==================== design 1
--- config.mk ---
export PLATFORM = sky130hd
export DESIGN_NAME = change_dispenser_flat
export DESIGN_NICKNAME = d
export VERILOG_FILES = /design/src/rtl/change_dispenser_if.sv /design/src/rtl/change_dispenser.sv /design/src/flat_wrapper.sv
export SDC_FILE = /design/constraint.sdc
export NUM_CORES = 1
export LEC_CHECK = 0
export CAP_MARGIN = 25
export CORE_MARGIN = 5
export CORE_UTILIZATION = 40
export DETAILED_ROUTE_END_ITERATION = 6
export RECOVER_POWER = 50
export SKIP_LAST_GASP = 1
export SYNTH_ARGS = -nofsm -noshare
export SYNTH_HDL_FRONTEND = slang
export SYNTH_SLANG_ARGS = --single-unit
--- constraint.sdc ---
create_clock -name clock -period 2.5 [get_ports clock]
set_input_delay 0.75 -clock clock [delete_from_list [all_inputs] [get_ports clock]]
set_output_delay 0.75 -clock clock [all_outputs]
set_load 0.01 [all_outputs]
--- src/rtl/change_dispenser_if.sv ---
// Handshake bundle between the payout controller (master) and the change dispenser (slave).
// Carries the start/amount request, the hopper handshake and the payout status.
interface change_dispenser_if;
    logic       start;
    logic [3:0] change_amount;
    logic       hopper_ack;
    logic       hopper_500_empty;
    logic       hopper_100_empty;
    logic       coin_out_500;
    logic       coin_out_100;
    logic       busy;
    logic       done;
    logic       error;
    logic [3:0] remaining;
    logic [3:0] coins_dispensed;

    modport master (
        output start, change_amount, hopper_ack, hopper_500_empty, hopper_100_empty,
        input  coin_out_500, coin_out_100, busy, done, error, remaining, coins_dispensed
    );

    modport slave (
        input  start, change_amount, hopper_ack, hopper_500_empty, hopper_100_empty,
        output coin_out_500, coin_out_100, busy, done, error, remaining, coins_dispensed
    );
endinterface

--- src/rtl/change_dispenser.sv ---
// Pays out change in 500/100 coins via a hopper handshake, preferring 500 coins,
// with a per-coin ack timeout, an inter-coin gap and a sticky fault state.
module change_dispenser #(
    parameter int unsigned TIMEOUT_CYCLES = 1000,
    parameter int unsigned GAP_CYCLES     = 2
) (
    input logic               clock,
    input logic               reset,
    change_dispenser_if.slave bus
);

    localparam int unsigned TmoW = $clog2(TIMEOUT_CYCLES + 1);
    localparam int unsigned GapW = (GAP_CYCLES > 0) ? $clog2(GAP_CYCLES + 1) : 1;
    localparam logic [TmoW-1:0] TmoLast = TmoW'(TIMEOUT_CYCLES - 1);
    localparam logic [GapW-1:0] GapLast = GapW'((GAP_CYCLES == 0) ? 0 : GAP_CYCLES - 1);

    typedef enum logic [2:0] {
        StIdle, StSelect, StEject, StGap, StDone, StFault
    } state_e;

    state_e          state_q, state_d;
    logic [3:0]      rem_q, rem_d;
    logic [3:0]      cnt_q, cnt_d;
    logic            c500_q, c500_d;
    logic            c100_q, c100_d;
    logic [TmoW-1:0] tmo_q, tmo_d;
    logic [GapW-1:0] gap_q, gap_d;

    always_ff @(posedge clock or negedge reset) begin
        if (!reset) begin
            state_q <= StIdle;
            rem_q   <= '0;
            cnt_q   <= '0;
            c500_q  <= 1'b0;
            c100_q  <= 1'b0;
            tmo_q   <= '0;
            gap_q   <= '0;
        end else begin
            state_q <= state_d;
            rem_q   <= rem_d;
            cnt_q   <= cnt_d;
            c500_q  <= c500_d;
            c100_q  <= c100_d;
            tmo_q   <= tmo_d;
            gap_q   <= gap_d;
        end
    end

    always_comb begin
        state_d = state_q;
        rem_d   = rem_q;
        cnt_d   = cnt_q;
        c500_d  = c500_q;
        c100_d  = c100_q;
        tmo_d   = tmo_q;
        gap_d   = gap_q;
        unique case (state_q)
            StIdle: begin
                if (bus.start) begin
                    rem_d   = bus.change_amount;
                    cnt_d   = '0;
                    state_d = StSelect;
                end
            end
            StSelect: begin
                tmo_d = '0;
                if (rem_q >= 4'd5 && !bus.hopper_500_empty) begin
                    c500_d  = 1'b1;
                    state_d = StEject;
                end else if (rem_q != 4'd0 && !bus.hopper_100_empty) begin
                    c100_d  = 1'b1;
                    state_d = StEject;
                end else if (rem_q != 4'd0) begin
                    state_d = StFault;
                end else begin
                    state_d = StDone;
                end
            end
            StEject: begin
                // An ack arriving in the expiry cycle still completes the coin.
                if (bus.hopper_ack) begin
                    c500_d  = 1'b0;
                    c100_d  = 1'b0;
                    rem_d   = c500_q ? rem_q - 4'd5 : rem_q - 4'd1;
                    cnt_d   = (cnt_q == 4'hf) ? cnt_q : cnt_q + 4'd1;
                    gap_d   = '0;
                    state_d = (GAP_CYCLES == 0) ? StSelect : StGap;
                end else if (tmo_q == TmoLast) begin
                    c500_d  = 1'b0;
                    c100_d  = 1'b0;
                    state_d = StFault;
                end else begin
                    tmo_d = tmo_q + 1'b1;
                end
            end
            StGap: begin
                if (gap_q == GapLast) begin
                    state_d = StSelect;
                end else begin
                    gap_d = gap_q + 1'b1;
                end
            end
            StDone:  state_d = StIdle;
            StFault: state_d = StFault;
            default: state_d = StIdle;
        endcase
    end

    assign bus.coin_out_500    = c500_q;
    assign bus.coin_out_100    = c100_q;
    assign bus.busy            = (state_q != StIdle) && (state_q != StFault);
    assign bus.done            = (state_q == StDone);
    assign bus.error           = (state_q == StFault);
    assign bus.remaining       = rem_q;
    assign bus.coins_dispensed = cnt_q;

endmodule

--- src/flat_wrapper.sv ---
// flat-port wrapper written by rule: the top's interface ports become plain ports
module change_dispenser_flat 
#(
    parameter int unsigned TIMEOUT_CYCLES = 1000,
    parameter int unsigned GAP_CYCLES     = 2
)
  (clock, reset, bus_start, bus_change_amount, bus_hopper_ack, bus_hopper_500_empty, bus_hopper_100_empty, bus_coin_out_500, bus_coin_out_100, bus_busy, bus_done, bus_error, bus_remaining, bus_coins_dispensed);
  change_dispenser_if bus_i ();
  input logic clock;
  input logic reset;
  input wire logic [$bits(bus_i.start)-1:0] bus_start;
  input wire logic [$bits(bus_i.change_amount)-1:0] bus_change_amount;
  input wire logic [$bits(bus_i.hopper_ack)-1:0] bus_hopper_ack;
  input wire logic [$bits(bus_i.hopper_500_empty)-1:0] bus_hopper_500_empty;
  input wire logic [$bits(bus_i.hopper_100_empty)-1:0] bus_hopper_100_empty;
  output wire logic [$bits(bus_i.coin_out_500)-1:0] bus_coin_out_500;
  output wire logic [$bits(bus_i.coin_out_100)-1:0] bus_coin_out_100;
  output wire logic [$bits(bus_i.busy)-1:0] bus_busy;
  output wire logic [$bits(bus_i.done)-1:0] bus_done;
  output wire logic [$bits(bus_i.error)-1:0] bus_error;
  output wire logic [$bits(bus_i.remaining)-1:0] bus_remaining;
  output wire logic [$bits(bus_i.coins_dispensed)-1:0] bus_coins_dispensed;
  assign bus_i.start = bus_start;
  assign bus_i.change_amount = bus_change_amount;
  assign bus_i.hopper_ack = bus_hopper_ack;
  assign bus_i.hopper_500_empty = bus_hopper_500_empty;
  assign bus_i.hopper_100_empty = bus_hopper_100_empty;
  assign bus_coin_out_500 = bus_i.coin_out_500;
  assign bus_coin_out_100 = bus_i.coin_out_100;
  assign bus_busy = bus_i.busy;
  assign bus_done = bus_i.done;
  assign bus_error = bus_i.error;
  assign bus_remaining = bus_i.remaining;
  assign bus_coins_dispensed = bus_i.coins_dispensed;
  change_dispenser #(.TIMEOUT_CYCLES(TIMEOUT_CYCLES), .GAP_CYCLES(GAP_CYCLES)) u_core (.clock(clock), .reset(reset), .bus(bus_i));
endmodule
==================== design 2
## config.mk

```make
export PLATFORM = sky130hd
export DESIGN_NAME = proto_host_initiator
export DESIGN_NICKNAME = d
export VERILOG_FILES = /design/src/rtl/proto_host_initiator.sv
export SDC_FILE = /design/constraint.sdc
export NUM_CORES = 1
export LEC_CHECK = 0
export ABC_AREA = 1
export ABC_CLOCK_PERIOD_IN_PS = 1500
export CAP_MARGIN = 10
export CORE_MARGIN = 10
export CORE_UTILIZATION = 37
export CTS_CLUSTER_DIAMETER = 30
export CTS_CLUSTER_SIZE = 10
export DETAILED_ROUTE_END_ITERATION = 7
export PLACE_DENSITY_LB_ADDON = 0.15
export REMOVE_ABC_BUFFERS = 1
export SYNTH_ARGS = -nofsm -noshare
export SYNTH_HDL_FRONTEND = slang
export SYNTH_SLANG_ARGS = --single-unit
```

## constraint.sdc

```tcl
create_clock -name in_clk -period 1.5 [get_ports in_clk]
set_clock_uncertainty 0.05 [all_clocks]
set_input_delay 0.15 -clock in_clk [delete_from_list [all_inputs] [get_ports in_clk]]
set_output_delay 0.15 -clock in_clk [all_outputs]
set_load 0.02 [all_outputs]
```

## src/rtl/proto_host_initiator.sv

```systemverilog
// Host-side initiator: sends (cmd, data) over a 4-phase req/ack byte link and
// collects 1 or 3 response bytes from the return 4-phase link into one word.
// Ports: in_clk/in_rst_n (async active-low); in_cmd_valid/in_cmd/in_data (start);
//   out_busy; out_link_tx/out_link_tx_hsk_req/in_link_tx_hsk_ack/in_peer_rx_enable (tx link);
//   in_link_rx/in_link_rx_hsk_req/out_link_rx_hsk_ack (rx link);
//   out_resp_valid/out_resp_data/out_resp_len/out_error (result).
// Option: define PROTO_HOST_TIMEOUT_EN to abort peer waits after TIMEOUT_CYCLES clocks.
module proto_host_initiator #(
   parameter int unsigned TIMEOUT_CYCLES = 1024
) (
   input  logic        in_clk,
   input  logic        in_rst_n,
   input  logic        in_cmd_valid,
   input  logic [7:0]  in_cmd,
   input  logic [7:0]  in_data,
   output logic        out_busy,
   output logic [7:0]  out_link_tx,
   output logic        out_link_tx_hsk_req,
   input  logic        in_link_tx_hsk_ack,
   input  logic        in_peer_rx_enable,
   input  logic [7:0]  in_link_rx,
   input  logic        in_link_rx_hsk_req,
   output logic        out_link_rx_hsk_ack,
   output logic        out_resp_valid,
   output logic [23:0] out_resp_data,
   output logic [1:0]  out_resp_len,
   output logic        out_error
);

   typedef enum logic [2:0] {
      S_IDLE        = 3'd0,
      S_TX_WAIT_EN  = 3'd1,
      S_TX_REQ      = 3'd2,
      S_TX_ACK_LOW  = 3'd3,
      S_RX_WAIT_REQ = 3'd4,
      S_RX_ACK      = 3'd5,
      S_DONE        = 3'd6
   } state_t;

   state_t     state;
   logic [7:0] data_q;
   logic [1:0] byte_idx;
   logic [1:0] expect_len;
   logic [1:0] rx_count;
   logic       timeout_hit;

   // In RX_ACK the current byte is already stored, so it counts as received.
   assign rx_count = (state == S_RX_ACK)      ? byte_idx + 2'd1 :
                     (state == S_RX_WAIT_REQ) ? byte_idx : 2'd0;

`ifdef PROTO_HOST_TIMEOUT_EN
   logic [15:0] to_cnt;
   state_t      st_prev;
   logic        counting;

   assign counting = state inside {S_TX_WAIT_EN, S_TX_REQ, S_TX_ACK_LOW,
                                   S_RX_WAIT_REQ, S_RX_ACK};

   // to_cnt holds the number of clocks already spent in the current state;
   // a state change restarts it.
   always_ff @(posedge in_clk or negedge in_rst_n) begin
      if (!in_rst_n) begin
         to_cnt  <= '0;
         st_prev <= S_IDLE;
      end else begin
         st_prev <= state;
         if (!counting)
            to_cnt <= '0;
         else if (state != st_prev)
            to_cnt <= 16'd1;
         else
            to_cnt <= to_cnt + 16'd1;
      end
   end

   assign timeout_hit = counting && (state == st_prev) &&
                        (to_cnt == 16'(TIMEOUT_CYCLES - 1));
`else
   assign timeout_hit = 1'b0;
`endif

   always_ff @(posedge in_clk or negedge in_rst_n) begin
      if (!in_rst_n) begin
         state               <= S_IDLE;
         data_q              <= '0;
         byte_idx            <= '0;
         expect_len          <= '0;
         out_busy            <= 1'b0;
         out_link_tx         <= '0;
         out_link_tx_hsk_req <= 1'b0;
         out_link_rx_hsk_ack <= 1'b0;
         out_resp_valid      <= 1'b0;
         out_resp_data       <= '0;
         out_resp_len        <= '0;
         out_error           <= 1'b0;
      end else begin
         out_resp_valid <= 1'b0;
         if (timeout_hit) begin
            state               <= S_IDLE;
            byte_idx            <= '0;
            out_busy            <= 1'b0;
            out_link_tx_hsk_req <= 1'b0;
            out_link_rx_hsk_ack <= 1'b0;
            out_resp_valid      <= 1'b1;
            out_resp_len        <= rx_count;
            out_error           <= 1'b1;
         end else begin
            unique case (state)
               S_IDLE: begin
                  if (in_cmd_valid) begin
                     data_q        <= in_data;
                     out_link_tx   <= in_cmd;
                     byte_idx      <= '0;
                     expect_len    <= (in_cmd == 8'h00 || in_cmd == 8'h01) ? 2'd1 : 2'd3;
                     out_resp_data <= '0;
                     out_resp_len  <= '0;
                     out_error     <= 1'b0;
                     out_busy      <= 1'b1;
                     state         <= S_TX_WAIT_EN;
                  end
               end
               S_TX_WAIT_EN: begin
                  if (in_peer_rx_enable) begin
                     out_link_tx_hsk_req <= 1'b1;
                     state               <= S_TX_REQ;
                  end
               end
               S_TX_REQ: begin
                  if (in_link_tx_hsk_ack) begin
                     out_link_tx_hsk_req <= 1'b0;
                     state               <= S_TX_ACK_LOW;
                  end
               end
               S_TX_ACK_LOW: begin
                  if (!in_link_tx_hsk_ack) begin
                     if (byte_idx == 2'd0) begin
                        byte_idx    <= 2'd1;
                        out_link_tx <= data_q;
                        state       <= S_TX_WAIT_EN;
                     end else begin
                        byte_idx <= 2'd0;
                        state    <= S_RX_WAIT_REQ;
                     end
                  end
               end
               S_RX_WAIT_REQ: begin
                  if (in_link_rx_hsk_req) begin
                     case (byte_idx)
                        2'd0:    out_resp_data[7:0]   <= in_link_rx;
                        2'd1:    out_resp_data[15:8]  <= in_link_rx;
                        default: out_resp_data[23:16] <= in_link_rx;
                     endcase
                     out_link_rx_hsk_ack <= 1'b1;
                     state               <= S_RX_ACK;
                  end
               end
               S_RX_ACK: begin
                  if (!in_link_rx_hsk_req) begin
                     out_link_rx_hsk_ack <= 1'b0;
                     byte_idx            <= byte_idx + 2'd1;
                     if (byte_idx + 2'd1 == expect_len) begin
                        out_resp_valid <= 1'b1;
                        out_resp_len   <= expect_len;
                        out_error      <= 1'b0;
                        state          <= S_DONE;
                     end else begin
                        state <= S_RX_WAIT_REQ;
                     end
                  end
               end
               S_DONE: begin
                  out_busy <= 1'b0;
                  state    <= S_IDLE;
               end
               default: begin
                  out_busy            <= 1'b0;
                  out_link_tx_hsk_req <= 1'b0;
                  out_link_rx_hsk_ack <= 1'b0;
                  state               <= S_IDLE;
               end
            endcase
         end
      end
   end

endmodule

```

==================== design 3
===== src/rtl/pipelined_adder_pkg.sv =====
`default_nettype none
// ============================================================================
// Module   : pipelined_adder_pkg
// Purpose  : Shared defaults and the segment-width derivation used by the
//            pipelined adder and its per-stage segment adder.
// Contents : DEFAULT_WIDTH  - default operand/sum width in bits
//            DEFAULT_STAGES - default number of register stages
//            seg_width()    - bits handled by each stage (WIDTH / STAGES)
// Revision : 1.0 - initial release
// ============================================================================
package pipelined_adder_pkg;

  localparam int unsigned DEFAULT_WIDTH  = 32;
  localparam int unsigned DEFAULT_STAGES = 4;

  // A zero stage count is trapped by an elaboration check in the top; the
  // guard here only keeps the constant function itself well defined.
  function automatic int unsigned seg_width(input int unsigned width,
                                            input int unsigned stages);
    return (stages == 0) ? width : width / stages;
  endfunction

endpackage : pipelined_adder_pkg
`default_nettype wire


===== src/rtl/seg_adder.sv =====
`default_nettype none
// ============================================================================
// Module   : seg_adder
// Purpose  : Combinational WIDTH-bit ripple-carry adder built from full-adder
//            cells; one instance forms the arithmetic of each pipeline stage.
// Ports    : a, b  (in)  segment operands
//            cin   (in)  carry into bit 0
//            sum   (out) segment sum
//            cout  (out) carry out of the top bit
// Revision : 1.0 - initial release
// ============================================================================
module seg_adder
  import pipelined_adder_pkg::*;
#(
  parameter int unsigned WIDTH = seg_width(DEFAULT_WIDTH, DEFAULT_STAGES)
) (
  input  logic [WIDTH-1:0] a,
  input  logic [WIDTH-1:0] b,
  input  logic             cin,
  output logic [WIDTH-1:0] sum,
  output logic             cout
);

  // The carry ripples through a procedural variable so that each cell's
  // carry-in is the previous cell's carry-out without a self-referencing
  // carry vector.
  always_comb begin
    logic c;
    sum = '0;
    c   = cin;
    for (int i = 0; i < int'(WIDTH); i++) begin
      sum[i] = a[i] ^ b[i] ^ c;
      c      = (a[i] & b[i]) | (c & (a[i] ^ b[i]));
    end
    cout = c;
  end

endmodule : seg_adder
`default_nettype wire


===== src/rtl/pipelined_adder.sv =====
`default_nettype none
// ============================================================================
// Module   : pipelined_adder
// Purpose  : STAGES-deep carry-pipelined adder/subtractor with valid/ready
//            handshakes on both sides. Stage k adds bit segment k using the
//            carry registered by stage k-1; unprocessed operand segments ride
//            ahead in skew registers and finished sum segments follow in
//            deskew registers so a whole result leaves the last stage at once.
// Ports    : clk        (in)  clock, rising edge
//            rst_n      (in)  synchronous active-low reset
//            in_valid   (in)  operand transfer offered
//            in_ready   (out) stage 0 can accept
//            a, b       (in)  operands
//            cin        (in)  carry-in, ignored when subtracting
//            sub        (in)  0 = a+b+cin, 1 = a-b
//            out_valid  (out) result available
//            out_ready  (in)  downstream accepts result
//            sum        (out) result
//            cout       (out) carry out of MSB (no-borrow when subtracting)
//            ovf        (out) two's-complement overflow
// Revision : 1.0 - initial release
// ============================================================================
module pipelined_adder
  import pipelined_adder_pkg::*;
#(
  parameter int unsigned WIDTH  = DEFAULT_WIDTH,
  parameter int unsigned STAGES = DEFAULT_STAGES
) (
  input  logic             clk,
  input  logic             rst_n,
  input  logic             in_valid,
  output logic             in_ready,
  input  logic [WIDTH-1:0] a,
  input  logic [WIDTH-1:0] b,
  input  logic             cin,
  input  logic             sub,
  output logic             out_valid,
  input  logic             out_ready,
  output logic [WIDTH-1:0] sum,
  output logic             cout,
  output logic             ovf
);

  localparam int unsigned SEG = seg_width(WIDTH, STAGES);
  localparam int unsigned MSB = WIDTH - 1;

  // --------------------------------------------------------------------------
  // Parameter legality
  // --------------------------------------------------------------------------
  if (STAGES == 0) begin : g_bad_stages
    $error("pipelined_adder: STAGES must be at least 1");
  end else if ((WIDTH % STAGES) != 0) begin : g_bad_split
    $error("pipelined_adder: WIDTH (%0d) must be a multiple of STAGES (%0d)",
           WIDTH, STAGES);
  end

  // --------------------------------------------------------------------------
  // Inter-stage views of each stage's registers
  // --------------------------------------------------------------------------
  logic [STAGES:0]   stage_ready;
  logic [STAGES-1:0] stage_valid;
  logic [STAGES-1:0] stage_carry;
  logic [WIDTH-1:0]  stage_a   [STAGES];
  logic [WIDTH-1:0]  stage_b   [STAGES];
  logic [WIDTH-1:0]  stage_sum [STAGES];

  logic [WIDTH-1:0]  b_eff;
  logic              cin_eff;
  logic              ovf_d;
  logic              ovf_q;

  // Subtraction is a + ~b + 1: invert b once at the entrance and force the
  // stage-0 carry high, so every stage is a plain adder.
  assign b_eff   = sub ? ~b : b;
  assign cin_eff = sub | cin;

  // A stage may load when it is empty or its successor is loading too. The
  // chain is resolved in one procedural pass from the output backwards, which
  // lets an empty stage accept even while the stages after it are stalled.
  always_comb begin
    stage_ready         = '0;
    stage_ready[STAGES] = out_ready;
    for (int k = int'(STAGES) - 1; k >= 0; k--) begin
      stage_ready[k] = !stage_valid[k] || stage_ready[k + 1];
    end
  end

  assign in_ready = stage_ready[0];

  // --------------------------------------------------------------------------
  // Pipeline stages
  // --------------------------------------------------------------------------
  for (genvar k = 0; k < int'(STAGES); k++) begin : g_stage
    // Operand bits still waiting for a later stage; the last stage keeps none.
    localparam logic [WIDTH-1:0] c_HI_MASK = {WIDTH{1'b1}} << (SEG * (k + 1));

    logic             vin;
    logic [WIDTH-1:0] ain;
    logic [WIDTH-1:0] bin;
    logic [WIDTH-1:0] sin;
    logic             cin_k;
    logic [SEG-1:0]   seg_sum;
    logic             seg_cout;

    logic             valid_d, valid_q;
    logic             carry_d, carry_q;
    logic [WIDTH-1:0] a_d, a_q;
    logic [WIDTH-1:0] b_d, b_q;
    logic [WIDTH-1:0] sum_d, sum_q;

    if (k == 0) begin : g_first
      assign vin   = in_valid;
      assign ain   = a;
      assign bin   = b_eff;
      assign sin   = '0;
      assign cin_k = cin_eff;
    end else begin : g_next
      assign vin   = stage_valid[k - 1];
      assign ain   = stage_a[k - 1];
      assign bin   = stage_b[k - 1];
      assign sin   = stage_sum[k - 1];
      assign cin_k = stage_carry[k - 1];
    end

    seg_adder #(
      .WIDTH (SEG)
    ) u_seg_adder (
      .a    (ain[SEG * k +: SEG]),
      .b    (bin[SEG * k +: SEG]),
      .cin  (cin_k),
      .sum  (seg_sum),
      .cout (seg_cout)
    );

    // Data registers only move when a valid item is loaded; a stage that is
    // drained keeps its last contents, so no stale or unknown data moves.
    always_comb begin
      valid_d = valid_q;
      carry_d = carry_q;
      a_d     = a_q;
      b_d     = b_q;
      sum_d   = sum_q;
      if (stage_ready[k]) begin
        valid_d = vin;
        if (vin) begin
          a_d                  = ain & c_HI_MASK;
          b_d                  = bin & c_HI_MASK;
          sum_d                = sin;
          sum_d[SEG * k +: SEG] = seg_sum;
          carry_d              = seg_cout;
        end
      end
    end

    always_ff @(posedge clk) begin
      if (!rst_n) begin
        valid_q <= 1'b0;
        carry_q <= 1'b0;
        a_q     <= '0;
        b_q     <= '0;
        sum_q   <= '0;
      end else begin
        valid_q <= valid_d;
        carry_q <= carry_d;
        a_q     <= a_d;
        b_q     <= b_d;
        sum_q   <= sum_d;
      end
    end

    assign stage_valid[k] = valid_q;
    assign stage_carry[k] = carry_q;
    assign stage_a[k]     = a_q;
    assign stage_b[k]     = b_q;
    assign stage_sum[k]   = sum_q;

    // The operand MSBs arrive with the top segment, so overflow is settled
    // by the final stage alongside the top sum bit.
    if (k == int'(STAGES) - 1) begin : g_ovf
      always_comb begin
        ovf_d = ovf_q;
        if (stage_ready[k] && vin) begin
          ovf_d = (ain[MSB] == bin[MSB]) && (seg_sum[SEG-1] != ain[MSB]);
        end
      end

      always_ff @(posedge clk) begin
        if (!rst_n) begin
          ovf_q <= 1'b0;
        end else begin
          ovf_q <= ovf_d;
        end
      end
    end
  end

  // --------------------------------------------------------------------------
  // Outputs
  // --------------------------------------------------------------------------
  assign out_valid = stage_valid[STAGES-1];
  assign sum       = stage_sum[STAGES-1];
  assign cout      = stage_carry[STAGES-1];
  assign ovf       = ovf_q;

endmodule : pipelined_adder
`default_nettype wire

===== config.mk =====
export PLATFORM = sky130hd
export DESIGN_NAME = pipelined_adder
export DESIGN_NICKNAME = d
export VERILOG_FILES = /design/src/rtl/pipelined_adder_pkg.sv /design/src/rtl/seg_adder.sv /design/src/rtl/pipelined_adder.sv
export SDC_FILE = /design/constraint.sdc
export NUM_CORES = 1
export LEC_CHECK = 0
export ABC_AREA = 1
export CORE_MARGIN = 2
export CORE_UTILIZATION = 34
export DETAILED_ROUTE_END_ITERATION = 6
export SLEW_MARGIN = 5
export SYNTH_ARGS = -nofsm -noshare
export SYNTH_HDL_FRONTEND = slang
export SYNTH_SLANG_ARGS = --single-unit

===== constraint.sdc =====
create_clock -name clk -period 5.5 [get_ports clk]
set_clock_uncertainty 0.05 [all_clocks]
set_input_delay 1.1 -clock clk [delete_from_list [all_inputs] [get_ports clk]]
set_output_delay 1.1 -clock clk [all_outputs]
set_load 0.03 [all_outputs]

==================== design 4
File: src/rtl/axis_stall_injector.sv
// Two-entry stream buffer between a DUT output and a stream checker that injects
// pseudo-random stalls on both sides. Latency 1 cycle minimum; upstream stalls when full or on in_stall.
module axis_stall_injector #(
  parameter int          DATA_WIDTH          = 10,
  parameter int          IN_STALL_THRESHOLD  = 0,
  parameter int          OUT_STALL_THRESHOLD = 0,
  parameter logic [15:0] IN_SEED             = 16'hACE1,
  parameter logic [15:0] OUT_SEED            = 16'h1D2B
) (
  input  logic                  clk,
  input  logic                  rst,
  input  logic                  input_valid,
  input  logic [DATA_WIDTH-1:0] input_data,
  output logic                  input_ready,
  output logic                  output_valid,
  output logic [DATA_WIDTH-1:0] output_data,
  input  logic                  output_ready,
  output logic [31:0]           transfer_count
);

  // x^16+x^14+x^13+x^11+1 in right-shifting Galois form.
  localparam logic [15:0] POLY    = 16'hB400;
  localparam logic [8:0]  IN_THR  = 9'(IN_STALL_THRESHOLD);
  localparam logic [8:0]  OUT_THR = 9'(OUT_STALL_THRESHOLD);

  function automatic logic [15:0] lfsr_step(input logic [15:0] s);
    return (s >> 1) ^ (s[0] ? POLY : 16'h0000);
  endfunction

  logic [DATA_WIDTH-1:0] mem_q [2];
  logic [DATA_WIDTH-1:0] mem_d [2];
  logic                  wr_ptr_q, wr_ptr_d;
  logic                  rd_ptr_q, rd_ptr_d;
  logic [1:0]            occ_q, occ_d;
  logic [31:0]           transfer_count_q, transfer_count_d;
  logic [15:0]           lfsr_in_q, lfsr_in_d;
  logic [15:0]           lfsr_out_q, lfsr_out_d;
  logic                  in_stall, out_stall;
  logic                  wr_en, rd_en;

  // Stalls depend only on registered LFSR state, so no input-to-output combinational path.
  assign in_stall  = {1'b0, lfsr_in_q[7:0]}  < IN_THR;
  assign out_stall = {1'b0, lfsr_out_q[7:0]} < OUT_THR;

  assign input_ready    = !rst && (occ_q < 2'd2) && !in_stall;
  assign output_valid   = (occ_q != 2'd0) && !out_stall;
  assign output_data    = mem_q[rd_ptr_q];
  assign transfer_count = transfer_count_q;

  always_comb begin
    wr_en            = input_valid && input_ready;
    rd_en            = output_valid && output_ready;
    wr_ptr_d         = wr_ptr_q ^ wr_en;
    rd_ptr_d         = rd_ptr_q ^ rd_en;
    occ_d            = occ_q;
    if (wr_en && !rd_en)      occ_d = occ_q + 2'd1;
    else if (rd_en && !wr_en) occ_d = occ_q - 2'd1;
    mem_d            = mem_q;
    if (wr_en) mem_d[wr_ptr_q] = input_data;
    transfer_count_d = transfer_count_q + 32'(rd_en);
    lfsr_in_d        = lfsr_step(lfsr_in_q);
    lfsr_out_d       = lfsr_step(lfsr_out_q);
  end

  always_ff @(posedge clk or posedge rst) begin
    if (rst) begin
      wr_ptr_q         <= 1'b0;
      rd_ptr_q         <= 1'b0;
      occ_q            <= 2'd0;
      transfer_count_q <= 32'd0;
      lfsr_in_q        <= IN_SEED;
      lfsr_out_q       <= OUT_SEED;
    end else begin
      wr_ptr_q         <= wr_ptr_d;
      rd_ptr_q         <= rd_ptr_d;
      occ_q            <= occ_d;
      transfer_count_q <= transfer_count_d;
      lfsr_in_q        <= lfsr_in_d;
      lfsr_out_q       <= lfsr_out_d;
    end
  end

  // Storage is deliberately left out of reset; occupancy alone decides what is valid.
  always_ff @(posedge clk) begin
    mem_q <= mem_d;
  end

endmodule

File: config.mk
export PLATFORM = sky130hd
export DESIGN_NAME = axis_stall_injector
export DESIGN_NICKNAME = d
export VERILOG_FILES = /design/src/rtl/axis_stall_injector.sv
export SDC_FILE = /design/constraint.sdc
export NUM_CORES = 1
export LEC_CHECK = 0
export CORE_MARGIN = 5
export CORE_UTILIZATION = 45
export DETAILED_ROUTE_END_ITERATION = 8
export GPL_ROUTABILITY_DRIVEN = 1
export PLACE_DENSITY = 0.74
export SYNTH_ARGS = -nofsm -noshare
export SYNTH_HDL_FRONTEND = slang
export SYNTH_SLANG_ARGS = --single-unit
File: constraint.sdc
create_clock -name clk -period 3.35 [get_ports clk]
set_clock_uncertainty 0.15 [all_clocks]
set_input_delay 0.67 -clock clk [delete_from_list [all_inputs] [get_ports clk]]
set_output_delay 0.67 -clock clk [all_outputs]
set_load 0.02 [all_outputs]

==> layout pictures side by side <==
Routed metal, one colour a layer.
Plate I
Scale: 6 px per um. Only two layers are drawn.
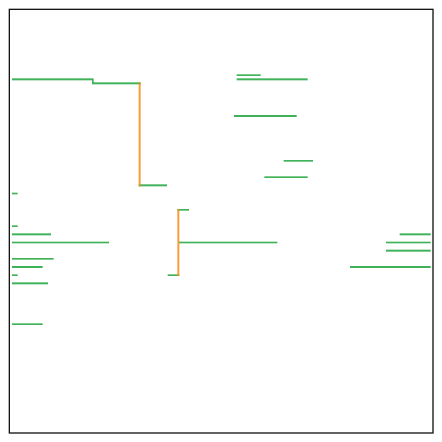
Plate II
Scale: 3 px per um. Only two layers are drawn.
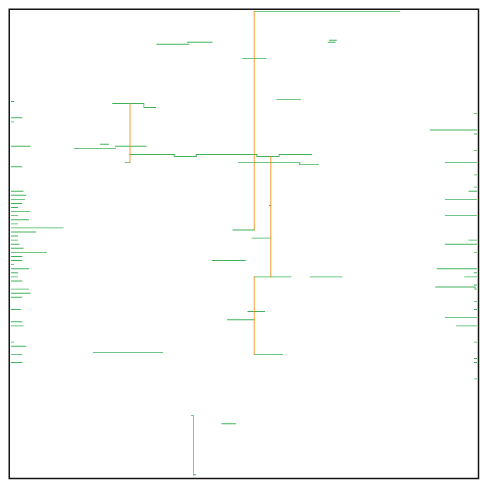
Plate III
Scale: 4 px per um. Only two layers are drawn.
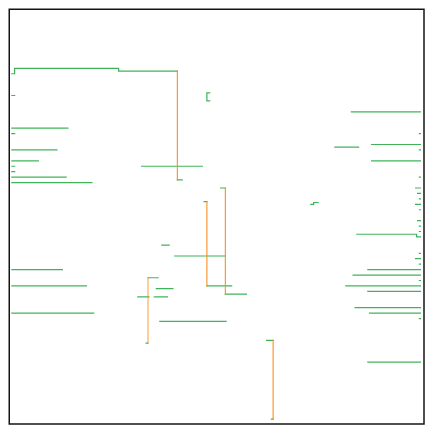
Plate IV
Scale: 6 px per um. Only two layers are drawn.
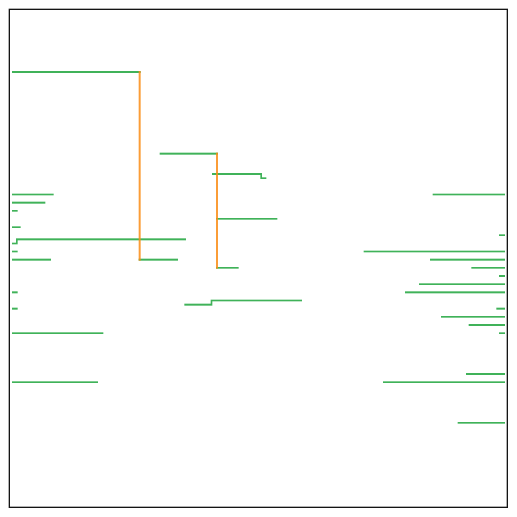
- design 1 = Plate I
- design 2 = Plate III
- design 4 = Plate IV
- design 3 = Plate II
The one with the largest die is Plate II.

==> design_2/congestion.png <==
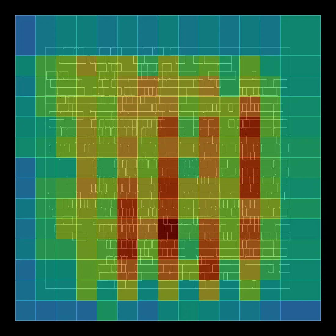
met1 Usage GRT: 0.159
Total Routing Usage GR: 0.129
GRT Max-Usage Layer: met2
WL/cell: 13.4 um

==> flow_metrics.tcl, design 2 <==
# flow metrics
set metrics [dict create \
    power-top-group "combinational logic" \
    fin_ws_ns 0.0504 \
    rows 30 \
    buffer_area_frac 0.261 \
    max_freq_ghz 0.690 \
    hpwlAfterDp_mm 5.32 \
    syn_to_final_growth_pct 45.9 \
    cts_buffers 5 \
    tritoncts "built" \
    whs_ns 0.229 \
    status "finished clean" \
    topCellsByArea "dfrtp_1 52%, nand2_1 20%, nand3_1 6.2%, inv_1 4.2%, o21ai_0 4.1%" \
    seq_power_share 0.334 \
    met1Wirelength_mm 3.10 \
    cts.sinks 53 \
    num-nonclk-buffers 98 \
    num-nets-final 461 \
    crit_slowest_cell "dfrtp_2" \
    place_area_um2 3530 \
    wirelength_mm 6.84 \
    synth_top_area_share 0.516 \
]
design 2: how the worst max path moves through the flow:
stage,start,slack (ns),to,cells past startpoint
detailed placement,state[1],-0.05,out_link_tx[0],8
floorplan,byte_idx[0],-0.03,out_resp_data[16],6
global placement,state[1],-0.01,out_link_tx[4],8
global route,state[0],-0.03,byte_idx[0],7
finish,state[1],0.05,state[2],7
CTS,out_link_tx[5],0.002,out_link_tx[5],1
design 2: Yosys cell counts, drive strengths merged:
cell type	instances
inv	37
nand4	5
nor4	1
dfrtp	53
ha	2
o22ai	1
conb	1
o21ai	25
nand3b	1
nor2	16
buf	7
nand3	34
nor3	1
nand2	146
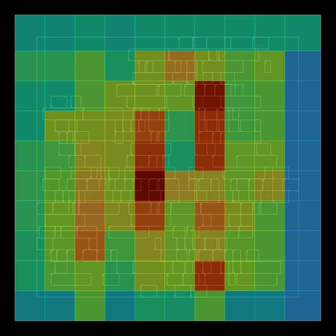
(design_1/congestion.png)
met3 usage: 0.0259
GRT Max-Usage Layer: met2
met2 usage: 0.225
Util after Layout: 0.498
WL/cell: 13.9 um

==> flow_metrics.tcl, design 1 <==
# flow metrics
set metrics [dict create \
    status "finished clean" \
    fp_nets 171 \
    cp-endpoint "u_core.bus.coins_dispensed[3]" \
    post-cts-setup-buffer-count 0 \
    vias 1229 \
    total_power_mw 1.80 \
    die-area_um2 4950 \
    port_buffers 22 \
    xor_share 0.0421 \
    slew_headroom 0.0886 \
    io_pins 23 \
    drt_iter0_drc 94 \
    finalSetupViolCount 0 \
    ir_worst_vdd_mv 0.588 \
    worst_ep_required_time_ns 2.70 \
    r2r_start "u_core.state_q[0]" \
    die_w_um 70.4 \
    largest_reg_flops 10 \
    cts_buffers 3 \
    regMostFlops "u_core.tmo_q" \
    async_reset_ff_frac 1.00 \
    drive_gt1_frac 0.0815 \
    wl_met2_mm 1.58 \
    worst_path_dominant_cell_family "simple AND/OR/NAND/NOR gates" \
    leakage_nw 0.751 \
    yosys.stat.chipArea_um2 1460 \
    maxSlewViolCount 0 \
    synth_area_leader_cell "dfrtp_1" \
    antenna_found_initial 0 \
    power_density_nw_per_um2 1000 \
    clkLatencyLatePin_ns 0.26 \
    crit_path_start_kind "input port" \
    common_cells "25 x dfrtp_1, 13 x nor2_1, 13 x o21ai_0" \
    tritoncts "built" \
    grt_remaining_overflow 0 \
    yosys.area_share.aoi 0.164 \
    topCombFamilyByArea "simple AND/OR/NAND/NOR gates" \
    whs_ns 0.513 \
    cts-resized-gates 0 \
    finClkSkew_ns 0.000653 \
    met3_length_um 160 \
]
## design 1: cell type report
class	instances	area (um2)
Fill cell	344	1810
Sequential cell	25	627
Tap cell	48	60.1
Inverter	7	26.3
Clock buffer	4	45.0
Multi-Input combinational cell	116	753
Timing Repair Buffer	32	284
## design 1: where the power goes
group / internal [mW] / total [mW] / switching [mW] / leakage [nW]
logic: 0.455 / 0.912 / 0.457 / 0.403
registers: 0.510 / 0.644 / 0.134 / 0.325
clock network: 0.114 / 0.240 / 0.126 / 0.0228
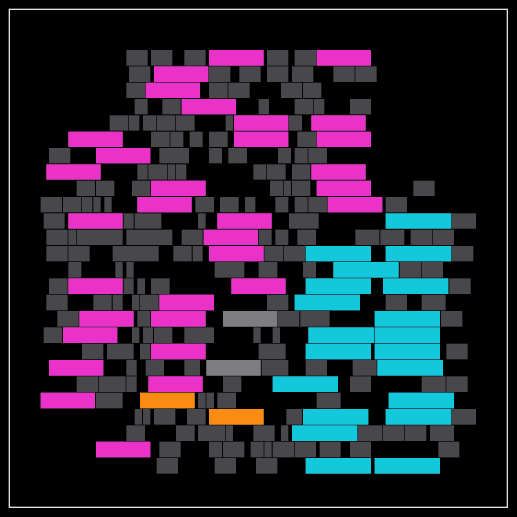
(design_4/flops_by_reg.png)
Scale: 6 px per um.
netlist name	colour	placed flops
mem_q	cyan	20
occ_q	orange	2
transfer_count	magenta	32
not coloured	2

==> flow_metrics.tcl, design 4 <==
# flow metrics
set metrics [dict create \
    cp-endpoint "output_data[5]" \
    grt_pass1_vias 1575 \
    synth_area_leader_cell "dfrtp_1" \
    fin_ws_ns 0.616 \
    die-area_um2 6850 \
    maxCapViolations 0 \
    gr-usage-met2 0.238 \
    vias 1514 \
    power-top-group "registers" \
    cp_num_cells 2 \
    leakage_nw 1.29 \
    cts_buffers 5 \
    syn_area_per_cell_um2 13.9 \
    clkLatencyLatePin_ns 0.31 \
    power.switching_mw 0.565 \
    status "finished clean" \
    async_reset_ff_frac 0.643 \
    critPathKind "reg -> out" \
    io_pins 58 \
    maxSlewViolCount 0 \
    drtPass1Iterations 3 \
    wl_per_cell_um 14.8 \
    fp_nets 192 \
    mostFrequentLayoutCell "clkdlybuf4s50_1" \
    core_area_um2 5140 \
    cp-end-kind "output port" \
    r2r_cells 9 \
    ys_cells 172 \
    max_freq_ghz 0.366 \
    pre_cts_ws_ns 0.378 \
    drc 0 \
    critical_path.max_fanout 11 \
    common_cells "36 x dfrtp_1, 25 x xnor2_1, 20 x edfxtp_1" \
    lay_top_cells "57 x clkdlybuf4s50_1, 36 x dfrtp_1, 25 x xnor2_1" \
    syn_to_final_growth_pct 31.4 \
    met1Wirelength_mm 2.01 \
    grt_pass1_wl_mm 7.49 \
    cts_buffer_depth 2 \
    synth-edff-count 20 \
    crit_start "rd_ptr_q" \
    hold_depth 1 \
    min_to "transfer_count[31]" \
    yosys_warnings 0 \
    switching_share 0.316 \
    min_from "transfer_count[31]" \
    finalSetupViolCount 0 \
    worst-path-buf-inv 1 \
    met3_length_um 295 \
    worstPathCellList "mux2_2 > clkdlybuf4s50_1" \
    ant_nets 0 \
    rows 26 \
    drt_iter0_drc 74 \
    pwr-share-clk 0.211 \
    min_path_type "reg -> reg" \
    num_antenna_cells 0 \
    timing.rr.end "transfer_count[22]" \
    worst_ep_required_time_ns 2.53 \
    finalHoldViolations 0 \
    warnings 28 \
    slew_headroom 0.604 \
    wl_met2_mm 2.14 \
    n_fill_cell 428 \
]
design 4: final cells by class:
type	instances	area (um2)	share of cell area
multi-input combinational	108	851	0.272
clock buffer	5	68.8	0.0220
timing repair buffer	58	578	0.185
clock inverter	3	25.0	0.00799
tap	70	87.6	0.0280
sequential	56	1500	0.480
inverter	5	18.8	0.00600
design 4: cells by family after synthesis:
kind of cell	count (synthesis)	synth area share
simple gates	58	0.153
flops	56	0.630
xor+xnor	34	0.125
mux	10	0.0473
buf+inv	8	0.0126
fa+ha+maj	6	0.0315
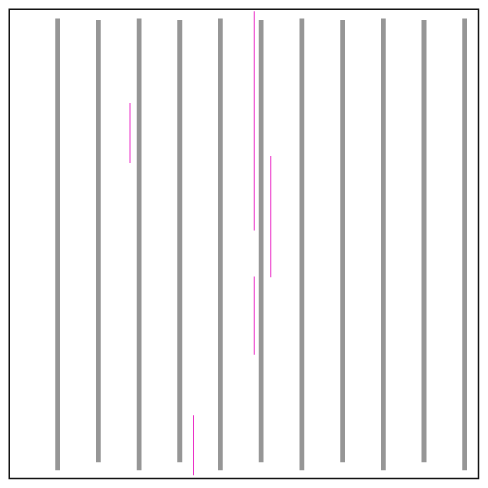
(design_3/layer_met4.png)
Scale: 3 px per um. Supply wires on this layer in grey.
nets with wire on the layer	3
main direction	vertical
share of all routed wire	1.1%
longest straight run	72.8 um
wire length on this layer	178 um

==> flow_metrics.tcl, design 3 <==
# flow metrics
set metrics [dict create \
    status "finished with violations" \
    violations "DRC" \
    cp.arrival_ns 5.01 \
    timing.rr.end "ovf" \
    hold_depth 2 \
    drc 3 \
    r2r_cells 15 \
    synth_flops 185 \
    flop_cell "dfxtp_1" \
    combPwrFrac 0.125 \
    worstPathCellList "clkdlybuf4s50_1 > xnor2_1 > fa_1 > inv_1 > fa_1 > inv_1 > fa_1 > fa_1 > fa_1 > fa_1 > fa_1 > inv_1 > fa_1 > inv_1 > nand3_1 > nand2_1 > nor2_1" \
    internal-power_mw 2.19 \
    vias 6063 \
    post-route-min-period_ns 4.74 \
    yosys.area_share.aoi 0.115 \
    common_cells "303 x nor2_1, 185 x dfxtp_1, 108 x o21ai_0" \
    cp_num_cells 17 \
    hpwlAfterDp_mm 11.1 \
    num-nonclk-buffers 113 \
    core_area_um2 22600 \
    ys_cells 1007 \
    placed_cells 1331 \
    rsz0062_at_grt "false" \
    wirelength_mm 16.6 \
    die-area_um2 24300 \
    num_antenna_cells 0 \
    viasPerCell 4.45 \
    lay_top_cells "302 x nor2_1, 185 x dfxtp_1, 108 x o21ai_0" \
    power_density_nw_per_um2 313 \
    io_pins 106 \
    clock_buffers 17 \
    tap_cells 285 \
    worst_ep_required_time_ns 5.77 \
    clock_area_frac 0.0588 \
]
design 3: registers in the layout (all words and copies together) (netlist names):
| register | flops |
|---|---|
| cout | 1 |
| g_stage.a_q | 48 |
| ovf | 1 |
| g_stage.sum_q | 48 |
| out_valid | 1 |
| sum | 32 |
| g_stage.b_q | 48 |
| g_stage.valid_q | 3 |
| g_stage.carry_q | 3 |
design 3: metal layers:
metal / vias up / GRT usage / wire length [um]
met5: - / 0 / 0
met4: 0 / 0.0406 / 178
met3: 14 / 0.0322 / 599
met2: 113 / 0.196 / 6480
met1: 2645 / 0.222 / 9390
li1: 3291 / - / -

==================== design 5
[src/rtl/regfile_dump_reader_if.sv]
// Byte stream from the register dump engine to the UART transmitter.
// Valid/ready handshake; a byte moves on a clock edge with both high.
interface regfile_dump_reader_if;
  logic [7:0] tx_data;
  logic       tx_valid;
  logic       tx_ready;

  modport master (
    output tx_data,
    output tx_valid,
    input  tx_ready
  );

  modport slave (
    input  tx_data,
    input  tx_valid,
    output tx_ready
  );
endinterface

[src/rtl/regfile_dump_reader.sv]
// Debug dump engine: walks the register file read port and streams a
// sync byte followed by every register, little-endian, over tx.
module regfile_dump_reader #(
  parameter int          NUM_REGS  = 32,
  parameter int          ADDR_W    = 5,
  parameter int          DATA_W    = 32,
  parameter logic [7:0]  SYNC_BYTE = 8'hA5
) (
  input  logic                  clk,
  input  logic                  rst_n,
  input  logic                  start,
  output logic [ADDR_W-1:0]     rd_addr,
  input  logic [DATA_W-1:0]     rd_data,
  regfile_dump_reader_if.master tx,
  output logic                  busy,
  output logic                  done
);

  localparam int NB    = DATA_W / 8;
  localparam int IDX_W = (NB > 1) ? $clog2(NB) : 1;
  localparam logic [IDX_W-1:0]  LAST_IDX  = IDX_W'(NB - 1);
  localparam logic [ADDR_W-1:0] LAST_ADDR = ADDR_W'(NUM_REGS - 1);

  typedef enum logic [2:0] {
    S_IDLE,
    S_HDR,
    S_READ,
    S_SEND,
    S_DONE
  } state_t;

  state_t              state_q, state_d;
  logic [ADDR_W-1:0]   rd_addr_q, rd_addr_d;
  logic [7:0]          tx_data_q, tx_data_d;
  logic                tx_valid_q, tx_valid_d;
  logic                busy_q, busy_d;
  logic                done_q, done_d;
  logic [DATA_W-1:0]   shift_q, shift_d;
  logic [IDX_W-1:0]    idx_q, idx_d;
  logic [DATA_W-1:0]   shift_nx;
  logic                xfer;

  always_ff @(posedge clk or negedge rst_n) begin
    if (!rst_n) begin
      state_q    <= S_IDLE;
      rd_addr_q  <= '0;
      tx_data_q  <= '0;
      tx_valid_q <= 1'b0;
      busy_q     <= 1'b0;
      done_q     <= 1'b0;
      shift_q    <= '0;
      idx_q      <= '0;
    end else begin
      state_q    <= state_d;
      rd_addr_q  <= rd_addr_d;
      tx_data_q  <= tx_data_d;
      tx_valid_q <= tx_valid_d;
      busy_q     <= busy_d;
      done_q     <= done_d;
      shift_q    <= shift_d;
      idx_q      <= idx_d;
    end
  end

  always_comb begin
    state_d    = state_q;
    rd_addr_d  = rd_addr_q;
    tx_data_d  = tx_data_q;
    tx_valid_d = tx_valid_q;
    busy_d     = busy_q;
    done_d     = 1'b0;
    shift_d    = shift_q;
    idx_d      = idx_q;
    shift_nx   = shift_q >> 8;
    xfer       = tx_valid_q && tx.tx_ready;

    unique case (state_q)
      S_IDLE: begin
        if (start) begin
          state_d    = S_HDR;
          busy_d     = 1'b1;
          tx_data_d  = SYNC_BYTE;
          tx_valid_d = 1'b1;
        end
      end
      S_HDR: begin
        if (xfer) begin
          tx_valid_d = 1'b0;
          rd_addr_d  = '0;
          state_d    = S_READ;
        end
      end
      S_READ: begin
        shift_d    = rd_data;
        idx_d      = '0;
        tx_data_d  = rd_data[7:0];
        tx_valid_d = 1'b1;
        state_d    = S_SEND;
      end
      S_SEND: begin
        if (xfer) begin
          if (idx_q != LAST_IDX) begin
            shift_d   = shift_nx;
            tx_data_d = shift_nx[7:0];
            idx_d     = idx_q + 1'b1;
          end else begin
            tx_valid_d = 1'b0;
            if (rd_addr_q == LAST_ADDR) begin
              state_d = S_DONE;
              done_d  = 1'b1;
            end else begin
              rd_addr_d = rd_addr_q + 1'b1;
              state_d   = S_READ;
            end
          end
        end
      end
      S_DONE: begin
        // busy drops together with the done pulse
        busy_d    = 1'b0;
        rd_addr_d = '0;
        state_d   = S_IDLE;
      end
      default: begin
        state_d = S_IDLE;
      end
    endcase
  end

  assign rd_addr     = rd_addr_q;
  assign tx.tx_data  = tx_data_q;
  assign tx.tx_valid = tx_valid_q;
  assign busy        = busy_q;
  assign done        = done_q;

endmodule

[src/flat_wrapper.sv]
// flat-port wrapper written by rule: the top's interface ports become plain ports
module regfile_dump_reader_flat 
#(
  parameter int          NUM_REGS  = 32,
  parameter int          ADDR_W    = 5,
  parameter int          DATA_W    = 32,
  parameter logic [7:0]  SYNC_BYTE = 8'hA5
)
  (clk, rst_n, start, rd_addr, rd_data, busy, done, tx_tx_data, tx_tx_valid, tx_tx_ready);
  regfile_dump_reader_if tx_i ();
  input  logic clk;
  input  logic rst_n;
  input  logic start;
  output logic [ADDR_W-1:0] rd_addr;
  input  logic [DATA_W-1:0] rd_data;
  output logic busy;
  output logic done;
  output wire logic [$bits(tx_i.tx_data)-1:0] tx_tx_data;
  output wire logic [$bits(tx_i.tx_valid)-1:0] tx_tx_valid;
  input wire logic [$bits(tx_i.tx_ready)-1:0] tx_tx_ready;
  assign tx_tx_data = tx_i.tx_data;
  assign tx_tx_valid = tx_i.tx_valid;
  assign tx_i.tx_ready = tx_tx_ready;
  regfile_dump_reader #(.NUM_REGS(NUM_REGS), .ADDR_W(ADDR_W), .DATA_W(DATA_W), .SYNC_BYTE(SYNC_BYTE)) u_core (.clk(clk), .rst_n(rst_n), .start(start), .rd_addr(rd_addr), .rd_data(rd_data), .tx(tx_i), .busy(busy), .done(done));
endmodule
[config.mk]
export PLATFORM = sky130hd
export DESIGN_NAME = regfile_dump_reader_flat
export DESIGN_NICKNAME = d
export VERILOG_FILES = /design/src/rtl/regfile_dump_reader_if.sv /design/src/rtl/regfile_dump_reader.sv /design/src/flat_wrapper.sv
export SDC_FILE = /design/constraint.sdc
export NUM_CORES = 1
export LEC_CHECK = 0
export CAP_MARGIN = 20
export CORE_UTILIZATION = 35
export DETAILED_ROUTE_END_ITERATION = 10
export PLACE_DENSITY = 0.58
export SYNTH_ARGS = -nofsm -noshare
export SYNTH_HDL_FRONTEND = slang
export SYNTH_SLANG_ARGS = --single-unit
[constraint.sdc]
create_clock -name clk -period 1.7 [get_ports clk]
set_input_delay 0.51 -clock clk [delete_from_list [all_inputs] [get_ports clk]]
set_output_delay 0.51 -clock clk [all_outputs]
set_load 0.05 [all_outputs]
==================== design 6
[config.mk]
export PLATFORM = sky130hd
export DESIGN_NAME = seg7_scan_decoder_flat
export DESIGN_NICKNAME = d
export VERILOG_FILES = /design/src/rtl/seg7_scan_if.sv /design/src/rtl/seg7_scan_decoder.sv /design/src/flat_wrapper.sv
export SDC_FILE = /design/constraint.sdc
export NUM_CORES = 1
export LEC_CHECK = 0
export CAP_MARGIN = 20
export CORE_MARGIN = 3
export CORE_UTILIZATION = 50
export DETAILED_ROUTE_END_ITERATION = 8
export PLACE_DENSITY = 0.76
export SYNTH_ARGS = -nofsm -noshare
export SYNTH_HDL_FRONTEND = slang
export SYNTH_SLANG_ARGS = --single-unit
[constraint.sdc]
create_clock -name clk -period 3.7 [get_ports clk]
set_input_delay 0.74 -clock clk [delete_from_list [all_inputs] [get_ports clk]]
set_output_delay 0.74 -clock clk [all_outputs]
set_load 0.1 [all_outputs]
[src/rtl/seg7_scan_if.sv]
// Bundle of display-bus pins and frame handshake seen by the 7-segment scan decoder.
// The master drives the display pins and frame_ready; the slave is the decoder.
interface seg7_scan_if #(
  parameter int NUM_DIGITS = 4
);
  localparam int IdxW = (NUM_DIGITS > 1) ? $clog2(NUM_DIGITS) : 1;

  logic [6:0]              seg_n;
  logic [NUM_DIGITS-1:0]   an_n;
  logic                    frame_ready;
  logic [4*NUM_DIGITS-1:0] frame_data;
  logic                    frame_valid;
  logic                    digit_stb;
  logic [IdxW-1:0]         digit_idx;
  logic [3:0]              digit_val;
  logic                    bad_pattern;
  logic                    overrun;

  modport master (
    output seg_n, an_n, frame_ready,
    input  frame_data, frame_valid, digit_stb, digit_idx, digit_val, bad_pattern, overrun
  );

  modport slave (
    input  seg_n, an_n, frame_ready,
    output frame_data, frame_valid, digit_stb, digit_idx, digit_val, bad_pattern, overrun
  );
endinterface

[src/rtl/seg7_scan_decoder.sv]
// Snoops a multiplexed active-low 7-segment bus, recovers each stable hex digit
// and assembles complete frames for a valid/ready consumer.
module seg7_scan_decoder #(
  parameter int NUM_DIGITS    = 4,
  parameter int STABLE_CYCLES = 3
) (
  input logic        clk,
  input logic        rst,
  seg7_scan_if.slave bus_io
);
  localparam int IdxW   = (NUM_DIGITS > 1) ? $clog2(NUM_DIGITS) : 1;
  localparam int CntW   = $clog2(STABLE_CYCLES + 1);
  localparam int FrameW = 4 * NUM_DIGITS;

  typedef enum logic [1:0] {StWait, StCount, StLocked} state_e;

  state_e                state_q, state_d;
  logic [6:0]            seg_q, segPrev_q;
  logic [NUM_DIGITS-1:0] an_q, anPrev_q;
  logic [CntW-1:0]       cnt_q, cnt_d;
  logic [NUM_DIGITS-1:0] mask_q, mask_d;
  logic [FrameW-1:0]     buf_q, buf_d, frameData_q, frameData_d;
  logic                  frameValid_q, frameValid_d;
  logic                  digitStb_q, digitStb_d;
  logic                  badPattern_q, badPattern_d;
  logic                  overrun_q, overrun_d;
  logic [IdxW-1:0]       digitIdx_q, digitIdx_d;
  logic [3:0]            digitVal_q, digitVal_d;

  logic                  same, anValid, capture, codeValid;
  logic [3:0]            codeVal;
  logic [IdxW-1:0]       anIdx;

  // Inverse of the hex->7seg encoder; returns {valid, value}, exact match only.
  function automatic logic [4:0] decodeSeg(input logic [6:0] seg);
    logic [4:0] r;
    case (seg)
      7'b0000001: r = {1'b1, 4'h0};
      7'b1001111: r = {1'b1, 4'h1};
      7'b0010010: r = {1'b1, 4'h2};
      7'b0000110: r = {1'b1, 4'h3};
      7'b1001100: r = {1'b1, 4'h4};
      7'b0100100: r = {1'b1, 4'h5};
      7'b0100000: r = {1'b1, 4'h6};
      7'b0001111: r = {1'b1, 4'h7};
      7'b0000000: r = {1'b1, 4'h8};
      7'b0000100: r = {1'b1, 4'h9};
      7'b0000010: r = {1'b1, 4'hA};
      7'b1100000: r = {1'b1, 4'hB};
      7'b0110001: r = {1'b1, 4'hC};
      7'b1000010: r = {1'b1, 4'hD};
      7'b0110000: r = {1'b1, 4'hE};
      7'b0111000: r = {1'b1, 4'hF};
      default:    r = 5'b0;
    endcase
    return r;
  endfunction

  assign {codeValid, codeVal} = decodeSeg(seg_q);
  assign same    = (an_q == anPrev_q) && (seg_q == segPrev_q);
  assign anValid = $onehot(~an_q);

  always_comb begin
    anIdx = '0;
    for (int i = 0; i < NUM_DIGITS; i++) begin
      if (!an_q[i]) anIdx = IdxW'(i);
    end
  end

  // Stability FSM: one capture per episode of identical, single-digit samples.
  always_comb begin
    state_d = state_q;
    cnt_d   = cnt_q;
    capture = 1'b0;
    case (state_q)
      StWait: begin
        if (same && anValid) begin
          cnt_d = CntW'(1);
          if (STABLE_CYCLES == 1) begin
            capture = 1'b1;
            state_d = StLocked;
          end else begin
            state_d = StCount;
          end
        end else begin
          cnt_d = '0;
        end
      end
      StCount: begin
        if (!same || !anValid) begin
          state_d = StWait;
          cnt_d   = '0;
        end else begin
          cnt_d = cnt_q + 1'b1;
          if (cnt_d == CntW'(STABLE_CYCLES)) begin
            capture = 1'b1;
            state_d = StLocked;
          end
        end
      end
      StLocked: begin
        if (!same) begin
          state_d = StWait;
          cnt_d   = '0;
        end
      end
      default: begin
        state_d = StWait;
        cnt_d   = '0;
      end
    endcase
  end

  always_comb begin
    buf_d        = buf_q;
    mask_d       = mask_q;
    frameData_d  = frameData_q;
    frameValid_d = frameValid_q;
    digitStb_d   = 1'b0;
    badPattern_d = 1'b0;
    overrun_d    = 1'b0;
    digitIdx_d   = digitIdx_q;
    digitVal_d   = digitVal_q;
    if (frameValid_q && bus_io.frame_ready) frameValid_d = 1'b0;
    if (capture) begin
      if (codeValid) begin
        digitStb_d = 1'b1;
        digitIdx_d = anIdx;
        digitVal_d = codeVal;
        for (int i = 0; i < NUM_DIGITS; i++) begin
          if (IdxW'(i) == anIdx) begin
            buf_d[4*i +: 4] = codeVal;
            mask_d[i]       = 1'b1;
          end
        end
        // A completed frame replaces the held one only if that one is gone or leaving now.
        if (&mask_d) begin
          mask_d = '0;
          if (!frameValid_q || bus_io.frame_ready) begin
            frameData_d  = buf_d;
            frameValid_d = 1'b1;
          end else begin
            overrun_d = 1'b1;
          end
        end
      end else begin
        badPattern_d = 1'b1;
      end
    end
  end

  always_ff @(posedge clk or posedge rst) begin
    if (rst) begin
      state_q      <= StWait;
      seg_q        <= 7'h7F;
      segPrev_q    <= 7'h7F;
      an_q         <= '1;
      anPrev_q     <= '1;
      cnt_q        <= '0;
      mask_q       <= '0;
      buf_q        <= '0;
      frameData_q  <= '0;
      frameValid_q <= 1'b0;
      digitStb_q   <= 1'b0;
      badPattern_q <= 1'b0;
      overrun_q    <= 1'b0;
      digitIdx_q   <= '0;
      digitVal_q   <= '0;
    end else begin
      state_q      <= state_d;
      seg_q        <= bus_io.seg_n;
      segPrev_q    <= seg_q;
      an_q         <= bus_io.an_n;
      anPrev_q     <= an_q;
      cnt_q        <= cnt_d;
      mask_q       <= mask_d;
      buf_q        <= buf_d;
      frameData_q  <= frameData_d;
      frameValid_q <= frameValid_d;
      digitStb_q   <= digitStb_d;
      badPattern_q <= badPattern_d;
      overrun_q    <= overrun_d;
      digitIdx_q   <= digitIdx_d;
      digitVal_q   <= digitVal_d;
    end
  end

  assign bus_io.frame_data  = frameData_q;
  assign bus_io.frame_valid = frameValid_q;
  assign bus_io.digit_stb   = digitStb_q;
  assign bus_io.digit_idx   = digitIdx_q;
  assign bus_io.digit_val   = digitVal_q;
  assign bus_io.bad_pattern = badPattern_q;
  assign bus_io.overrun     = overrun_q;
endmodule

[src/flat_wrapper.sv]
// flat-port wrapper written by rule: the top's interface ports become plain ports
module seg7_scan_decoder_flat 
#(
  parameter int NUM_DIGITS    = 4,
  parameter int STABLE_CYCLES = 3
)
  (clk, rst, bus_io_seg_n, bus_io_an_n, bus_io_frame_ready, bus_io_frame_data, bus_io_frame_valid, bus_io_digit_stb, bus_io_digit_idx, bus_io_digit_val, bus_io_bad_pattern, bus_io_overrun);
  seg7_scan_if #(.NUM_DIGITS(NUM_DIGITS)) bus_io_i ();
  input logic clk;
  input logic rst;
  input wire logic [$bits(bus_io_i.seg_n)-1:0] bus_io_seg_n;
  input wire logic [$bits(bus_io_i.an_n)-1:0] bus_io_an_n;
  input wire logic [$bits(bus_io_i.frame_ready)-1:0] bus_io_frame_ready;
  output wire logic [$bits(bus_io_i.frame_data)-1:0] bus_io_frame_data;
  output wire logic [$bits(bus_io_i.frame_valid)-1:0] bus_io_frame_valid;
  output wire logic [$bits(bus_io_i.digit_stb)-1:0] bus_io_digit_stb;
  output wire logic [$bits(bus_io_i.digit_idx)-1:0] bus_io_digit_idx;
  output wire logic [$bits(bus_io_i.digit_val)-1:0] bus_io_digit_val;
  output wire logic [$bits(bus_io_i.bad_pattern)-1:0] bus_io_bad_pattern;
  output wire logic [$bits(bus_io_i.overrun)-1:0] bus_io_overrun;
  assign bus_io_i.seg_n = bus_io_seg_n;
  assign bus_io_i.an_n = bus_io_an_n;
  assign bus_io_i.frame_ready = bus_io_frame_ready;
  assign bus_io_frame_data = bus_io_i.frame_data;
  assign bus_io_frame_valid = bus_io_i.frame_valid;
  assign bus_io_digit_stb = bus_io_i.digit_stb;
  assign bus_io_digit_idx = bus_io_i.digit_idx;
  assign bus_io_digit_val = bus_io_i.digit_val;
  assign bus_io_bad_pattern = bus_io_i.bad_pattern;
  assign bus_io_overrun = bus_io_i.overrun;
  seg7_scan_decoder #(.NUM_DIGITS(NUM_DIGITS), .STABLE_CYCLES(STABLE_CYCLES)) u_core (.clk(clk), .rst(rst), .bus_io(bus_io_i));
endmodule
==================== design 7
<file path="config.mk">
export PLATFORM = sky130hd
export DESIGN_NAME = iod_rx_train_sequencer
export DESIGN_NICKNAME = d
export VERILOG_FILES = /design/src/rtl/iod_rx_train_sequencer.sv
export SDC_FILE = /design/constraint.sdc
export NUM_CORES = 1
export LEC_CHECK = 0
export CELL_PAD_IN_SITES_DETAIL_PLACEMENT = 0
export CELL_PAD_IN_SITES_GLOBAL_PLACEMENT = 1
export CORE_MARGIN = 2
export CORE_UTILIZATION = 45
export DETAILED_ROUTE_END_ITERATION = 8
export PLACE_DENSITY = 0.88
export SYNTH_ARGS = -nofsm -noshare
export SYNTH_HDL_FRONTEND = slang
export SYNTH_SLANG_ARGS = --single-unit
</file>
<file path="constraint.sdc">
create_clock -name SCLK -period 2.8 [get_ports SCLK]
set_clock_uncertainty 0.1 [all_clocks]
set_input_delay 0.56 -clock SCLK [delete_from_list [all_inputs] [get_ports SCLK]]
set_output_delay 0.56 -clock SCLK [all_outputs]
set_load 0.005 [all_outputs]
</file>
<file path="src/rtl/iod_rx_train_sequencer.sv">
// ---------------------------------------------------------------------------
// iod_rx_train_sequencer
//
// Purpose:
//   Sequences RX interface training on SCLK. It sits directly upstream of the
//   BCLK/SCLK clock-align block. It qualifies PLL lock, then runs clock
//   alignment. On success it starts bit alignment. On error or timeout it
//   pulses CLK_ALGN_RSTRT and retries, up to MAX_RETRY failed attempts. It
//   reports done/fail status to the fabric.
//
// Ports:
//   SCLK                  in   system clock
//   RESETN                in   asynchronous active-low reset
//   PLL_LOCK              in   PLL lock, asynchronous to SCLK
//   SW_RSTRT              in   single-cycle software restart (DONE/FAIL only)
//   BCLKSCLK_TRAIN_DONE   in   clock-align complete (level)
//   ICB_CLK_ALGN_ERR      in   clock-align error (level)
//   BIT_ALGN_DONE         in   bit-align complete (level)
//   BCLKSCLK_TRAIN_START  out  high while in CLK_TRAIN
//   CLK_ALGN_RSTRT        out  one-cycle pulse in RETRY / RSTRT
//   BIT_ALGN_START        out  high while in BIT_TRAIN
//   TRAIN_DONE            out  high in DONE
//   TRAIN_ERR             out  high in FAIL
//   RETRY_CNT             out  failed attempts since last clear (saturating)
//   ERR_EVENT_CNT         out  saturating count of RETRY entries
//                              (only when IOD_RX_TRAIN_SEQ_ERRCNT_EN is defined)
//   SEQ_STATE             out  current state encoding (debug)
//
// Build option:
//   IOD_RX_TRAIN_SEQ_ERRCNT_EN - adds ERR_EVENT_CNT. Only RESETN clears it.
// ---------------------------------------------------------------------------
module iod_rx_train_sequencer #(
    parameter int LOCK_SYNC_STAGES      = 2,
    parameter int LOCK_STABLE_CNT_WIDTH = 8,
    parameter int TIMEOUT_CNT_WIDTH     = 16,
    parameter int MAX_RETRY             = 3,
    parameter int RETRY_CNT_WIDTH       = 2
) (
    input  logic                       SCLK,
    input  logic                       RESETN,
    input  logic                       PLL_LOCK,
    input  logic                       SW_RSTRT,
    input  logic                       BCLKSCLK_TRAIN_DONE,
    input  logic                       ICB_CLK_ALGN_ERR,
    input  logic                       BIT_ALGN_DONE,
    output logic                       BCLKSCLK_TRAIN_START,
    output logic                       CLK_ALGN_RSTRT,
    output logic                       BIT_ALGN_START,
    output logic                       TRAIN_DONE,
    output logic                       TRAIN_ERR,
    output logic [RETRY_CNT_WIDTH-1:0] RETRY_CNT,
`ifdef IOD_RX_TRAIN_SEQ_ERRCNT_EN
    output logic [7:0]                 ERR_EVENT_CNT,
`endif
    output logic [2:0]                 SEQ_STATE
);

    typedef enum logic [2:0] {
        IDLE      = 3'd0,
        LOCK_WAIT = 3'd1,
        CLK_TRAIN = 3'd2,
        BIT_TRAIN = 3'd3,
        RETRY     = 3'd4,
        DONE      = 3'd5,
        FAIL      = 3'd6,
        RSTRT     = 3'd7
    } state_t;

    localparam logic [LOCK_STABLE_CNT_WIDTH-1:0] STABLE_ONE  = 1;
    localparam logic [TIMEOUT_CNT_WIDTH-1:0]     TIMEOUT_ONE = 1;
    localparam logic [RETRY_CNT_WIDTH:0]         RETRY_ONE   = 1;
    localparam logic [RETRY_CNT_WIDTH:0]         MAX_RETRY_L = (RETRY_CNT_WIDTH+1)'(MAX_RETRY);

    state_t                           state_q, state_d;
    logic [LOCK_SYNC_STAGES-1:0]      lock_sync_q, lock_sync_d;
    logic [LOCK_STABLE_CNT_WIDTH-1:0] stable_cnt_q, stable_cnt_d;
    logic [TIMEOUT_CNT_WIDTH-1:0]     timeout_cnt_q, timeout_cnt_d;
    logic [RETRY_CNT_WIDTH-1:0]       retry_cnt_q, retry_cnt_d;
    logic                             start_q, start_d;
    logic                             rstrt_q, rstrt_d;
    logic                             bit_start_q, bit_start_d;
    logic                             done_q, done_d;
    logic                             err_q, err_d;
    logic                             lock_s;
    logic                             lock_lost;
    logic [RETRY_CNT_WIDTH:0]         retry_inc;

    // PLL_LOCK enters at bit 0 and shifts toward the MSB.
    assign lock_sync_d = {lock_sync_q[LOCK_SYNC_STAGES-2:0], PLL_LOCK};
    assign lock_s      = lock_sync_q[LOCK_SYNC_STAGES-1];
    assign lock_lost   = (state_q != IDLE) && !lock_s;
    // One bit wider so that "count + 1" can be compared with MAX_RETRY
    // without overflowing.
    assign retry_inc   = {1'b0, retry_cnt_q} + RETRY_ONE;

    always_comb begin
        state_d = state_q;
        if (lock_lost) begin
            state_d = IDLE;
        end else begin
            case (state_q)
                IDLE:      if (lock_s) state_d = LOCK_WAIT;
                LOCK_WAIT: if (&stable_cnt_q) state_d = CLK_TRAIN;
                CLK_TRAIN: begin
                    if (ICB_CLK_ALGN_ERR)         state_d = RETRY;
                    else if (BCLKSCLK_TRAIN_DONE) state_d = BIT_TRAIN;
                    else if (&timeout_cnt_q)      state_d = RETRY;
                end
                BIT_TRAIN: begin
                    if (BIT_ALGN_DONE)       state_d = DONE;
                    else if (&timeout_cnt_q) state_d = RETRY;
                end
                RETRY:     state_d = (retry_inc == MAX_RETRY_L) ? FAIL : LOCK_WAIT;
                DONE:      if (SW_RSTRT) state_d = RSTRT;
                FAIL:      if (SW_RSTRT) state_d = RSTRT;
                RSTRT:     state_d = LOCK_WAIT;
                default:   state_d = IDLE;
            endcase
        end
    end

    always_comb begin
        // Both counters restart from zero whenever their state is (re)entered.
        stable_cnt_d = '0;
        if (state_q == LOCK_WAIT && state_d == LOCK_WAIT)
            stable_cnt_d = stable_cnt_q + STABLE_ONE;

        timeout_cnt_d = '0;
        if ((state_q == CLK_TRAIN || state_q == BIT_TRAIN) && state_d == state_q && !(&timeout_cnt_q))
            timeout_cnt_d = timeout_cnt_q + TIMEOUT_ONE;

        // A lock loss leaves the retry count untouched.
        retry_cnt_d = retry_cnt_q;
        if (!lock_lost) begin
            if (state_q == RETRY && !(&retry_cnt_q))
                retry_cnt_d = retry_inc[RETRY_CNT_WIDTH-1:0];
            else if (state_q == RSTRT)
                retry_cnt_d = '0;
        end

        // Outputs are decoded from the next state. As a result, they change on
        // the same edge as SEQ_STATE.
        start_d     = (state_d == CLK_TRAIN);
        bit_start_d = (state_d == BIT_TRAIN);
        rstrt_d     = (state_d == RETRY) || (state_d == RSTRT);
        done_d      = (state_d == DONE);
        err_d       = (state_d == FAIL);
    end

    always_ff @(posedge SCLK or negedge RESETN) begin
        if (!RESETN) begin
            state_q       <= IDLE;
            lock_sync_q   <= '0;
            stable_cnt_q  <= '0;
            timeout_cnt_q <= '0;
            retry_cnt_q   <= '0;
            start_q       <= 1'b0;
            rstrt_q       <= 1'b0;
            bit_start_q   <= 1'b0;
            done_q        <= 1'b0;
            err_q         <= 1'b0;
        end else begin
            state_q       <= state_d;
            lock_sync_q   <= lock_sync_d;
            stable_cnt_q  <= stable_cnt_d;
            timeout_cnt_q <= timeout_cnt_d;
            retry_cnt_q   <= retry_cnt_d;
            start_q       <= start_d;
            rstrt_q       <= rstrt_d;
            bit_start_q   <= bit_start_d;
            done_q        <= done_d;
            err_q         <= err_d;
        end
    end

`ifdef IOD_RX_TRAIN_SEQ_ERRCNT_EN
    logic [7:0] err_event_cnt_q, err_event_cnt_d;

    always_comb begin
        err_event_cnt_d = err_event_cnt_q;
        if (state_d == RETRY && state_q != RETRY && err_event_cnt_q != 8'hFF)
            err_event_cnt_d = err_event_cnt_q + 8'd1;
    end

    always_ff @(posedge SCLK or negedge RESETN) begin
        if (!RESETN) err_event_cnt_q <= 8'd0;
        else         err_event_cnt_q <= err_event_cnt_d;
    end

    assign ERR_EVENT_CNT = err_event_cnt_q;
`endif

    assign BCLKSCLK_TRAIN_START = start_q;
    assign CLK_ALGN_RSTRT       = rstrt_q;
    assign BIT_ALGN_START       = bit_start_q;
    assign TRAIN_DONE           = done_q;
    assign TRAIN_ERR            = err_q;
    assign RETRY_CNT            = retry_cnt_q;
    assign SEQ_STATE            = state_q;

endmodule

</file>
==> design_5/wires.png <==
Scale: 6 px per um. Only two layers are drawn.
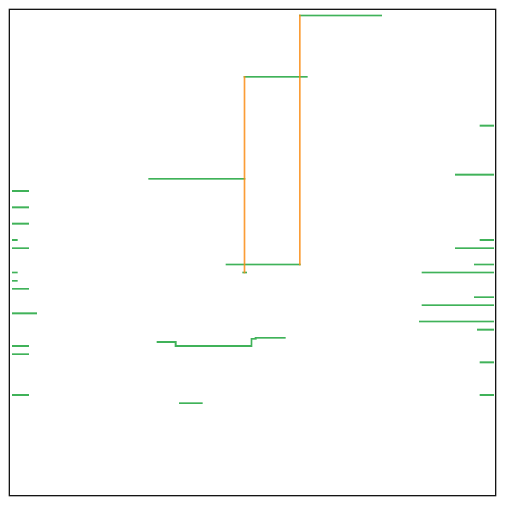
layer	colour	wire length
metal 4	orange	74.1 um
metal 3	green	170 um

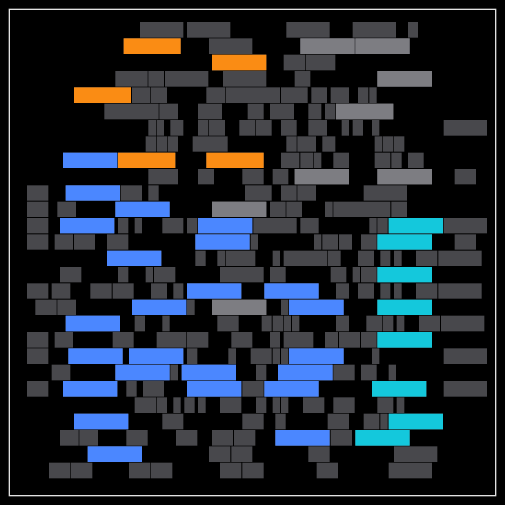
(design_5/flops_by_reg.png)
Scale: 6 px per um.
netlist name	colour	placed flops
u_core.tx.tx_data	cyan	8
u_core.shift_q	blue	24
u_core.rd_addr	orange	5
not coloured	8

==> flow_metrics.tcl, design 5 <==
# flow metrics
set metrics [dict create \
    nMultiInputCombCells 135 \
    worst_ep_required_time_ns 1.92 \
    clkLatencyLatePin_ns 0.30 \
    inverters 3 \
    n_fill_cell 554 \
    syn_to_final_growth_pct 44.4 \
    wl_per_cell_um 12.9 \
    fp_nets 234 \
    crit_start "u_core.rd_addr[0]" \
    worst_path_dominant_cell_family "simple AND/OR/NAND/NOR gates" \
    die_w_um 80.8 \
    leakage_nw 1.34 \
    met1Wirelength_mm 2.13 \
    buffer_area_frac 0.267 \
    fin_cells 335 \
    synth_flops 45 \
    worstPathCellList "ha_4 > and3_4 > ha_4 > and4bb_2 > and3_4 > nand2_1 > o21ai_1" \
    cp.arrival_ns 1.86 \
    cts_buffer_depth 2 \
    vias 1612 \
    hold_buffers 0 \
    top_cell "dfrtp_1" \
    grt_remaining_overflow 0 \
    final_core_util 0.527 \
    area_dominant_class "flip-flops and latches" \
    cts-resized-gates 0 \
    crit_path_start_kind "register" \
    cts_root_buffer "clkbuf_8" \
    design_area_um2 3140 \
    reg2reg_slack_ns 0.05 \
    async_reset_ff_frac 1.00 \
    status "finished clean" \
    seqCellArea_um2 1130 \
    viasPerCell 4.81 \
    grt_max_degree 42 \
    chipHeight_um 80.8 \
    critPathKind "reg -> reg" \
    clock_buffers 6 \
    rsz0062_at_grt "true" \
    r2r_start "u_core.rd_addr[0]" \
    power_density_nw_per_um2 1240 \
    total_power_mw 3.89 \
    drc 0 \
    ys_cells 195 \
    routed.top_layer "met4" \
    met3_usage 0.0371 \
    clk_pin_slew_ns 0.08 \
    finalHoldViolations 0 \
]
-- design 5: flip-flops by register name, indices dropped and copies added, names as in the netlist --
signal	flops
u_core.busy	1
u_core.tx.tx_valid	1
u_core.done	1
u_core.rd_addr	5
u_core.tx.tx_data	8
u_core.idx_q	2
u_core.shift_q	24
u_core.state_q	3
-- design 5: kinds of logic after synthesis --
group / synth area share
compound gates: 0.181
simple gates: 0.138
flops: 0.518
mux: 0.0990
buf+inv: 0.0472
fa+ha+maj: 0.0173
-- design 5: where the power goes --
part           switching, mW  internal [mW]
combinational          0.839          0.886
sequential             0.215           1.32
clock                  0.347          0.285
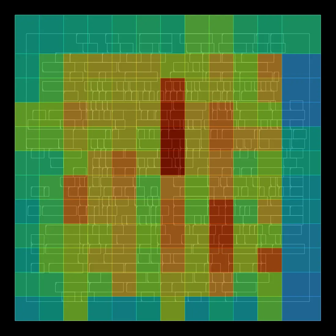
(design_6/congestion.png)
GRT Max-Usage Layer: met2
WL/cell: 15.3 um
met1 Usage GRT: 0.252
Total Routing Usage GR: 0.184

==> flow_metrics.tcl, design 6 <==
# flow metrics
set metrics [dict create \
    cp.arrival_ns 3.81 \
    synth-edff-count 0 \
    worstPathCellList "inv_1 > ha_1 > ha_1 > fa_1 > or3b_4 > or3_4 > or4_4 > a21o_4 > or2_4 > o21ai_0" \
    n_fill_cell 469 \
    num_antenna_cells 0 \
    design_area_um2 3960 \
    maxCapViolations 0 \
    grt_pass1_vias 2383 \
    whs_ns 0.384 \
    topCombFamilyByArea "simple AND/OR/NAND/NOR gates" \
    worst_path_dominant_cell_family "simple AND/OR/NAND/NOR gates" \
    cp-endpoint "u_core.buf_q[2]" \
    warnings 27 \
    drtPass1Iterations 4 \
    p_comb_mw 0.105 \
    wirelength_mm 6.54 \
    cts-resized-gates 2 \
    chipHeight_um 86.9 \
    status "finished clean" \
    cts_buffer_depth 2 \
    total_power_mw 1.49 \
    tns_ns 0 \
    synth_flops 72 \
    fp_util 0.534 \
    num-nets-final 367 \
    mostFrequentLayoutCell "dfrtp_1" \
    topCellsByArea "dfrtp_1 38%, dfstp_2 18%, o21ai_0 7.5%, mux2_2 5.5%, nand2_1 3.0%" \
    cp_num_cells 10 \
    finClkSkew_ns 0.00743 \
    critical_path.max_fanout 11 \
    combPwrFrac 0.070 \
    clk-power_mw 0.558 \
]
[design 6: routing by layer]
layer | GRT usage | up-vias | share of wire
li1 | - | 1145 | -
met1 | 0.252 | 1147 | 0.44
met2 | 0.287 | 68 | 0.49
met5 | 0 | - | 0
met4 | 0.0666 | 0 | 0.015
met3 | 0.0416 | 8 | 0.054
[design 6: final cells by class]
cell class | count | share of cell area
Clock inverter | 3 | 0.00443
Timing Repair Buffer | 48 | 0.119
Multi-Input combinational cell | 203 | 0.338
Inverter | 13 | 0.0123
Tap cell | 75 | 0.0237
Sequential cell | 72 | 0.462
Clock buffer | 13 | 0.0402
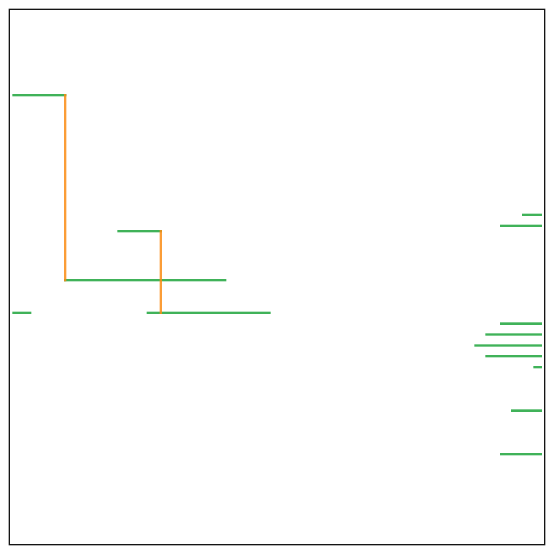
(design_7/wires.png)
Scale: 8 px per um. Only two layers are drawn.
layer	colour	wire length
metal 4	orange	33.3 um
metal 3	green	92.0 um

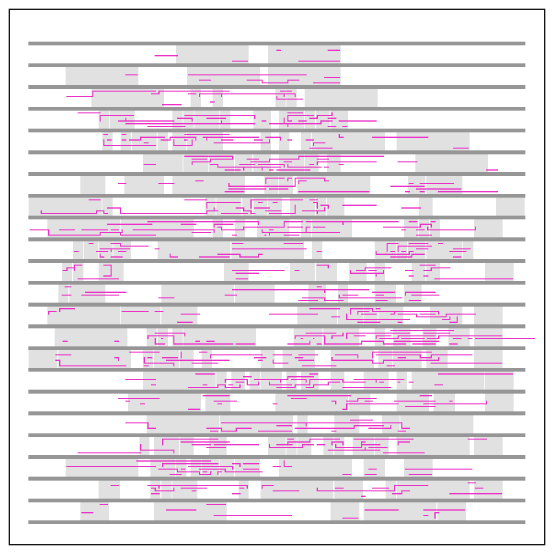
(design_7/layer_met1.png)
Scale: 8 px per um. Supply wires on this layer in grey. Cells faint in the background.
main direction	horizontal
wire length on this layer	1460 um

==> flow_metrics.tcl, design 7 <==
# flow metrics
set metrics [dict create \
    status "finished clean" \
    leakage_nw 0.851 \
    ys_cells 180 \
    power.switching_mw 0.193 \
    flop_cell "dfrtp_1" \
    hold_buffers 0 \
    cts_buffer_depth 2 \
    lay_top_cells "36 x dfrtp_1, 33 x nor2_1, 16 x clkdlybuf4s50_1" \
    switching_share 0.206 \
    min_from "lock_sync_q[0]" \
    placed_cells 241 \
    viasPerCell 5.26 \
    clk_pin_slew_ns 0.07 \
    final_core_util 0.559 \
    synth_flops 36 \
    place_area_um2 1990 \
    drt_iter0_drc 76 \
    rows 22 \
    mostFrequentLayoutCell "dfrtp_1" \
    hpwlAfterDp_mm 2.28 \
    routabilityCongestion 0.842 \
    routed.top_layer "met4" \
    port_buffers 16 \
    ys_sh_adder 0.0282 \
    common_cells "36 x dfrtp_1, 33 x nor2_1, 12 x nand2_1" \
    io_pins 17 \
    worst_path_dominant_cell_family "flip-flops" \
    grt_pass1_wl_mm 5.69 \
    simple_gate_area_frac 0.243 \
    synthCells 180 \
    async_reset_ff_frac 1.00 \
    internal-power_mw 0.744 \
    worst_slew_pin_slew_ns 0.530 \
    chipHeight_um 66.7 \
    htree_levels 2 \
    grt_max_degree 37 \
]
-- design 7: layout make-up --
class                      instances  area (um2)
fill                             352        1640
sequential                        36         901
multi-input combinational        132         825
timing repair buffer              18         175
clock buffer                       8        90.1
tap                               48        60.1
inverter                           7        26.3
-- design 7: kinds of logic (layout without fill, tap and decap cells) --
logic type                 Yosys count  in the layout
AOI/OAI and AO/OA                   22             22
and+or+nand+nor                     86             86
muxes                                1              1
adders and majority gates            4              4
buffers and inverters               12             33
DFF                                 36             36
xor gates and xnor gates            19             19

==> gallery <==
Signal wires on met3.
(a)
Scale: 4 px per um. Cells faint in the background.
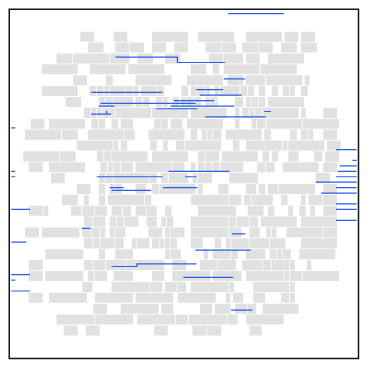
(b)
Scale: 4 px per um. Cells faint in the background.
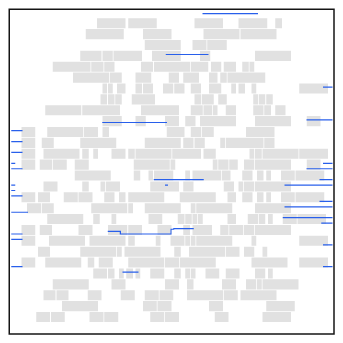
(c)
Scale: 6 px per um. Cells faint in the background.
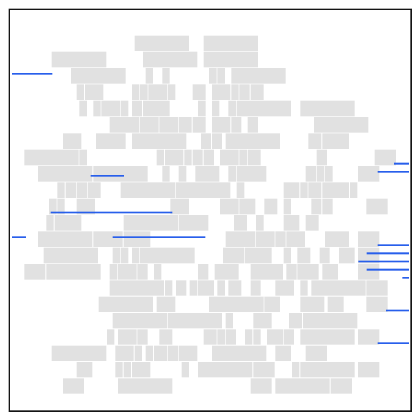
design 5 -> (b)
design 7 -> (c)
design 6 -> (a)
The one with the smallest die is (c).
The one with the largest die is (a).


==================== design 8
==> design_8/wires.png <==
Scale: 6 px per um. Only two layers are drawn.
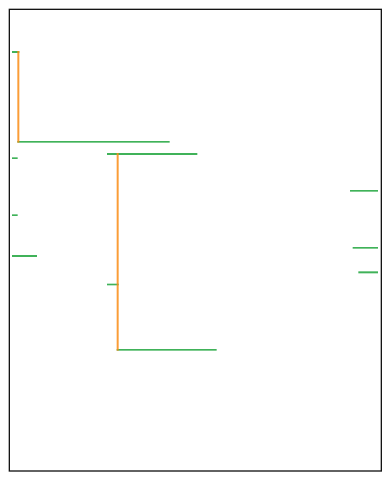

===== config.mk =====
export PLATFORM = sky130hd
export DESIGN_NAME = uart_rx
export DESIGN_NICKNAME = d
export VERILOG_FILES = /design/src/rtl/uart_pkg.sv /design/src/rtl/uart_rx_sync.sv /design/src/rtl/uart_rx.sv
export SDC_FILE = /design/constraint.sdc
export NUM_CORES = 1
export LEC_CHECK = 0
export CORE_ASPECT_RATIO = 1.25
export CORE_UTILIZATION = 38
export CTS_CLUSTER_SIZE = 8
export DETAILED_ROUTE_END_ITERATION = 7
export PLACE_DENSITY = 0.64
export SLEW_MARGIN = 10
export SYNTH_ARGS = -nofsm -noshare
export SYNTH_HDL_FRONTEND = slang
export SYNTH_SLANG_ARGS = --single-unit

===== constraint.sdc =====
create_clock -name clk -period 4.15 [get_ports clk]
set_input_delay 0.6225 -clock clk [delete_from_list [all_inputs] [get_ports clk]]
set_output_delay 0.6225 -clock clk [all_outputs]
set_load 0.02 [all_outputs]

===== src/rtl/uart_pkg.sv =====
// rtl/uart_pkg.sv - shared UART constants and FSM state type for the TX and RX ends
package uart_pkg;

  // Rounded integer division keeps the bit period closest to the nominal baud rate.
  function automatic int clks_per_bit_calc(input int freq, input int baud);
    return (freq + baud / 2) / baud;
  endfunction

  localparam int FPGA_FREQ        = 50_000_000;
  localparam int BAUD_RATE        = 9600;
  localparam int CLKS_PER_BIT     = clks_per_bit_calc(FPGA_FREQ, BAUD_RATE);
  localparam int SIM_CLKS_PER_BIT = 57;

  typedef enum logic [1:0] {
    IDLE  = 2'd0,
    START = 2'd1,
    DATA  = 2'd2,
    STOP  = 2'd3
  } uart_state_t;

endpackage


===== src/rtl/uart_rx_sync.sv =====
// rtl/uart_rx_sync.sv - two-flop synchroniser and falling-edge detector for the serial line
module uart_rx_sync (
  input  logic clk,
  input  logic rstn,
  input  logic rx,
  output logic rx_sync,
  output logic rx_fall
);

  logic rx_s1;
  logic rx_s2;
  logic rx_s3;

  // Resync the raw line and keep one delayed copy; all stages idle high so reset never fakes an edge.
  always_ff @(posedge clk) begin
    if (!rstn) begin
      rx_s1 <= 1'b1;
      rx_s2 <= 1'b1;
      rx_s3 <= 1'b1;
    end else begin
      rx_s1 <= rx;
      rx_s2 <= rx_s1;
      rx_s3 <= rx_s2;
    end
  end

  assign rx_sync = rx_s2;
  // Only a high-to-low transition counts; a line stuck low never re-triggers.
  assign rx_fall = rx_s3 & ~rx_s2;

endmodule


===== src/rtl/uart_rx.sv =====
// rtl/uart_rx.sv - 8N1 serial receiver with mid-bit sampling and framing-error detection
module uart_rx #(
  parameter int CLKS_PER_BIT = uart_pkg::CLKS_PER_BIT
) (
  input  logic       clk,
  input  logic       rstn,
  input  logic       rx,
  output logic [7:0] rx_data,
  output logic       rx_valid,
  output logic       rx_frame_err,
  output logic       rx_busy
);

  import uart_pkg::*;

  localparam int HALF  = CLKS_PER_BIT / 2;
  localparam int CNT_W = $clog2(CLKS_PER_BIT);

  uart_state_t state;
  uart_state_t state_nxt;

  logic [CNT_W-1:0] baud_cnt;
  logic [2:0]       bit_idx;
  logic [7:0]       shift_reg;

  logic rx_sync;
  logic rx_fall;

  logic half_done;
  logic bit_done;
  logic cnt_clr;
  logic shift_en;
  logic frame_ok;
  logic frame_bad;

  uart_rx_sync u_sync (
    .clk     (clk),
    .rstn    (rstn),
    .rx      (rx),
    .rx_sync (rx_sync),
    .rx_fall (rx_fall)
  );

  assign half_done = (baud_cnt == CNT_W'(HALF - 1));
  assign bit_done  = (baud_cnt == CNT_W'(CLKS_PER_BIT - 1));

  // FSM state register.
  always_ff @(posedge clk) begin
    if (!rstn) begin
      state <= IDLE;
    end else begin
      state <= state_nxt;
    end
  end

  // Next-state and datapath strobes; the counter restarts whenever a sample point is reached.
  always_comb begin
    state_nxt = state;
    cnt_clr   = 1'b0;
    shift_en  = 1'b0;
    frame_ok  = 1'b0;
    frame_bad = 1'b0;
    case (state)
      IDLE: begin
        cnt_clr = 1'b1;
        if (rx_fall) begin
          state_nxt = START;
        end
      end
      START: begin
        if (half_done) begin
          cnt_clr = 1'b1;
          // A line back high at mid start bit was a glitch, not a frame.
          state_nxt = rx_sync ? IDLE : DATA;
        end
      end
      DATA: begin
        if (bit_done) begin
          cnt_clr  = 1'b1;
          shift_en = 1'b1;
          if (bit_idx == 3'd7) begin
            state_nxt = STOP;
          end
        end
      end
      STOP: begin
        if (bit_done) begin
          cnt_clr   = 1'b1;
          state_nxt = IDLE;
          frame_ok  = rx_sync;
          frame_bad = ~rx_sync;
        end
      end
      default: begin
        state_nxt = IDLE;
        cnt_clr   = 1'b1;
      end
    endcase
  end

  // Baud counter, bit index and LSB-first shift register.
  always_ff @(posedge clk) begin
    if (!rstn) begin
      baud_cnt  <= '0;
      bit_idx   <= 3'd0;
      shift_reg <= 8'h00;
    end else begin
      baud_cnt <= cnt_clr ? '0 : baud_cnt + CNT_W'(1);
      if (state == START) begin
        bit_idx <= 3'd0;
      end else if (shift_en) begin
        bit_idx <= bit_idx + 3'd1;
      end
      if (shift_en) begin
        shift_reg <= {rx_sync, shift_reg[7:1]};
      end
    end
  end

  // Output registers: data updates only on a good frame; the two pulses are mutually exclusive.
  always_ff @(posedge clk) begin
    if (!rstn) begin
      rx_data      <= 8'h00;
      rx_valid     <= 1'b0;
      rx_frame_err <= 1'b0;
    end else begin
      rx_valid     <= frame_ok;
      rx_frame_err <= frame_bad;
      if (frame_ok) begin
        rx_data <= shift_reg;
      end
    end
  end

  assign rx_busy = (state != IDLE);

endmodule

==================== design 9
### src/rtl/alu_muldiv_seq.sv
// Iterative MIPS-style HI/LO multiply/divide sequencer. It borrows the execute-stage ALU for one add or subtract per step.
// Optional build macro MULDIV_SIGNED_EN adds signed MULT/DIV handling around the unsigned core.
`ifndef WIDTH
`define WIDTH 64
`endif

module alu_muldiv_seq #(
   parameter int WIDTH = `WIDTH,
   parameter int CNT_W = $clog2(WIDTH) + 1
) (
   input  logic             p_CLK,
   input  logic             p_RST_N,
   input  logic             p_start,
   input  logic             p_isDiv,
   input  logic             p_signed,
   input  logic             p_flush,
   input  logic [WIDTH-1:0] p_opA,
   input  logic [WIDTH-1:0] p_opB,
   output logic             p_busy,
   output logic             p_done,
   output logic [WIDTH-1:0] p_HI,
   output logic [WIDTH-1:0] p_LO,
   output logic             p_aluSel,
   output logic [3:0]       p_aluOp,
   output logic [WIDTH-1:0] p_aluA,
   output logic [WIDTH-1:0] p_aluB,
   input  logic [WIDTH-1:0] p_aluR,
   input  logic             p_aluOVL
);

   localparam logic [1:0] S_IDLE = 2'd0;
   localparam logic [1:0] S_MUL  = 2'd1;
   localparam logic [1:0] S_DIV  = 2'd2;
   localparam logic [1:0] S_DONE = 2'd3;
   localparam logic [3:0] OP_ADD = 4'b0101;
   localparam logic [3:0] OP_SUB = 4'b0111;

   logic [1:0]       state_q, state_d;
   logic [WIDTH-1:0] m_q, m_d;          // multiplicand M or divisor D
   logic [WIDTH-1:0] hi_q, hi_d;        // P_hi or remainder R
   logic [WIDTH-1:0] lo_q, lo_d;        // P_lo or quotient Q
   logic [WIDTH-1:0] res_hi_q, res_lo_q;
   logic [CNT_W-1:0] cnt_q, cnt_d;
   logic             div_q, div_d;
   logic             neg_q, neg_d;      // negate product / quotient at DONE
   logic             neg_r_q, neg_r_d;  // negate remainder at DONE

   logic [WIDTH-1:0] op_a, op_b;
   logic             sgn_a, sgn_b;
   logic [WIDTH-1:0] fin_hi, fin_lo;
   logic [WIDTH:0]   mul_sum;
   logic             div_take;

`ifdef MULDIV_SIGNED_EN
   assign sgn_a = p_signed & p_opA[WIDTH-1];
   assign sgn_b = p_signed & p_opB[WIDTH-1];
   assign op_a  = sgn_a ? -p_opA : p_opA;
   assign op_b  = sgn_b ? -p_opB : p_opB;
`else
   logic unused_signed;
   assign unused_signed = p_signed;
   assign sgn_a = 1'b0;
   assign sgn_b = 1'b0;
   assign op_a  = p_opA;
   assign op_b  = p_opB;
`endif

   always_comb begin
      fin_hi = hi_q;
      fin_lo = lo_q;
`ifdef MULDIV_SIGNED_EN
      if (div_q) begin
         if (neg_q)   fin_lo = -lo_q;
         if (neg_r_q) fin_hi = -hi_q;
      end else if (neg_q) begin
         {fin_hi, fin_lo} = -{hi_q, lo_q};
      end
`endif
   end

   assign p_busy   = (state_q != S_IDLE);
   assign p_aluSel = (state_q == S_MUL) || (state_q == S_DIV);
   assign p_aluOp  = (state_q == S_DIV) ? OP_SUB : OP_ADD;
   assign p_aluA   = (state_q == S_DIV) ? {hi_q[WIDTH-2:0], lo_q[WIDTH-1]} : hi_q;
   assign p_aluB   = m_q;
   // HI/LO become visible in the DONE cycle itself; a flush there leaves them untouched.
   assign p_done   = (state_q == S_DONE) && !p_flush;
   assign p_HI     = p_done ? fin_hi : res_hi_q;
   assign p_LO     = p_done ? fin_lo : res_lo_q;

   assign mul_sum  = lo_q[0] ? {p_aluOVL, p_aluR} : {1'b0, hi_q};
   assign div_take = hi_q[WIDTH-1] | ~p_aluOVL;

   // NOTE: every always_comb output gets a default first so no path can infer a latch.
   always_comb begin
      state_d = state_q;
      m_d     = m_q;
      hi_d    = hi_q;
      lo_d    = lo_q;
      cnt_d   = cnt_q;
      div_d   = div_q;
      neg_d   = neg_q;
      neg_r_d = neg_r_q;
      case (state_q)
         S_IDLE: begin
            if (p_start && !p_flush) begin
               div_d   = p_isDiv;
               m_d     = op_b;
               hi_d    = '0;
               lo_d    = op_a;
               cnt_d   = CNT_W'(WIDTH);
               neg_d   = sgn_a ^ sgn_b;
               neg_r_d = sgn_a;
               if (p_isDiv && (p_opB == '0)) begin
                  hi_d    = p_opA;
                  lo_d    = '1;
                  neg_d   = 1'b0;
                  neg_r_d = 1'b0;
                  state_d = S_DONE;
               end else begin
                  state_d = p_isDiv ? S_DIV : S_MUL;
               end
            end
         end
         S_MUL, S_DIV: begin
            if (p_flush) begin
               state_d = S_IDLE;
            end else begin
               if (state_q == S_MUL) begin
                  hi_d = mul_sum[WIDTH:1];
                  lo_d = {mul_sum[0], lo_q[WIDTH-1:1]};
               end else begin
                  hi_d = div_take ? p_aluR : p_aluA;
                  lo_d = {lo_q[WIDTH-2:0], div_take};
               end
               cnt_d = cnt_q - 1'b1;
               if (cnt_q == CNT_W'(1)) state_d = S_DONE;
            end
         end
         default: state_d = S_IDLE;
      endcase
   end

   // NOTE: sequential state uses non-blocking assignments; every register, including the datapath, resets asynchronously.
   always_ff @(posedge p_CLK or negedge p_RST_N) begin
      if (!p_RST_N) begin
         state_q  <= S_IDLE;
         m_q      <= '0;
         hi_q     <= '0;
         lo_q     <= '0;
         res_hi_q <= '0;
         res_lo_q <= '0;
         cnt_q    <= '0;
         div_q    <= 1'b0;
         neg_q    <= 1'b0;
         neg_r_q  <= 1'b0;
      end else begin
         state_q  <= state_d;
         m_q      <= m_d;
         hi_q     <= hi_d;
         lo_q     <= lo_d;
         res_hi_q <= p_HI;
         res_lo_q <= p_LO;
         cnt_q    <= cnt_d;
         div_q    <= div_d;
         neg_q    <= neg_d;
         neg_r_q  <= neg_r_d;
      end
   end

endmodule
### config.mk
export PLATFORM = sky130hd
export DESIGN_NAME = alu_muldiv_seq
export DESIGN_NICKNAME = d
export VERILOG_FILES = /design/src/rtl/alu_muldiv_seq.sv
export SDC_FILE = /design/constraint.sdc
export NUM_CORES = 1
export LEC_CHECK = 0
export ABC_AREA = 1
export CAP_MARGIN = 20
export CORE_ASPECT_RATIO = 2
export CORE_MARGIN = 2
export CORE_UTILIZATION = 50
export DETAILED_ROUTE_END_ITERATION = 16
export HOLD_SLACK_MARGIN = 0.05
export MAX_ROUTING_LAYER = met4
export PLACE_DENSITY = 0.82
export SKIP_LAST_GASP = 1
export SYNTH_ARGS = -nofsm -noshare
export SYNTH_HDL_FRONTEND = slang
export SYNTH_SLANG_ARGS = --single-unit
### constraint.sdc
create_clock -name p_CLK -period 3.1 [get_ports p_CLK]
set_input_delay 0.62 -clock p_CLK [delete_from_list [all_inputs] [get_ports p_CLK]]
set_output_delay 0.62 -clock p_CLK [all_outputs]
set_load 0.01 [all_outputs]

==> layout pictures side by side <==
Met1 routing.
shot_01.png
Scale: 8 px per um. Supply wires on this layer in grey. Cells faint in the background.
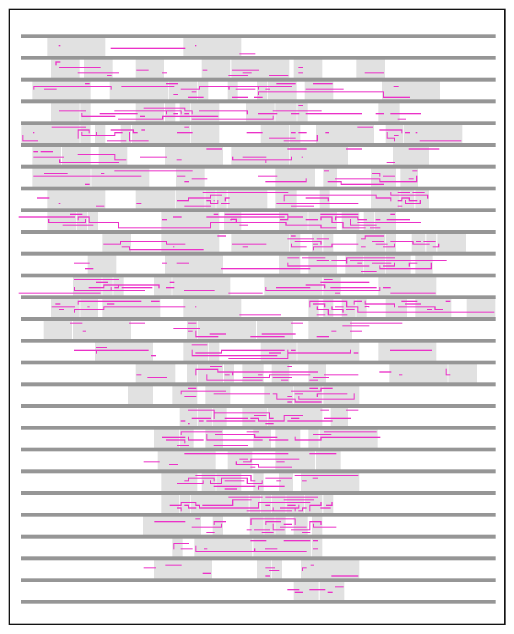
shot_02.png
Scale: 3 px per um. Supply wires on this layer in grey. Cells faint in the background.
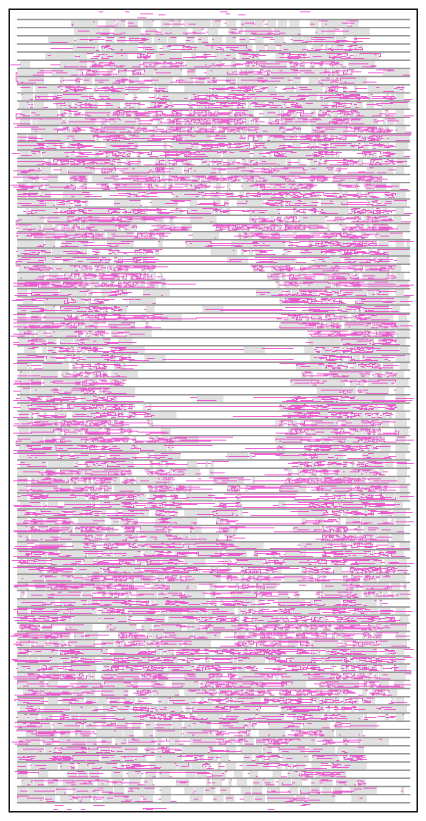
shot_02.png comes from design 9.
shot_01.png comes from design 8.

Key to shot_02.png:
longest straight run	46.5 um
wire length on this layer	21.1 mm
main direction	horizontal

==> design_8/layer_met3.png <==
Scale: 4 px per um. Cells faint in the background.
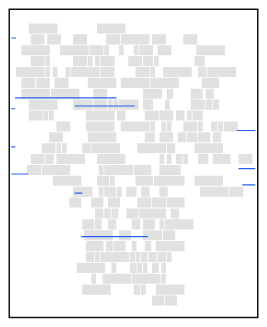
wire length on this layer	75.2 um
nets with wire on the layer	8
share of all routed wire	2.4%

Notes on design_8/wires.png above:
layer	colour	wire length
metal 4	orange	47.6 um
metal 3	green	75.2 um

==> flow_metrics.tcl, design 8 <==
# flow metrics
set metrics [dict create \
    pwr-share-clk 0.394 \
    leakage_nw 0.776 \
    fp_nets 182 \
    max_freq_ghz 0.442 \
    grt_usage 0.149 \
    maxSlewViolCount 0 \
    grt_pass1_wl_mm 5.35 \
    met1Wirelength_mm 1.35 \
    seq_cell_power_mw 0.379 \
    wl_met2_mm 1.61 \
    postSynthSeqShare 0.460 \
    simple_gate_area_frac 0.280 \
    warnings 26 \
    grt_pass1_vias 1238 \
    drive_gt1_frac 0.0798 \
    clk_pin_slew_ns 0.08 \
    status "finished clean" \
    final_core_util 0.465 \
    cts-resized-gates 0 \
    flop_cell "dfxtp_1" \
    drt_iter0_drc 45 \
    drc 0 \
    critical_path.max_fanout 12 \
    cts_root_buffer "clkbuf_8" \
]
-- design 8: cell type report --
cell class,instances,area share
multi-input combinational,124,0.441
sequential,39,0.401
timing repair buffer,13,0.0668
tap,56,0.0359
clock buffer,5,0.0353
clock inverter,3,0.0128
inverter,4,0.00770
-- design 8: metrics by stage --
stage	setup slack (ns)	instance area (um2)	hold slack (ns)
floorplan	2.44	1700	0.386
global placement	1.73	1860	0.396
detailed placement	1.68	1860	0.410
CTS	1.89	1950	0.421
global route	1.78	1950	0.453
finish	1.89	1950	0.414
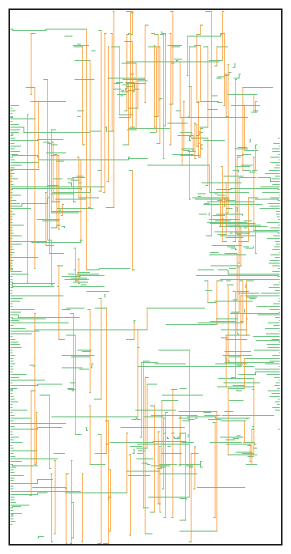
(design_9/wires.png)
Scale: 2 px per um. Only two layers are drawn.
layer	colour	wire length
metal 4	orange	5400 um
metal 3	green	4700 um

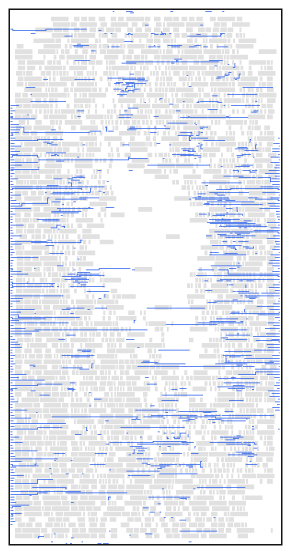
(design_9/layer_met3.png)
Scale: 2 px per um. Cells faint in the background.
main direction	horizontal
share of all routed wire	7.3%
wire length on this layer	4700 um
longest straight run	56.1 um
nets with wire on the layer	478

==> flow_metrics.tcl, design 9 <==
# flow metrics
set metrics [dict create \
    grt_remaining_overflow 0 \
    met3_usage 0.0575 \
    port_buffers 457 \
    comb_share 0.320 \
    violations "setup timing" \
    critPathKind "reg -> out" \
    buffer_area_frac 0.232 \
    chipHeight_um 267 \
    fin_ws_ns -0.0501 \
    antenna_found_initial 6 \
    ys_sh_mux 0.0404 \
    viasPerCell 5.82 \
    wirelength_mm 64.6 \
    routabilityCongestion 0.946 \
    flop_cell "dfrtp_1" \
    met1Wirelength_mm 21.1 \
    max_freq_ghz 0.317 \
    finalSetupViolCount 7 \
    area_dominant_class "flip-flops and latches" \
    ant_nets 0 \
    status "finished with violations" \
    fp_util 0.505 \
    cts.sinks 329 \
    hpwlAfterDp_mm 44.5 \
    simple_gate_area_frac 0.151 \
    xor_share 0 \
    timing.rr.end "fin_hi[57]" \
    min_to "res_lo_q[62]" \
    topCombFamilyByArea "AND-OR/OR-AND gates" \
    tap_cells 441 \
    min_path_type "reg -> reg" \
]
[design 9: report_power, final]
| part | internal (mW) | switching [mW] | leakage, nW |
|---|---|---|---|
| combinational | 6.62 | 9.84 | 6.82 |
| clock | 2.12 | 1.72 | 0.479 |
| sequential | 6.39 | 1.22 | 4.05 |
[design 9: registers in the layout (all words and copies together), names as in the netlist]
name	cells
res_lo_q	64
fin_lo	64
cnt_q	7
fin_hi	64
p_aluB	64
res_hi_q	64
state_q	2

==================== design 10
**src/rtl/uart_print_arb_pkg.sv**
```systemverilog
// Shared UART definitions: response codes seen by uart_tx_ctrl and print arbiter sizing.
package uart_defines;
    typedef enum logic [2:0] {
        RES_NONE = 3'd0,
        RES_OK   = 3'd1,
        RES_ACK  = 3'd2,
        RES_NAK  = 3'd3,
        RES_BUSY = 3'd4
    } uart_res_t;

    localparam int PRINT_ARB_REQ    = 4;
    localparam int PRINT_SLOT_DEPTH = 2;
    localparam int PRINT_W          = 32;
endpackage

```
**src/rtl/uart_print_arb_if.sv**
```systemverilog
// Requester/print bundle between the print requesters, uart_print_arb and uart_tx_ctrl.
interface uart_print_arb_if #(parameter int NUM_REQ = uart_defines::PRINT_ARB_REQ);
    import uart_defines::*;
    localparam int GW = $clog2(NUM_REQ);

    logic [NUM_REQ-1:0]              req_valid;
    logic [NUM_REQ-1:0][PRINT_W-1:0] req_data;
    logic [NUM_REQ-1:0]              req_ready;
    uart_res_t                       res;
    logic                            tx_fifo_full;
    logic                            print_en;
    logic [PRINT_W-1:0]              print_data;
    logic [GW-1:0]                   grant_id;
    logic                            pending;

    modport master (output req_valid, req_data, res, tx_fifo_full,
                    input  req_ready, print_en, print_data, grant_id, pending);
    modport slave  (input  req_valid, req_data, res, tx_fifo_full,
                    output req_ready, print_en, print_data, grant_id, pending);
endinterface

```
**src/rtl/uart_print_slot.sv**
```systemverilog
// Two-entry per-requester FIFO; pointers carry a wrap bit so full/empty fall out of compare.
module uart_print_slot
    import uart_defines::*;
(
    input  logic               clk,
    input  logic               rst,
    input  logic               push_i,
    input  logic               pop_i,
    input  logic [PRINT_W-1:0] data_i,
    output logic [PRINT_W-1:0] head_o,
    output logic [1:0]         count_o,
    output logic               ready_o
);
    logic [1:0]         wr_q, wr_d, rd_q, rd_d;
    logic [PRINT_W-1:0] mem_q [PRINT_SLOT_DEPTH];
    logic               full, empty, do_push, do_pop;

    assign full    = (wr_q[1] != rd_q[1]) && (wr_q[0] == rd_q[0]);
    assign empty   = (wr_q == rd_q);
    assign count_o = wr_q - rd_q;
    assign ready_o = !full;
    assign head_o  = mem_q[rd_q[0]];
    assign do_push = push_i && !full;
    assign do_pop  = pop_i && !empty;
    assign wr_d    = wr_q + {1'b0, do_push};
    assign rd_d    = rd_q + {1'b0, do_pop};

    always_ff @(posedge clk) begin
        if (rst) begin
            wr_q <= 2'd0;
            rd_q <= 2'd0;
        end else begin
            wr_q <= wr_d;
            rd_q <= rd_d;
        end
    end

    // Storage is not reset; the pointers alone define what is valid.
    always_ff @(posedge clk) begin
        if (do_push && !rst) mem_q[wr_q[0]] <= data_i;
    end
endmodule

```
**src/rtl/uart_print_arb.sv**
```systemverilog
// Round-robin arbiter sharing the uart_tx_ctrl print path; never issues while ACK/NAK or FIFO full.
module uart_print_arb
    import uart_defines::*;
#(
    parameter int NUM_REQ = PRINT_ARB_REQ
) (
    input  logic            clk,
    input  logic            rst,
    uart_print_arb_if.slave bus
);
    localparam int GW = $clog2(NUM_REQ);

    logic [NUM_REQ-1:0]  elig, pop, ready;
    logic [PRINT_W-1:0]  head [NUM_REQ];
    logic [1:0]          cnt  [NUM_REQ];
    logic [GW-1:0]       rr_q, rr_d, sel;
    logic                found, blocked, grant;

    for (genvar i = 0; i < NUM_REQ; i++) begin : g_slot
        uart_print_slot u_slot (
            .clk    (clk),
            .rst    (rst),
            .push_i (bus.req_valid[i]),
            .pop_i  (pop[i]),
            .data_i (bus.req_data[i]),
            .head_o (head[i]),
            .count_o(cnt[i]),
            .ready_o(ready[i])
        );
        assign elig[i] = (cnt[i] != 2'd0);
    end

    assign bus.req_ready = ready;
    assign blocked = rst || bus.tx_fifo_full || (bus.res == RES_ACK) || (bus.res == RES_NAK);

    // First eligible slot scanning upward from rr_ptr with wraparound.
    always_comb begin : p_scan
        logic [GW:0] idx;
        found = 1'b0;
        sel   = '0;
        idx   = '0;
        for (int k = 0; k < NUM_REQ; k++) begin
            idx = {1'b0, rr_q} + (GW+1)'(k);
            if (idx >= (GW+1)'(NUM_REQ)) idx = idx - (GW+1)'(NUM_REQ);
            if (!found && elig[idx[GW-1:0]]) begin
                found = 1'b1;
                sel   = idx[GW-1:0];
            end
        end
    end

    assign grant = !blocked && found;

    always_comb begin
        pop      = '0;
        pop[sel] = grant;
    end

    assign bus.print_en   = grant;
    assign bus.print_data = grant ? head[sel] : '0;
    assign bus.grant_id   = grant ? sel : '0;
    assign bus.pending    = !rst && (|elig);

    assign rr_d = !grant ? rr_q : (sel == GW'(NUM_REQ-1)) ? '0 : sel + 1'b1;

    always_ff @(posedge clk) begin
        if (rst) rr_q <= '0;
        else     rr_q <= rr_d;
    end
endmodule

```
**src/flat_wrapper.sv**
```systemverilog
// flat-port wrapper written by rule: the top's interface ports become plain ports
module uart_print_arb_flat import uart_defines::*;
#(
    parameter int NUM_REQ = PRINT_ARB_REQ
)
  (clk, rst, bus_req_valid, bus_req_data, bus_res, bus_tx_fifo_full, bus_req_ready, bus_print_en, bus_print_data, bus_grant_id, bus_pending);
  uart_print_arb_if #(.NUM_REQ(NUM_REQ)) bus_i ();
  input  logic clk;
  input  logic rst;
  input wire logic [$bits(bus_i.req_valid)-1:0] bus_req_valid;
  input wire logic [$bits(bus_i.req_data)-1:0] bus_req_data;
  input wire logic [$bits(bus_i.res)-1:0] bus_res;
  input wire logic [$bits(bus_i.tx_fifo_full)-1:0] bus_tx_fifo_full;
  output wire logic [$bits(bus_i.req_ready)-1:0] bus_req_ready;
  output wire logic [$bits(bus_i.print_en)-1:0] bus_print_en;
  output wire logic [$bits(bus_i.print_data)-1:0] bus_print_data;
  output wire logic [$bits(bus_i.grant_id)-1:0] bus_grant_id;
  output wire logic [$bits(bus_i.pending)-1:0] bus_pending;
  assign bus_i.req_valid = bus_req_valid;
  assign bus_i.req_data = bus_req_data;
  assign bus_i.res = bus_res;
  assign bus_i.tx_fifo_full = bus_tx_fifo_full;
  assign bus_req_ready = bus_i.req_ready;
  assign bus_print_en = bus_i.print_en;
  assign bus_print_data = bus_i.print_data;
  assign bus_grant_id = bus_i.grant_id;
  assign bus_pending = bus_i.pending;
  uart_print_arb #(.NUM_REQ(NUM_REQ)) u_core (.clk(clk), .rst(rst), .bus(bus_i));
endmodule
```
**config.mk**
```make
export PLATFORM = sky130hd
export DESIGN_NAME = uart_print_arb_flat
export DESIGN_NICKNAME = d
export VERILOG_FILES = /design/src/rtl/uart_print_arb_pkg.sv /design/src/rtl/uart_print_arb_if.sv /design/src/rtl/uart_print_slot.sv /design/src/rtl/uart_print_arb.sv /design/src/flat_wrapper.sv
export SDC_FILE = /design/constraint.sdc
export NUM_CORES = 1
export LEC_CHECK = 0
export CORE_ASPECT_RATIO = 0.75
export CORE_MARGIN = 2
export CORE_UTILIZATION = 30
export CTS_CLUSTER_DIAMETER = 100
export CTS_CLUSTER_SIZE = 10
export DETAILED_ROUTE_END_ITERATION = 12
export DONT_BUFFER_PORTS = 1
export GPL_ROUTABILITY_DRIVEN = 0
export SLEW_MARGIN = 20
export SYNTH_ARGS = -nofsm -noshare
export SYNTH_HDL_FRONTEND = slang
export SYNTH_SLANG_ARGS = --single-unit
```
**constraint.sdc**
```tcl
create_clock -name clk -period 13.2 [get_ports clk]
set_clock_uncertainty 0.15 [all_clocks]
set_input_delay 2.64 -clock clk [delete_from_list [all_inputs] [get_ports clk]]
set_output_delay 2.64 -clock clk [all_outputs]
set_load 0.01 [all_outputs]
```
==================== design 11
==> src/rtl/uart_pkg.sv <==
// Shared types and constants for the UART receive path.
package uart_pkg;

  localparam int DEF_DATA_WIDTH = 8;
  localparam int OVERSAMPLE     = 16;
  localparam int SAMPLE_MID     = 7;

  typedef enum logic [2:0] {
    IDLE       = 3'd0,
    START      = 3'd1,
    DATA       = 3'd2,
    PARITY     = 3'd3,
    STOP       = 3'd4,
    BREAK_WAIT = 3'd5
  } rx_state_e;

endpackage

==> src/rtl/uart_baud_tick.sv <==
// Free-running oversample tick: one-clk pulse every BAUD_DIV clocks.
module uart_baud_tick #(
  parameter int BAUD_DIV = 27
) (
  input  logic clk,
  input  logic rst,
  output logic tick
);

  localparam int CW = (BAUD_DIV > 1) ? $clog2(BAUD_DIV) : 1;
  localparam logic [CW-1:0] LAST = CW'(BAUD_DIV - 1);

  logic [CW-1:0] cnt;

  always_ff @(posedge clk) begin
    if (rst) begin
      cnt <= '0;
    end else if (cnt == LAST) begin
      cnt <= '0;
    end else begin
      cnt <= cnt + 1'b1;
    end
  end

  assign tick = (cnt == LAST);

endmodule

==> src/rtl/uart_rx_byte.sv <==
// 16x oversampling UART receiver (8N1 / 8E1 / 8O1) with single-clk byte strobe
// on Empty and one-clk error pulses for framing and parity failures.
module uart_rx_byte
  import uart_pkg::*;
#(
  parameter int UART_DATA_WIDTH = uart_pkg::DEF_DATA_WIDTH,
  parameter int BAUD_DIV        = 27,
  parameter int PARITY_EN       = 0,
  parameter int PARITY_ODD      = 0
) (
  input  logic                       clk,
  input  logic                       rst,
  input  logic                       RXD,
  output logic [UART_DATA_WIDTH-1:0] RXD_Data,
  output logic                       Empty,
  output logic                       Frame_Error,
  output logic                       Parity_Error,
  output logic [2:0]                 dbg_state
);

  localparam int BW = (UART_DATA_WIDTH > 1) ? $clog2(UART_DATA_WIDTH) : 1;
  localparam logic [BW-1:0] LAST_BIT = BW'(UART_DATA_WIDTH - 1);
  localparam logic          ODD      = (PARITY_ODD != 0);

  logic                       sync1;
  logic                       rx_s;
  logic                       tick;
  rx_state_e                  state;
  logic [3:0]                 sample_cnt;
  logic [BW-1:0]              bit_cnt;
  logic [UART_DATA_WIDTH-1:0] shift_reg;
  logic                       parity_bit;
  logic                       parity_ok;
  logic                       start_mid;
  logic                       bit_end;

  uart_baud_tick #(.BAUD_DIV(BAUD_DIV)) u_tick (
    .clk  (clk),
    .rst  (rst),
    .tick (tick)
  );

  always_ff @(posedge clk) begin
    if (rst) begin
      sync1 <= 1'b1;
      rx_s  <= 1'b1;
    end else begin
      sync1 <= RXD;
      rx_s  <= sync1;
    end
  end

  // The START mid-bit clears the sample counter, so from then on a full
  // 16-tick wrap lands on the centre of each following bit.
  assign start_mid = tick && (sample_cnt == 4'(SAMPLE_MID));
  assign bit_end   = tick && (sample_cnt == 4'(OVERSAMPLE - 1));

  always_comb begin
    parity_ok = 1'b1;
    if (PARITY_EN != 0) parity_ok = ((^shift_reg) ^ parity_bit ^ ODD) == 1'b0;
  end

  always_ff @(posedge clk) begin
    if (rst) begin
      state        <= IDLE;
      sample_cnt   <= '0;
      bit_cnt      <= '0;
      shift_reg    <= '0;
      parity_bit   <= 1'b0;
      RXD_Data     <= '0;
      Empty        <= 1'b1;
      Frame_Error  <= 1'b0;
      Parity_Error <= 1'b0;
    end else begin
      Empty        <= 1'b1;
      Frame_Error  <= 1'b0;
      Parity_Error <= 1'b0;
      if (tick) sample_cnt <= sample_cnt + 1'b1;
      case (state)
        IDLE: begin
          sample_cnt <= '0;
          if (!rx_s) state <= START;
        end
        START: begin
          if (start_mid) begin
            sample_cnt <= '0;
            bit_cnt    <= '0;
            state      <= rx_s ? IDLE : DATA;
          end
        end
        DATA: begin
          if (bit_end) begin
            shift_reg <= {rx_s, shift_reg[UART_DATA_WIDTH-1:1]};
            if (bit_cnt == LAST_BIT) begin
              bit_cnt    <= '0;
              sample_cnt <= '0;
              state      <= (PARITY_EN != 0) ? PARITY : STOP;
            end else begin
              bit_cnt <= bit_cnt + 1'b1;
            end
          end
        end
        PARITY: begin
          if (bit_end) begin
            parity_bit <= rx_s;
            sample_cnt <= '0;
            state      <= STOP;
          end
        end
        STOP: begin
          // Leave at the stop-bit centre to gain half a bit of start-bit margin.
          if (bit_end) begin
            sample_cnt <= '0;
            if (rx_s) begin
              state <= IDLE;
              if (parity_ok) begin
                RXD_Data <= shift_reg;
                Empty    <= 1'b0;
              end else begin
                Parity_Error <= 1'b1;
              end
            end else begin
              Frame_Error <= 1'b1;
              state       <= BREAK_WAIT;
            end
          end
        end
        BREAK_WAIT: begin
          sample_cnt <= '0;
          if (rx_s) state <= IDLE;
        end
        default: state <= IDLE;
      endcase
    end
  end

  assign dbg_state = state;

endmodule

==> config.mk <==
export PLATFORM = sky130hd
export DESIGN_NAME = uart_rx_byte
export DESIGN_NICKNAME = d
export VERILOG_FILES = /design/src/rtl/uart_pkg.sv /design/src/rtl/uart_baud_tick.sv /design/src/rtl/uart_rx_byte.sv
export SDC_FILE = /design/constraint.sdc
export NUM_CORES = 1
export LEC_CHECK = 0
export ABC_AREA = 1
export CORE_MARGIN = 4
export CORE_UTILIZATION = 49
export DETAILED_ROUTE_END_ITERATION = 7
export GPL_ROUTABILITY_DRIVEN = 0
export PLACE_DENSITY = 0.81
export SLEW_MARGIN = 20
export SYNTH_ARGS = -nofsm -noshare
export SYNTH_HDL_FRONTEND = slang
export SYNTH_SLANG_ARGS = --single-unit
==> constraint.sdc <==
create_clock -name clk -period 1.5 [get_ports clk]
set_input_delay 0.3 -clock clk [delete_from_list [all_inputs] [get_ports clk]]
set_output_delay 0.3 -clock clk [all_outputs]
set_load 0.005 [all_outputs]
==> design_11/layer_met1.png <==
Scale: 10 px per um. Supply wires on this layer in grey. Cells faint in the background.
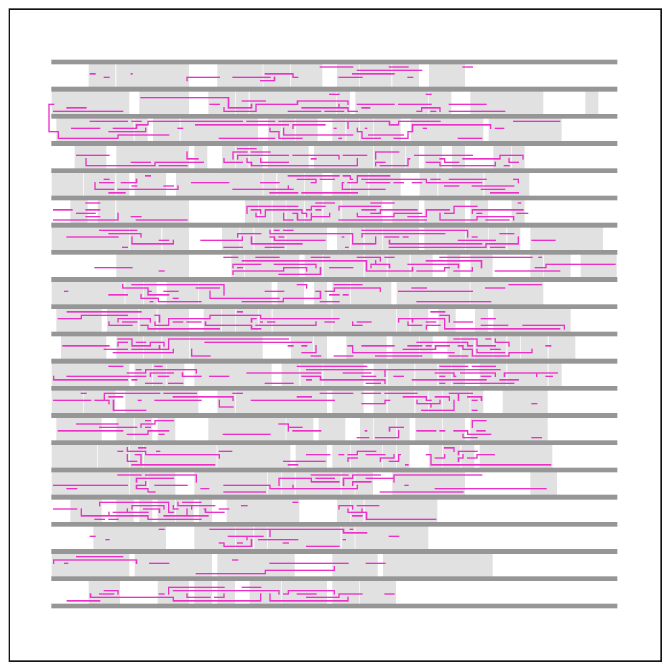
nets with wire on the layer	235
longest straight run	19.3 um
wire length on this layer	1640 um

==> flow_metrics.tcl, design 11 <==
# flow metrics
set metrics [dict create \
    vias 1422 \
    common_cells "35 x dfxtp_1, 26 x nand2_1, 21 x inv_1, 21 x nor2_1" \
    status "finished with violations" \
    cp-end-kind "register" \
    cts_buffer_depth 2 \
    ys_sh_mux 0 \
    chipHeight_um 65.0 \
    finalSetupViolCount 9 \
    rows 20 \
    grt_remaining_overflow 0 \
    simple_gate_area_frac 0.274 \
    post-route-min-period_ns 1.55 \
    seq_power_share 0.353 \
    worst_path_dominant_cell_family "simple AND/OR/NAND/NOR gates" \
    clkLatencyLatePin_ns 0.35 \
    warnings 28 \
    maxSlewViolCount 0 \
    synth_flops 35 \
    syn_area_per_cell_um2 7.93 \
    power-top-group "combinational logic" \
    power.switching_mw 1.17 \
    max_freq_ghz 0.643 \
    netlist_area_um2 1590 \
    port_buffers 15 \
    tritoncts "built" \
    num-nets-final 252 \
    grt_pass1_vias 1216 \
    reg2reg_slack_ns -0.05 \
    ys_sh_adder 0.0392 \
    fin_ws_ns -0.0548 \
    viasPerCell 4.92 \
    fin_cells 289 \
    syn_to_final_growth_pct 41.3 \
    synth-edff-count 0 \
    final.period_utilization 1.04 \
    total_power_mw 3.07 \
    min_path_type "reg -> reg" \
    min_to "rx_s" \
    place_area_um2 1870 \
    finClkSkew_ns 0.0152 \
    xor_share 0.0110 \
    fp_nets 209 \
    cts_buffers 5 \
    violations "setup timing" \
]
-- design 11: layer usage --
layer | up-vias | share of wire | wire, um | track usage
met2 | 35 | 0.50 | 1900 | 0.253
met1 | 645 | 0.44 | 1640 | 0.208
met3 | 7 | 0.046 | 175 | 0.0485
met4 | 0 | 0.012 | 47 | 0.0544
li1 | 735 | - | - | -
met5 | - | 0 | 0 | 0
-- design 11: layout make-up --
cell class | instances | area, um2
repair buffers | 42 | 424
fillers | 206 | 826
clock inverters | 2 | 38.8
flip-flops and latches | 35 | 724
clock buffers | 6 | 51.3
well taps | 44 | 55.1
multi-input cells | 135 | 860
inverters | 25 | 98.8
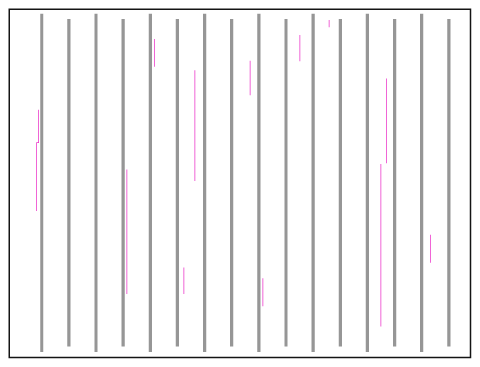
(design_10/layer_met4.png)
Scale: 2 px per um. Supply wires on this layer in grey.
wire length on this layer	378 um
nets with wire on the layer	4
share of all routed wire	1.3%
main direction	vertical

==> flow_metrics.tcl, design 10 <==
# flow metrics
set metrics [dict create \
    status "finished clean" \
    cp_num_cells 5 \
    grt_pass1_vias 5789 \
    cts.sinks 274 \
    comb_share 0.244 \
    post-cts-setup-buffer-count 0 \
    place_area_um2 12000 \
    leakage_nw 4.06 \
    xor_share 0.0157 \
    cp-end-kind "output port" \
    placed_cells 1134 \
    min_to "u_core.g_slot[3].u_slot.rd_q[1]" \
    area_dominant_class "flip-flops and latches" \
    design_area_um2 12900 \
    critical_path.max_fanout 37 \
]
-- design 10: registers in the layout, indices dropped and copies added (netlist names) --
signal / cells
u_core.g_slot.u_slot.mem_q: 256
u_core.g_slot.u_slot.rd_q: 8
u_core.g_slot.u_slot.wr_q: 8
u_core.rr_q: 2
-- design 10: power by group through the flow --
stage | Combinational [mW] | Sequential [mW] | Clock (mW)
floorplan | 0.331 | 1.04 | 0
global placement | 0.428 | 1.04 | 0
detailed placement | 0.433 | 1.05 | 0
CTS | 0.434 | 1.03 | 0.786
global route | 0.456 | 1.03 | 0.815
finish | 0.425 | 1.03 | 0.760

## Gallery

Routing congestion map.
panel A
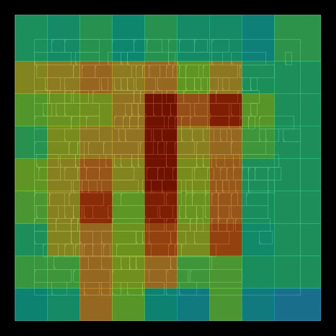
panel B
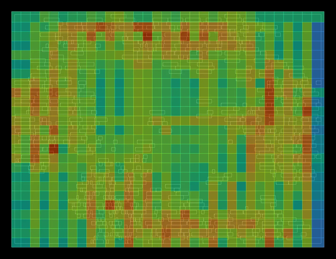
- highest utilization: panel A
- panel B = design 10
- panel A = design 11



## Gallery

Sequential cells coloured by netlist name.
image #1
Scale: 6 px per um.
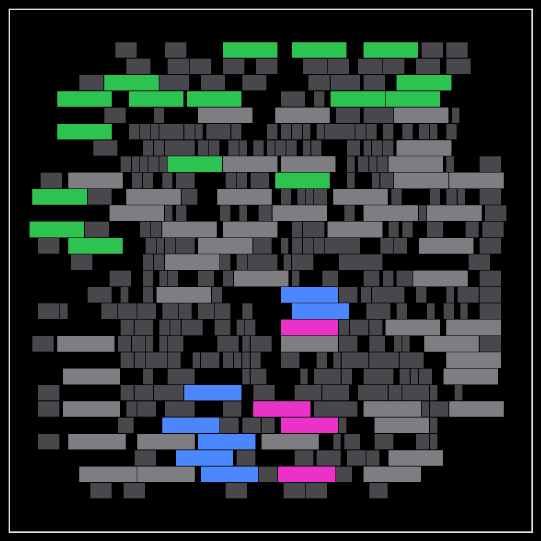
image #2
Scale: 3 px per um.
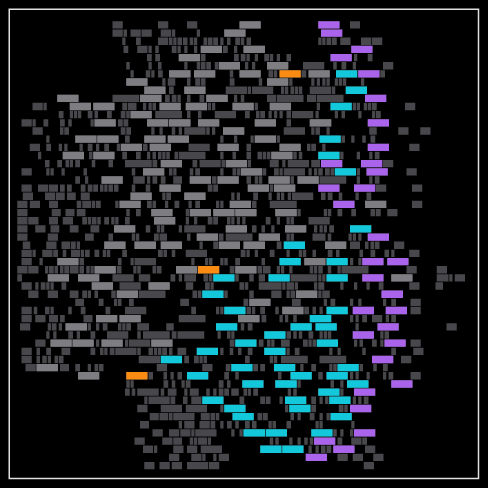
image #3
Scale: 4 px per um.
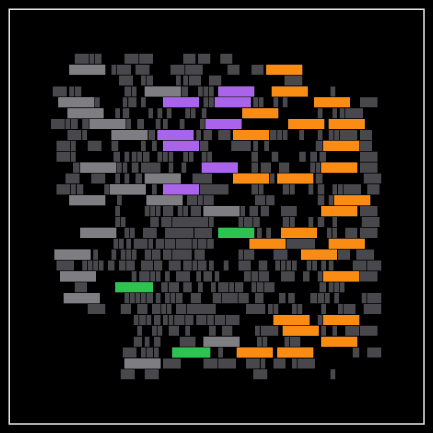
image #4
Scale: 8 px per um.
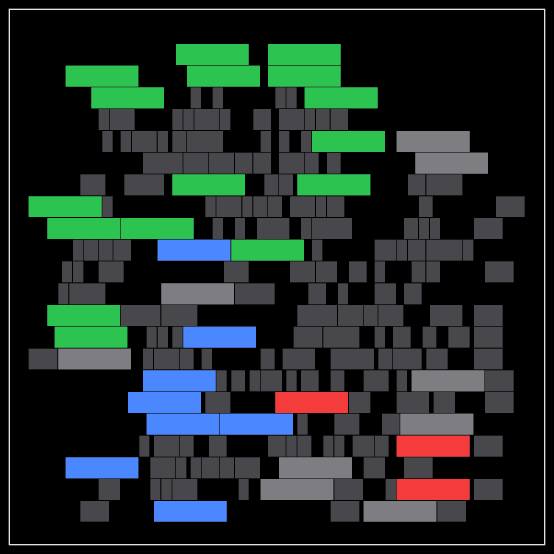
image #5
Scale: 8 px per um.
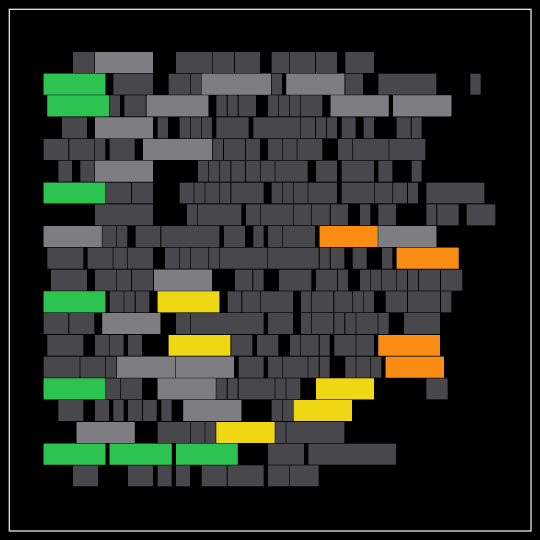
image #6
Scale: 2 px per um.
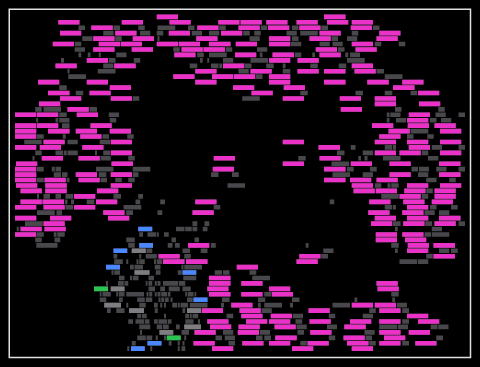
Of these, most sequential cells: image #6
| from | picture |
|---|---|
| design 11 | image #5 |
| design 6 | image #1 |
| design 2 | image #3 |
| design 10 | image #6 |
| design 3 | image #2 |
| design 7 | image #4 |


==> notes/layouts.md <==
Pictures saved along the way, in no particular order.

Signal wires on met3.
picture 1
Scale: 4 px per um. Cells faint in the background.
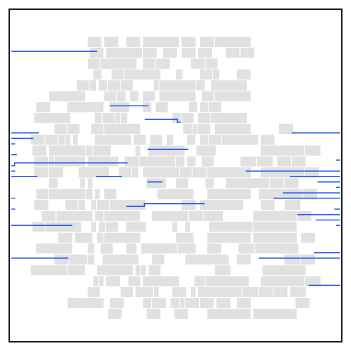
picture 2
Scale: 6 px per um. Cells faint in the background.
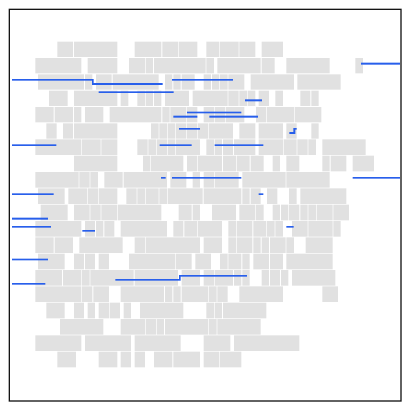
picture 3
Scale: 6 px per um. Cells faint in the background.
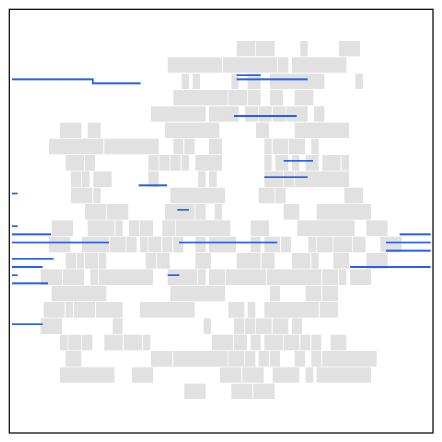
picture 4
Scale: 4 px per um. Cells faint in the background.
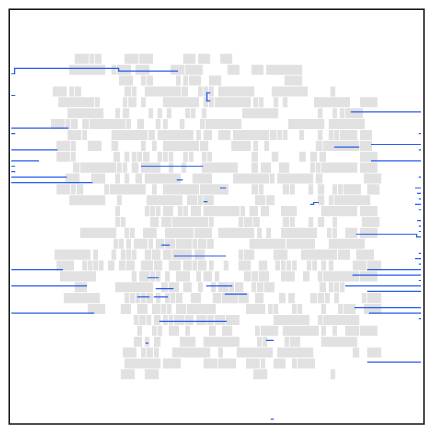
Of these, largest die: picture 4
Of these, smallest die: picture 2
Design 1 is picture 3.
Design 11 is picture 2.
Design 2 is picture 4.
Design 4 is picture 1.

Key to picture 1:
longest straight run	28.1 um
share of all routed wire	6.6%
nets with wire on the layer	29
wire length on this layer	296 um
main direction	horizontal

Power and IR drop assume default switching activity.
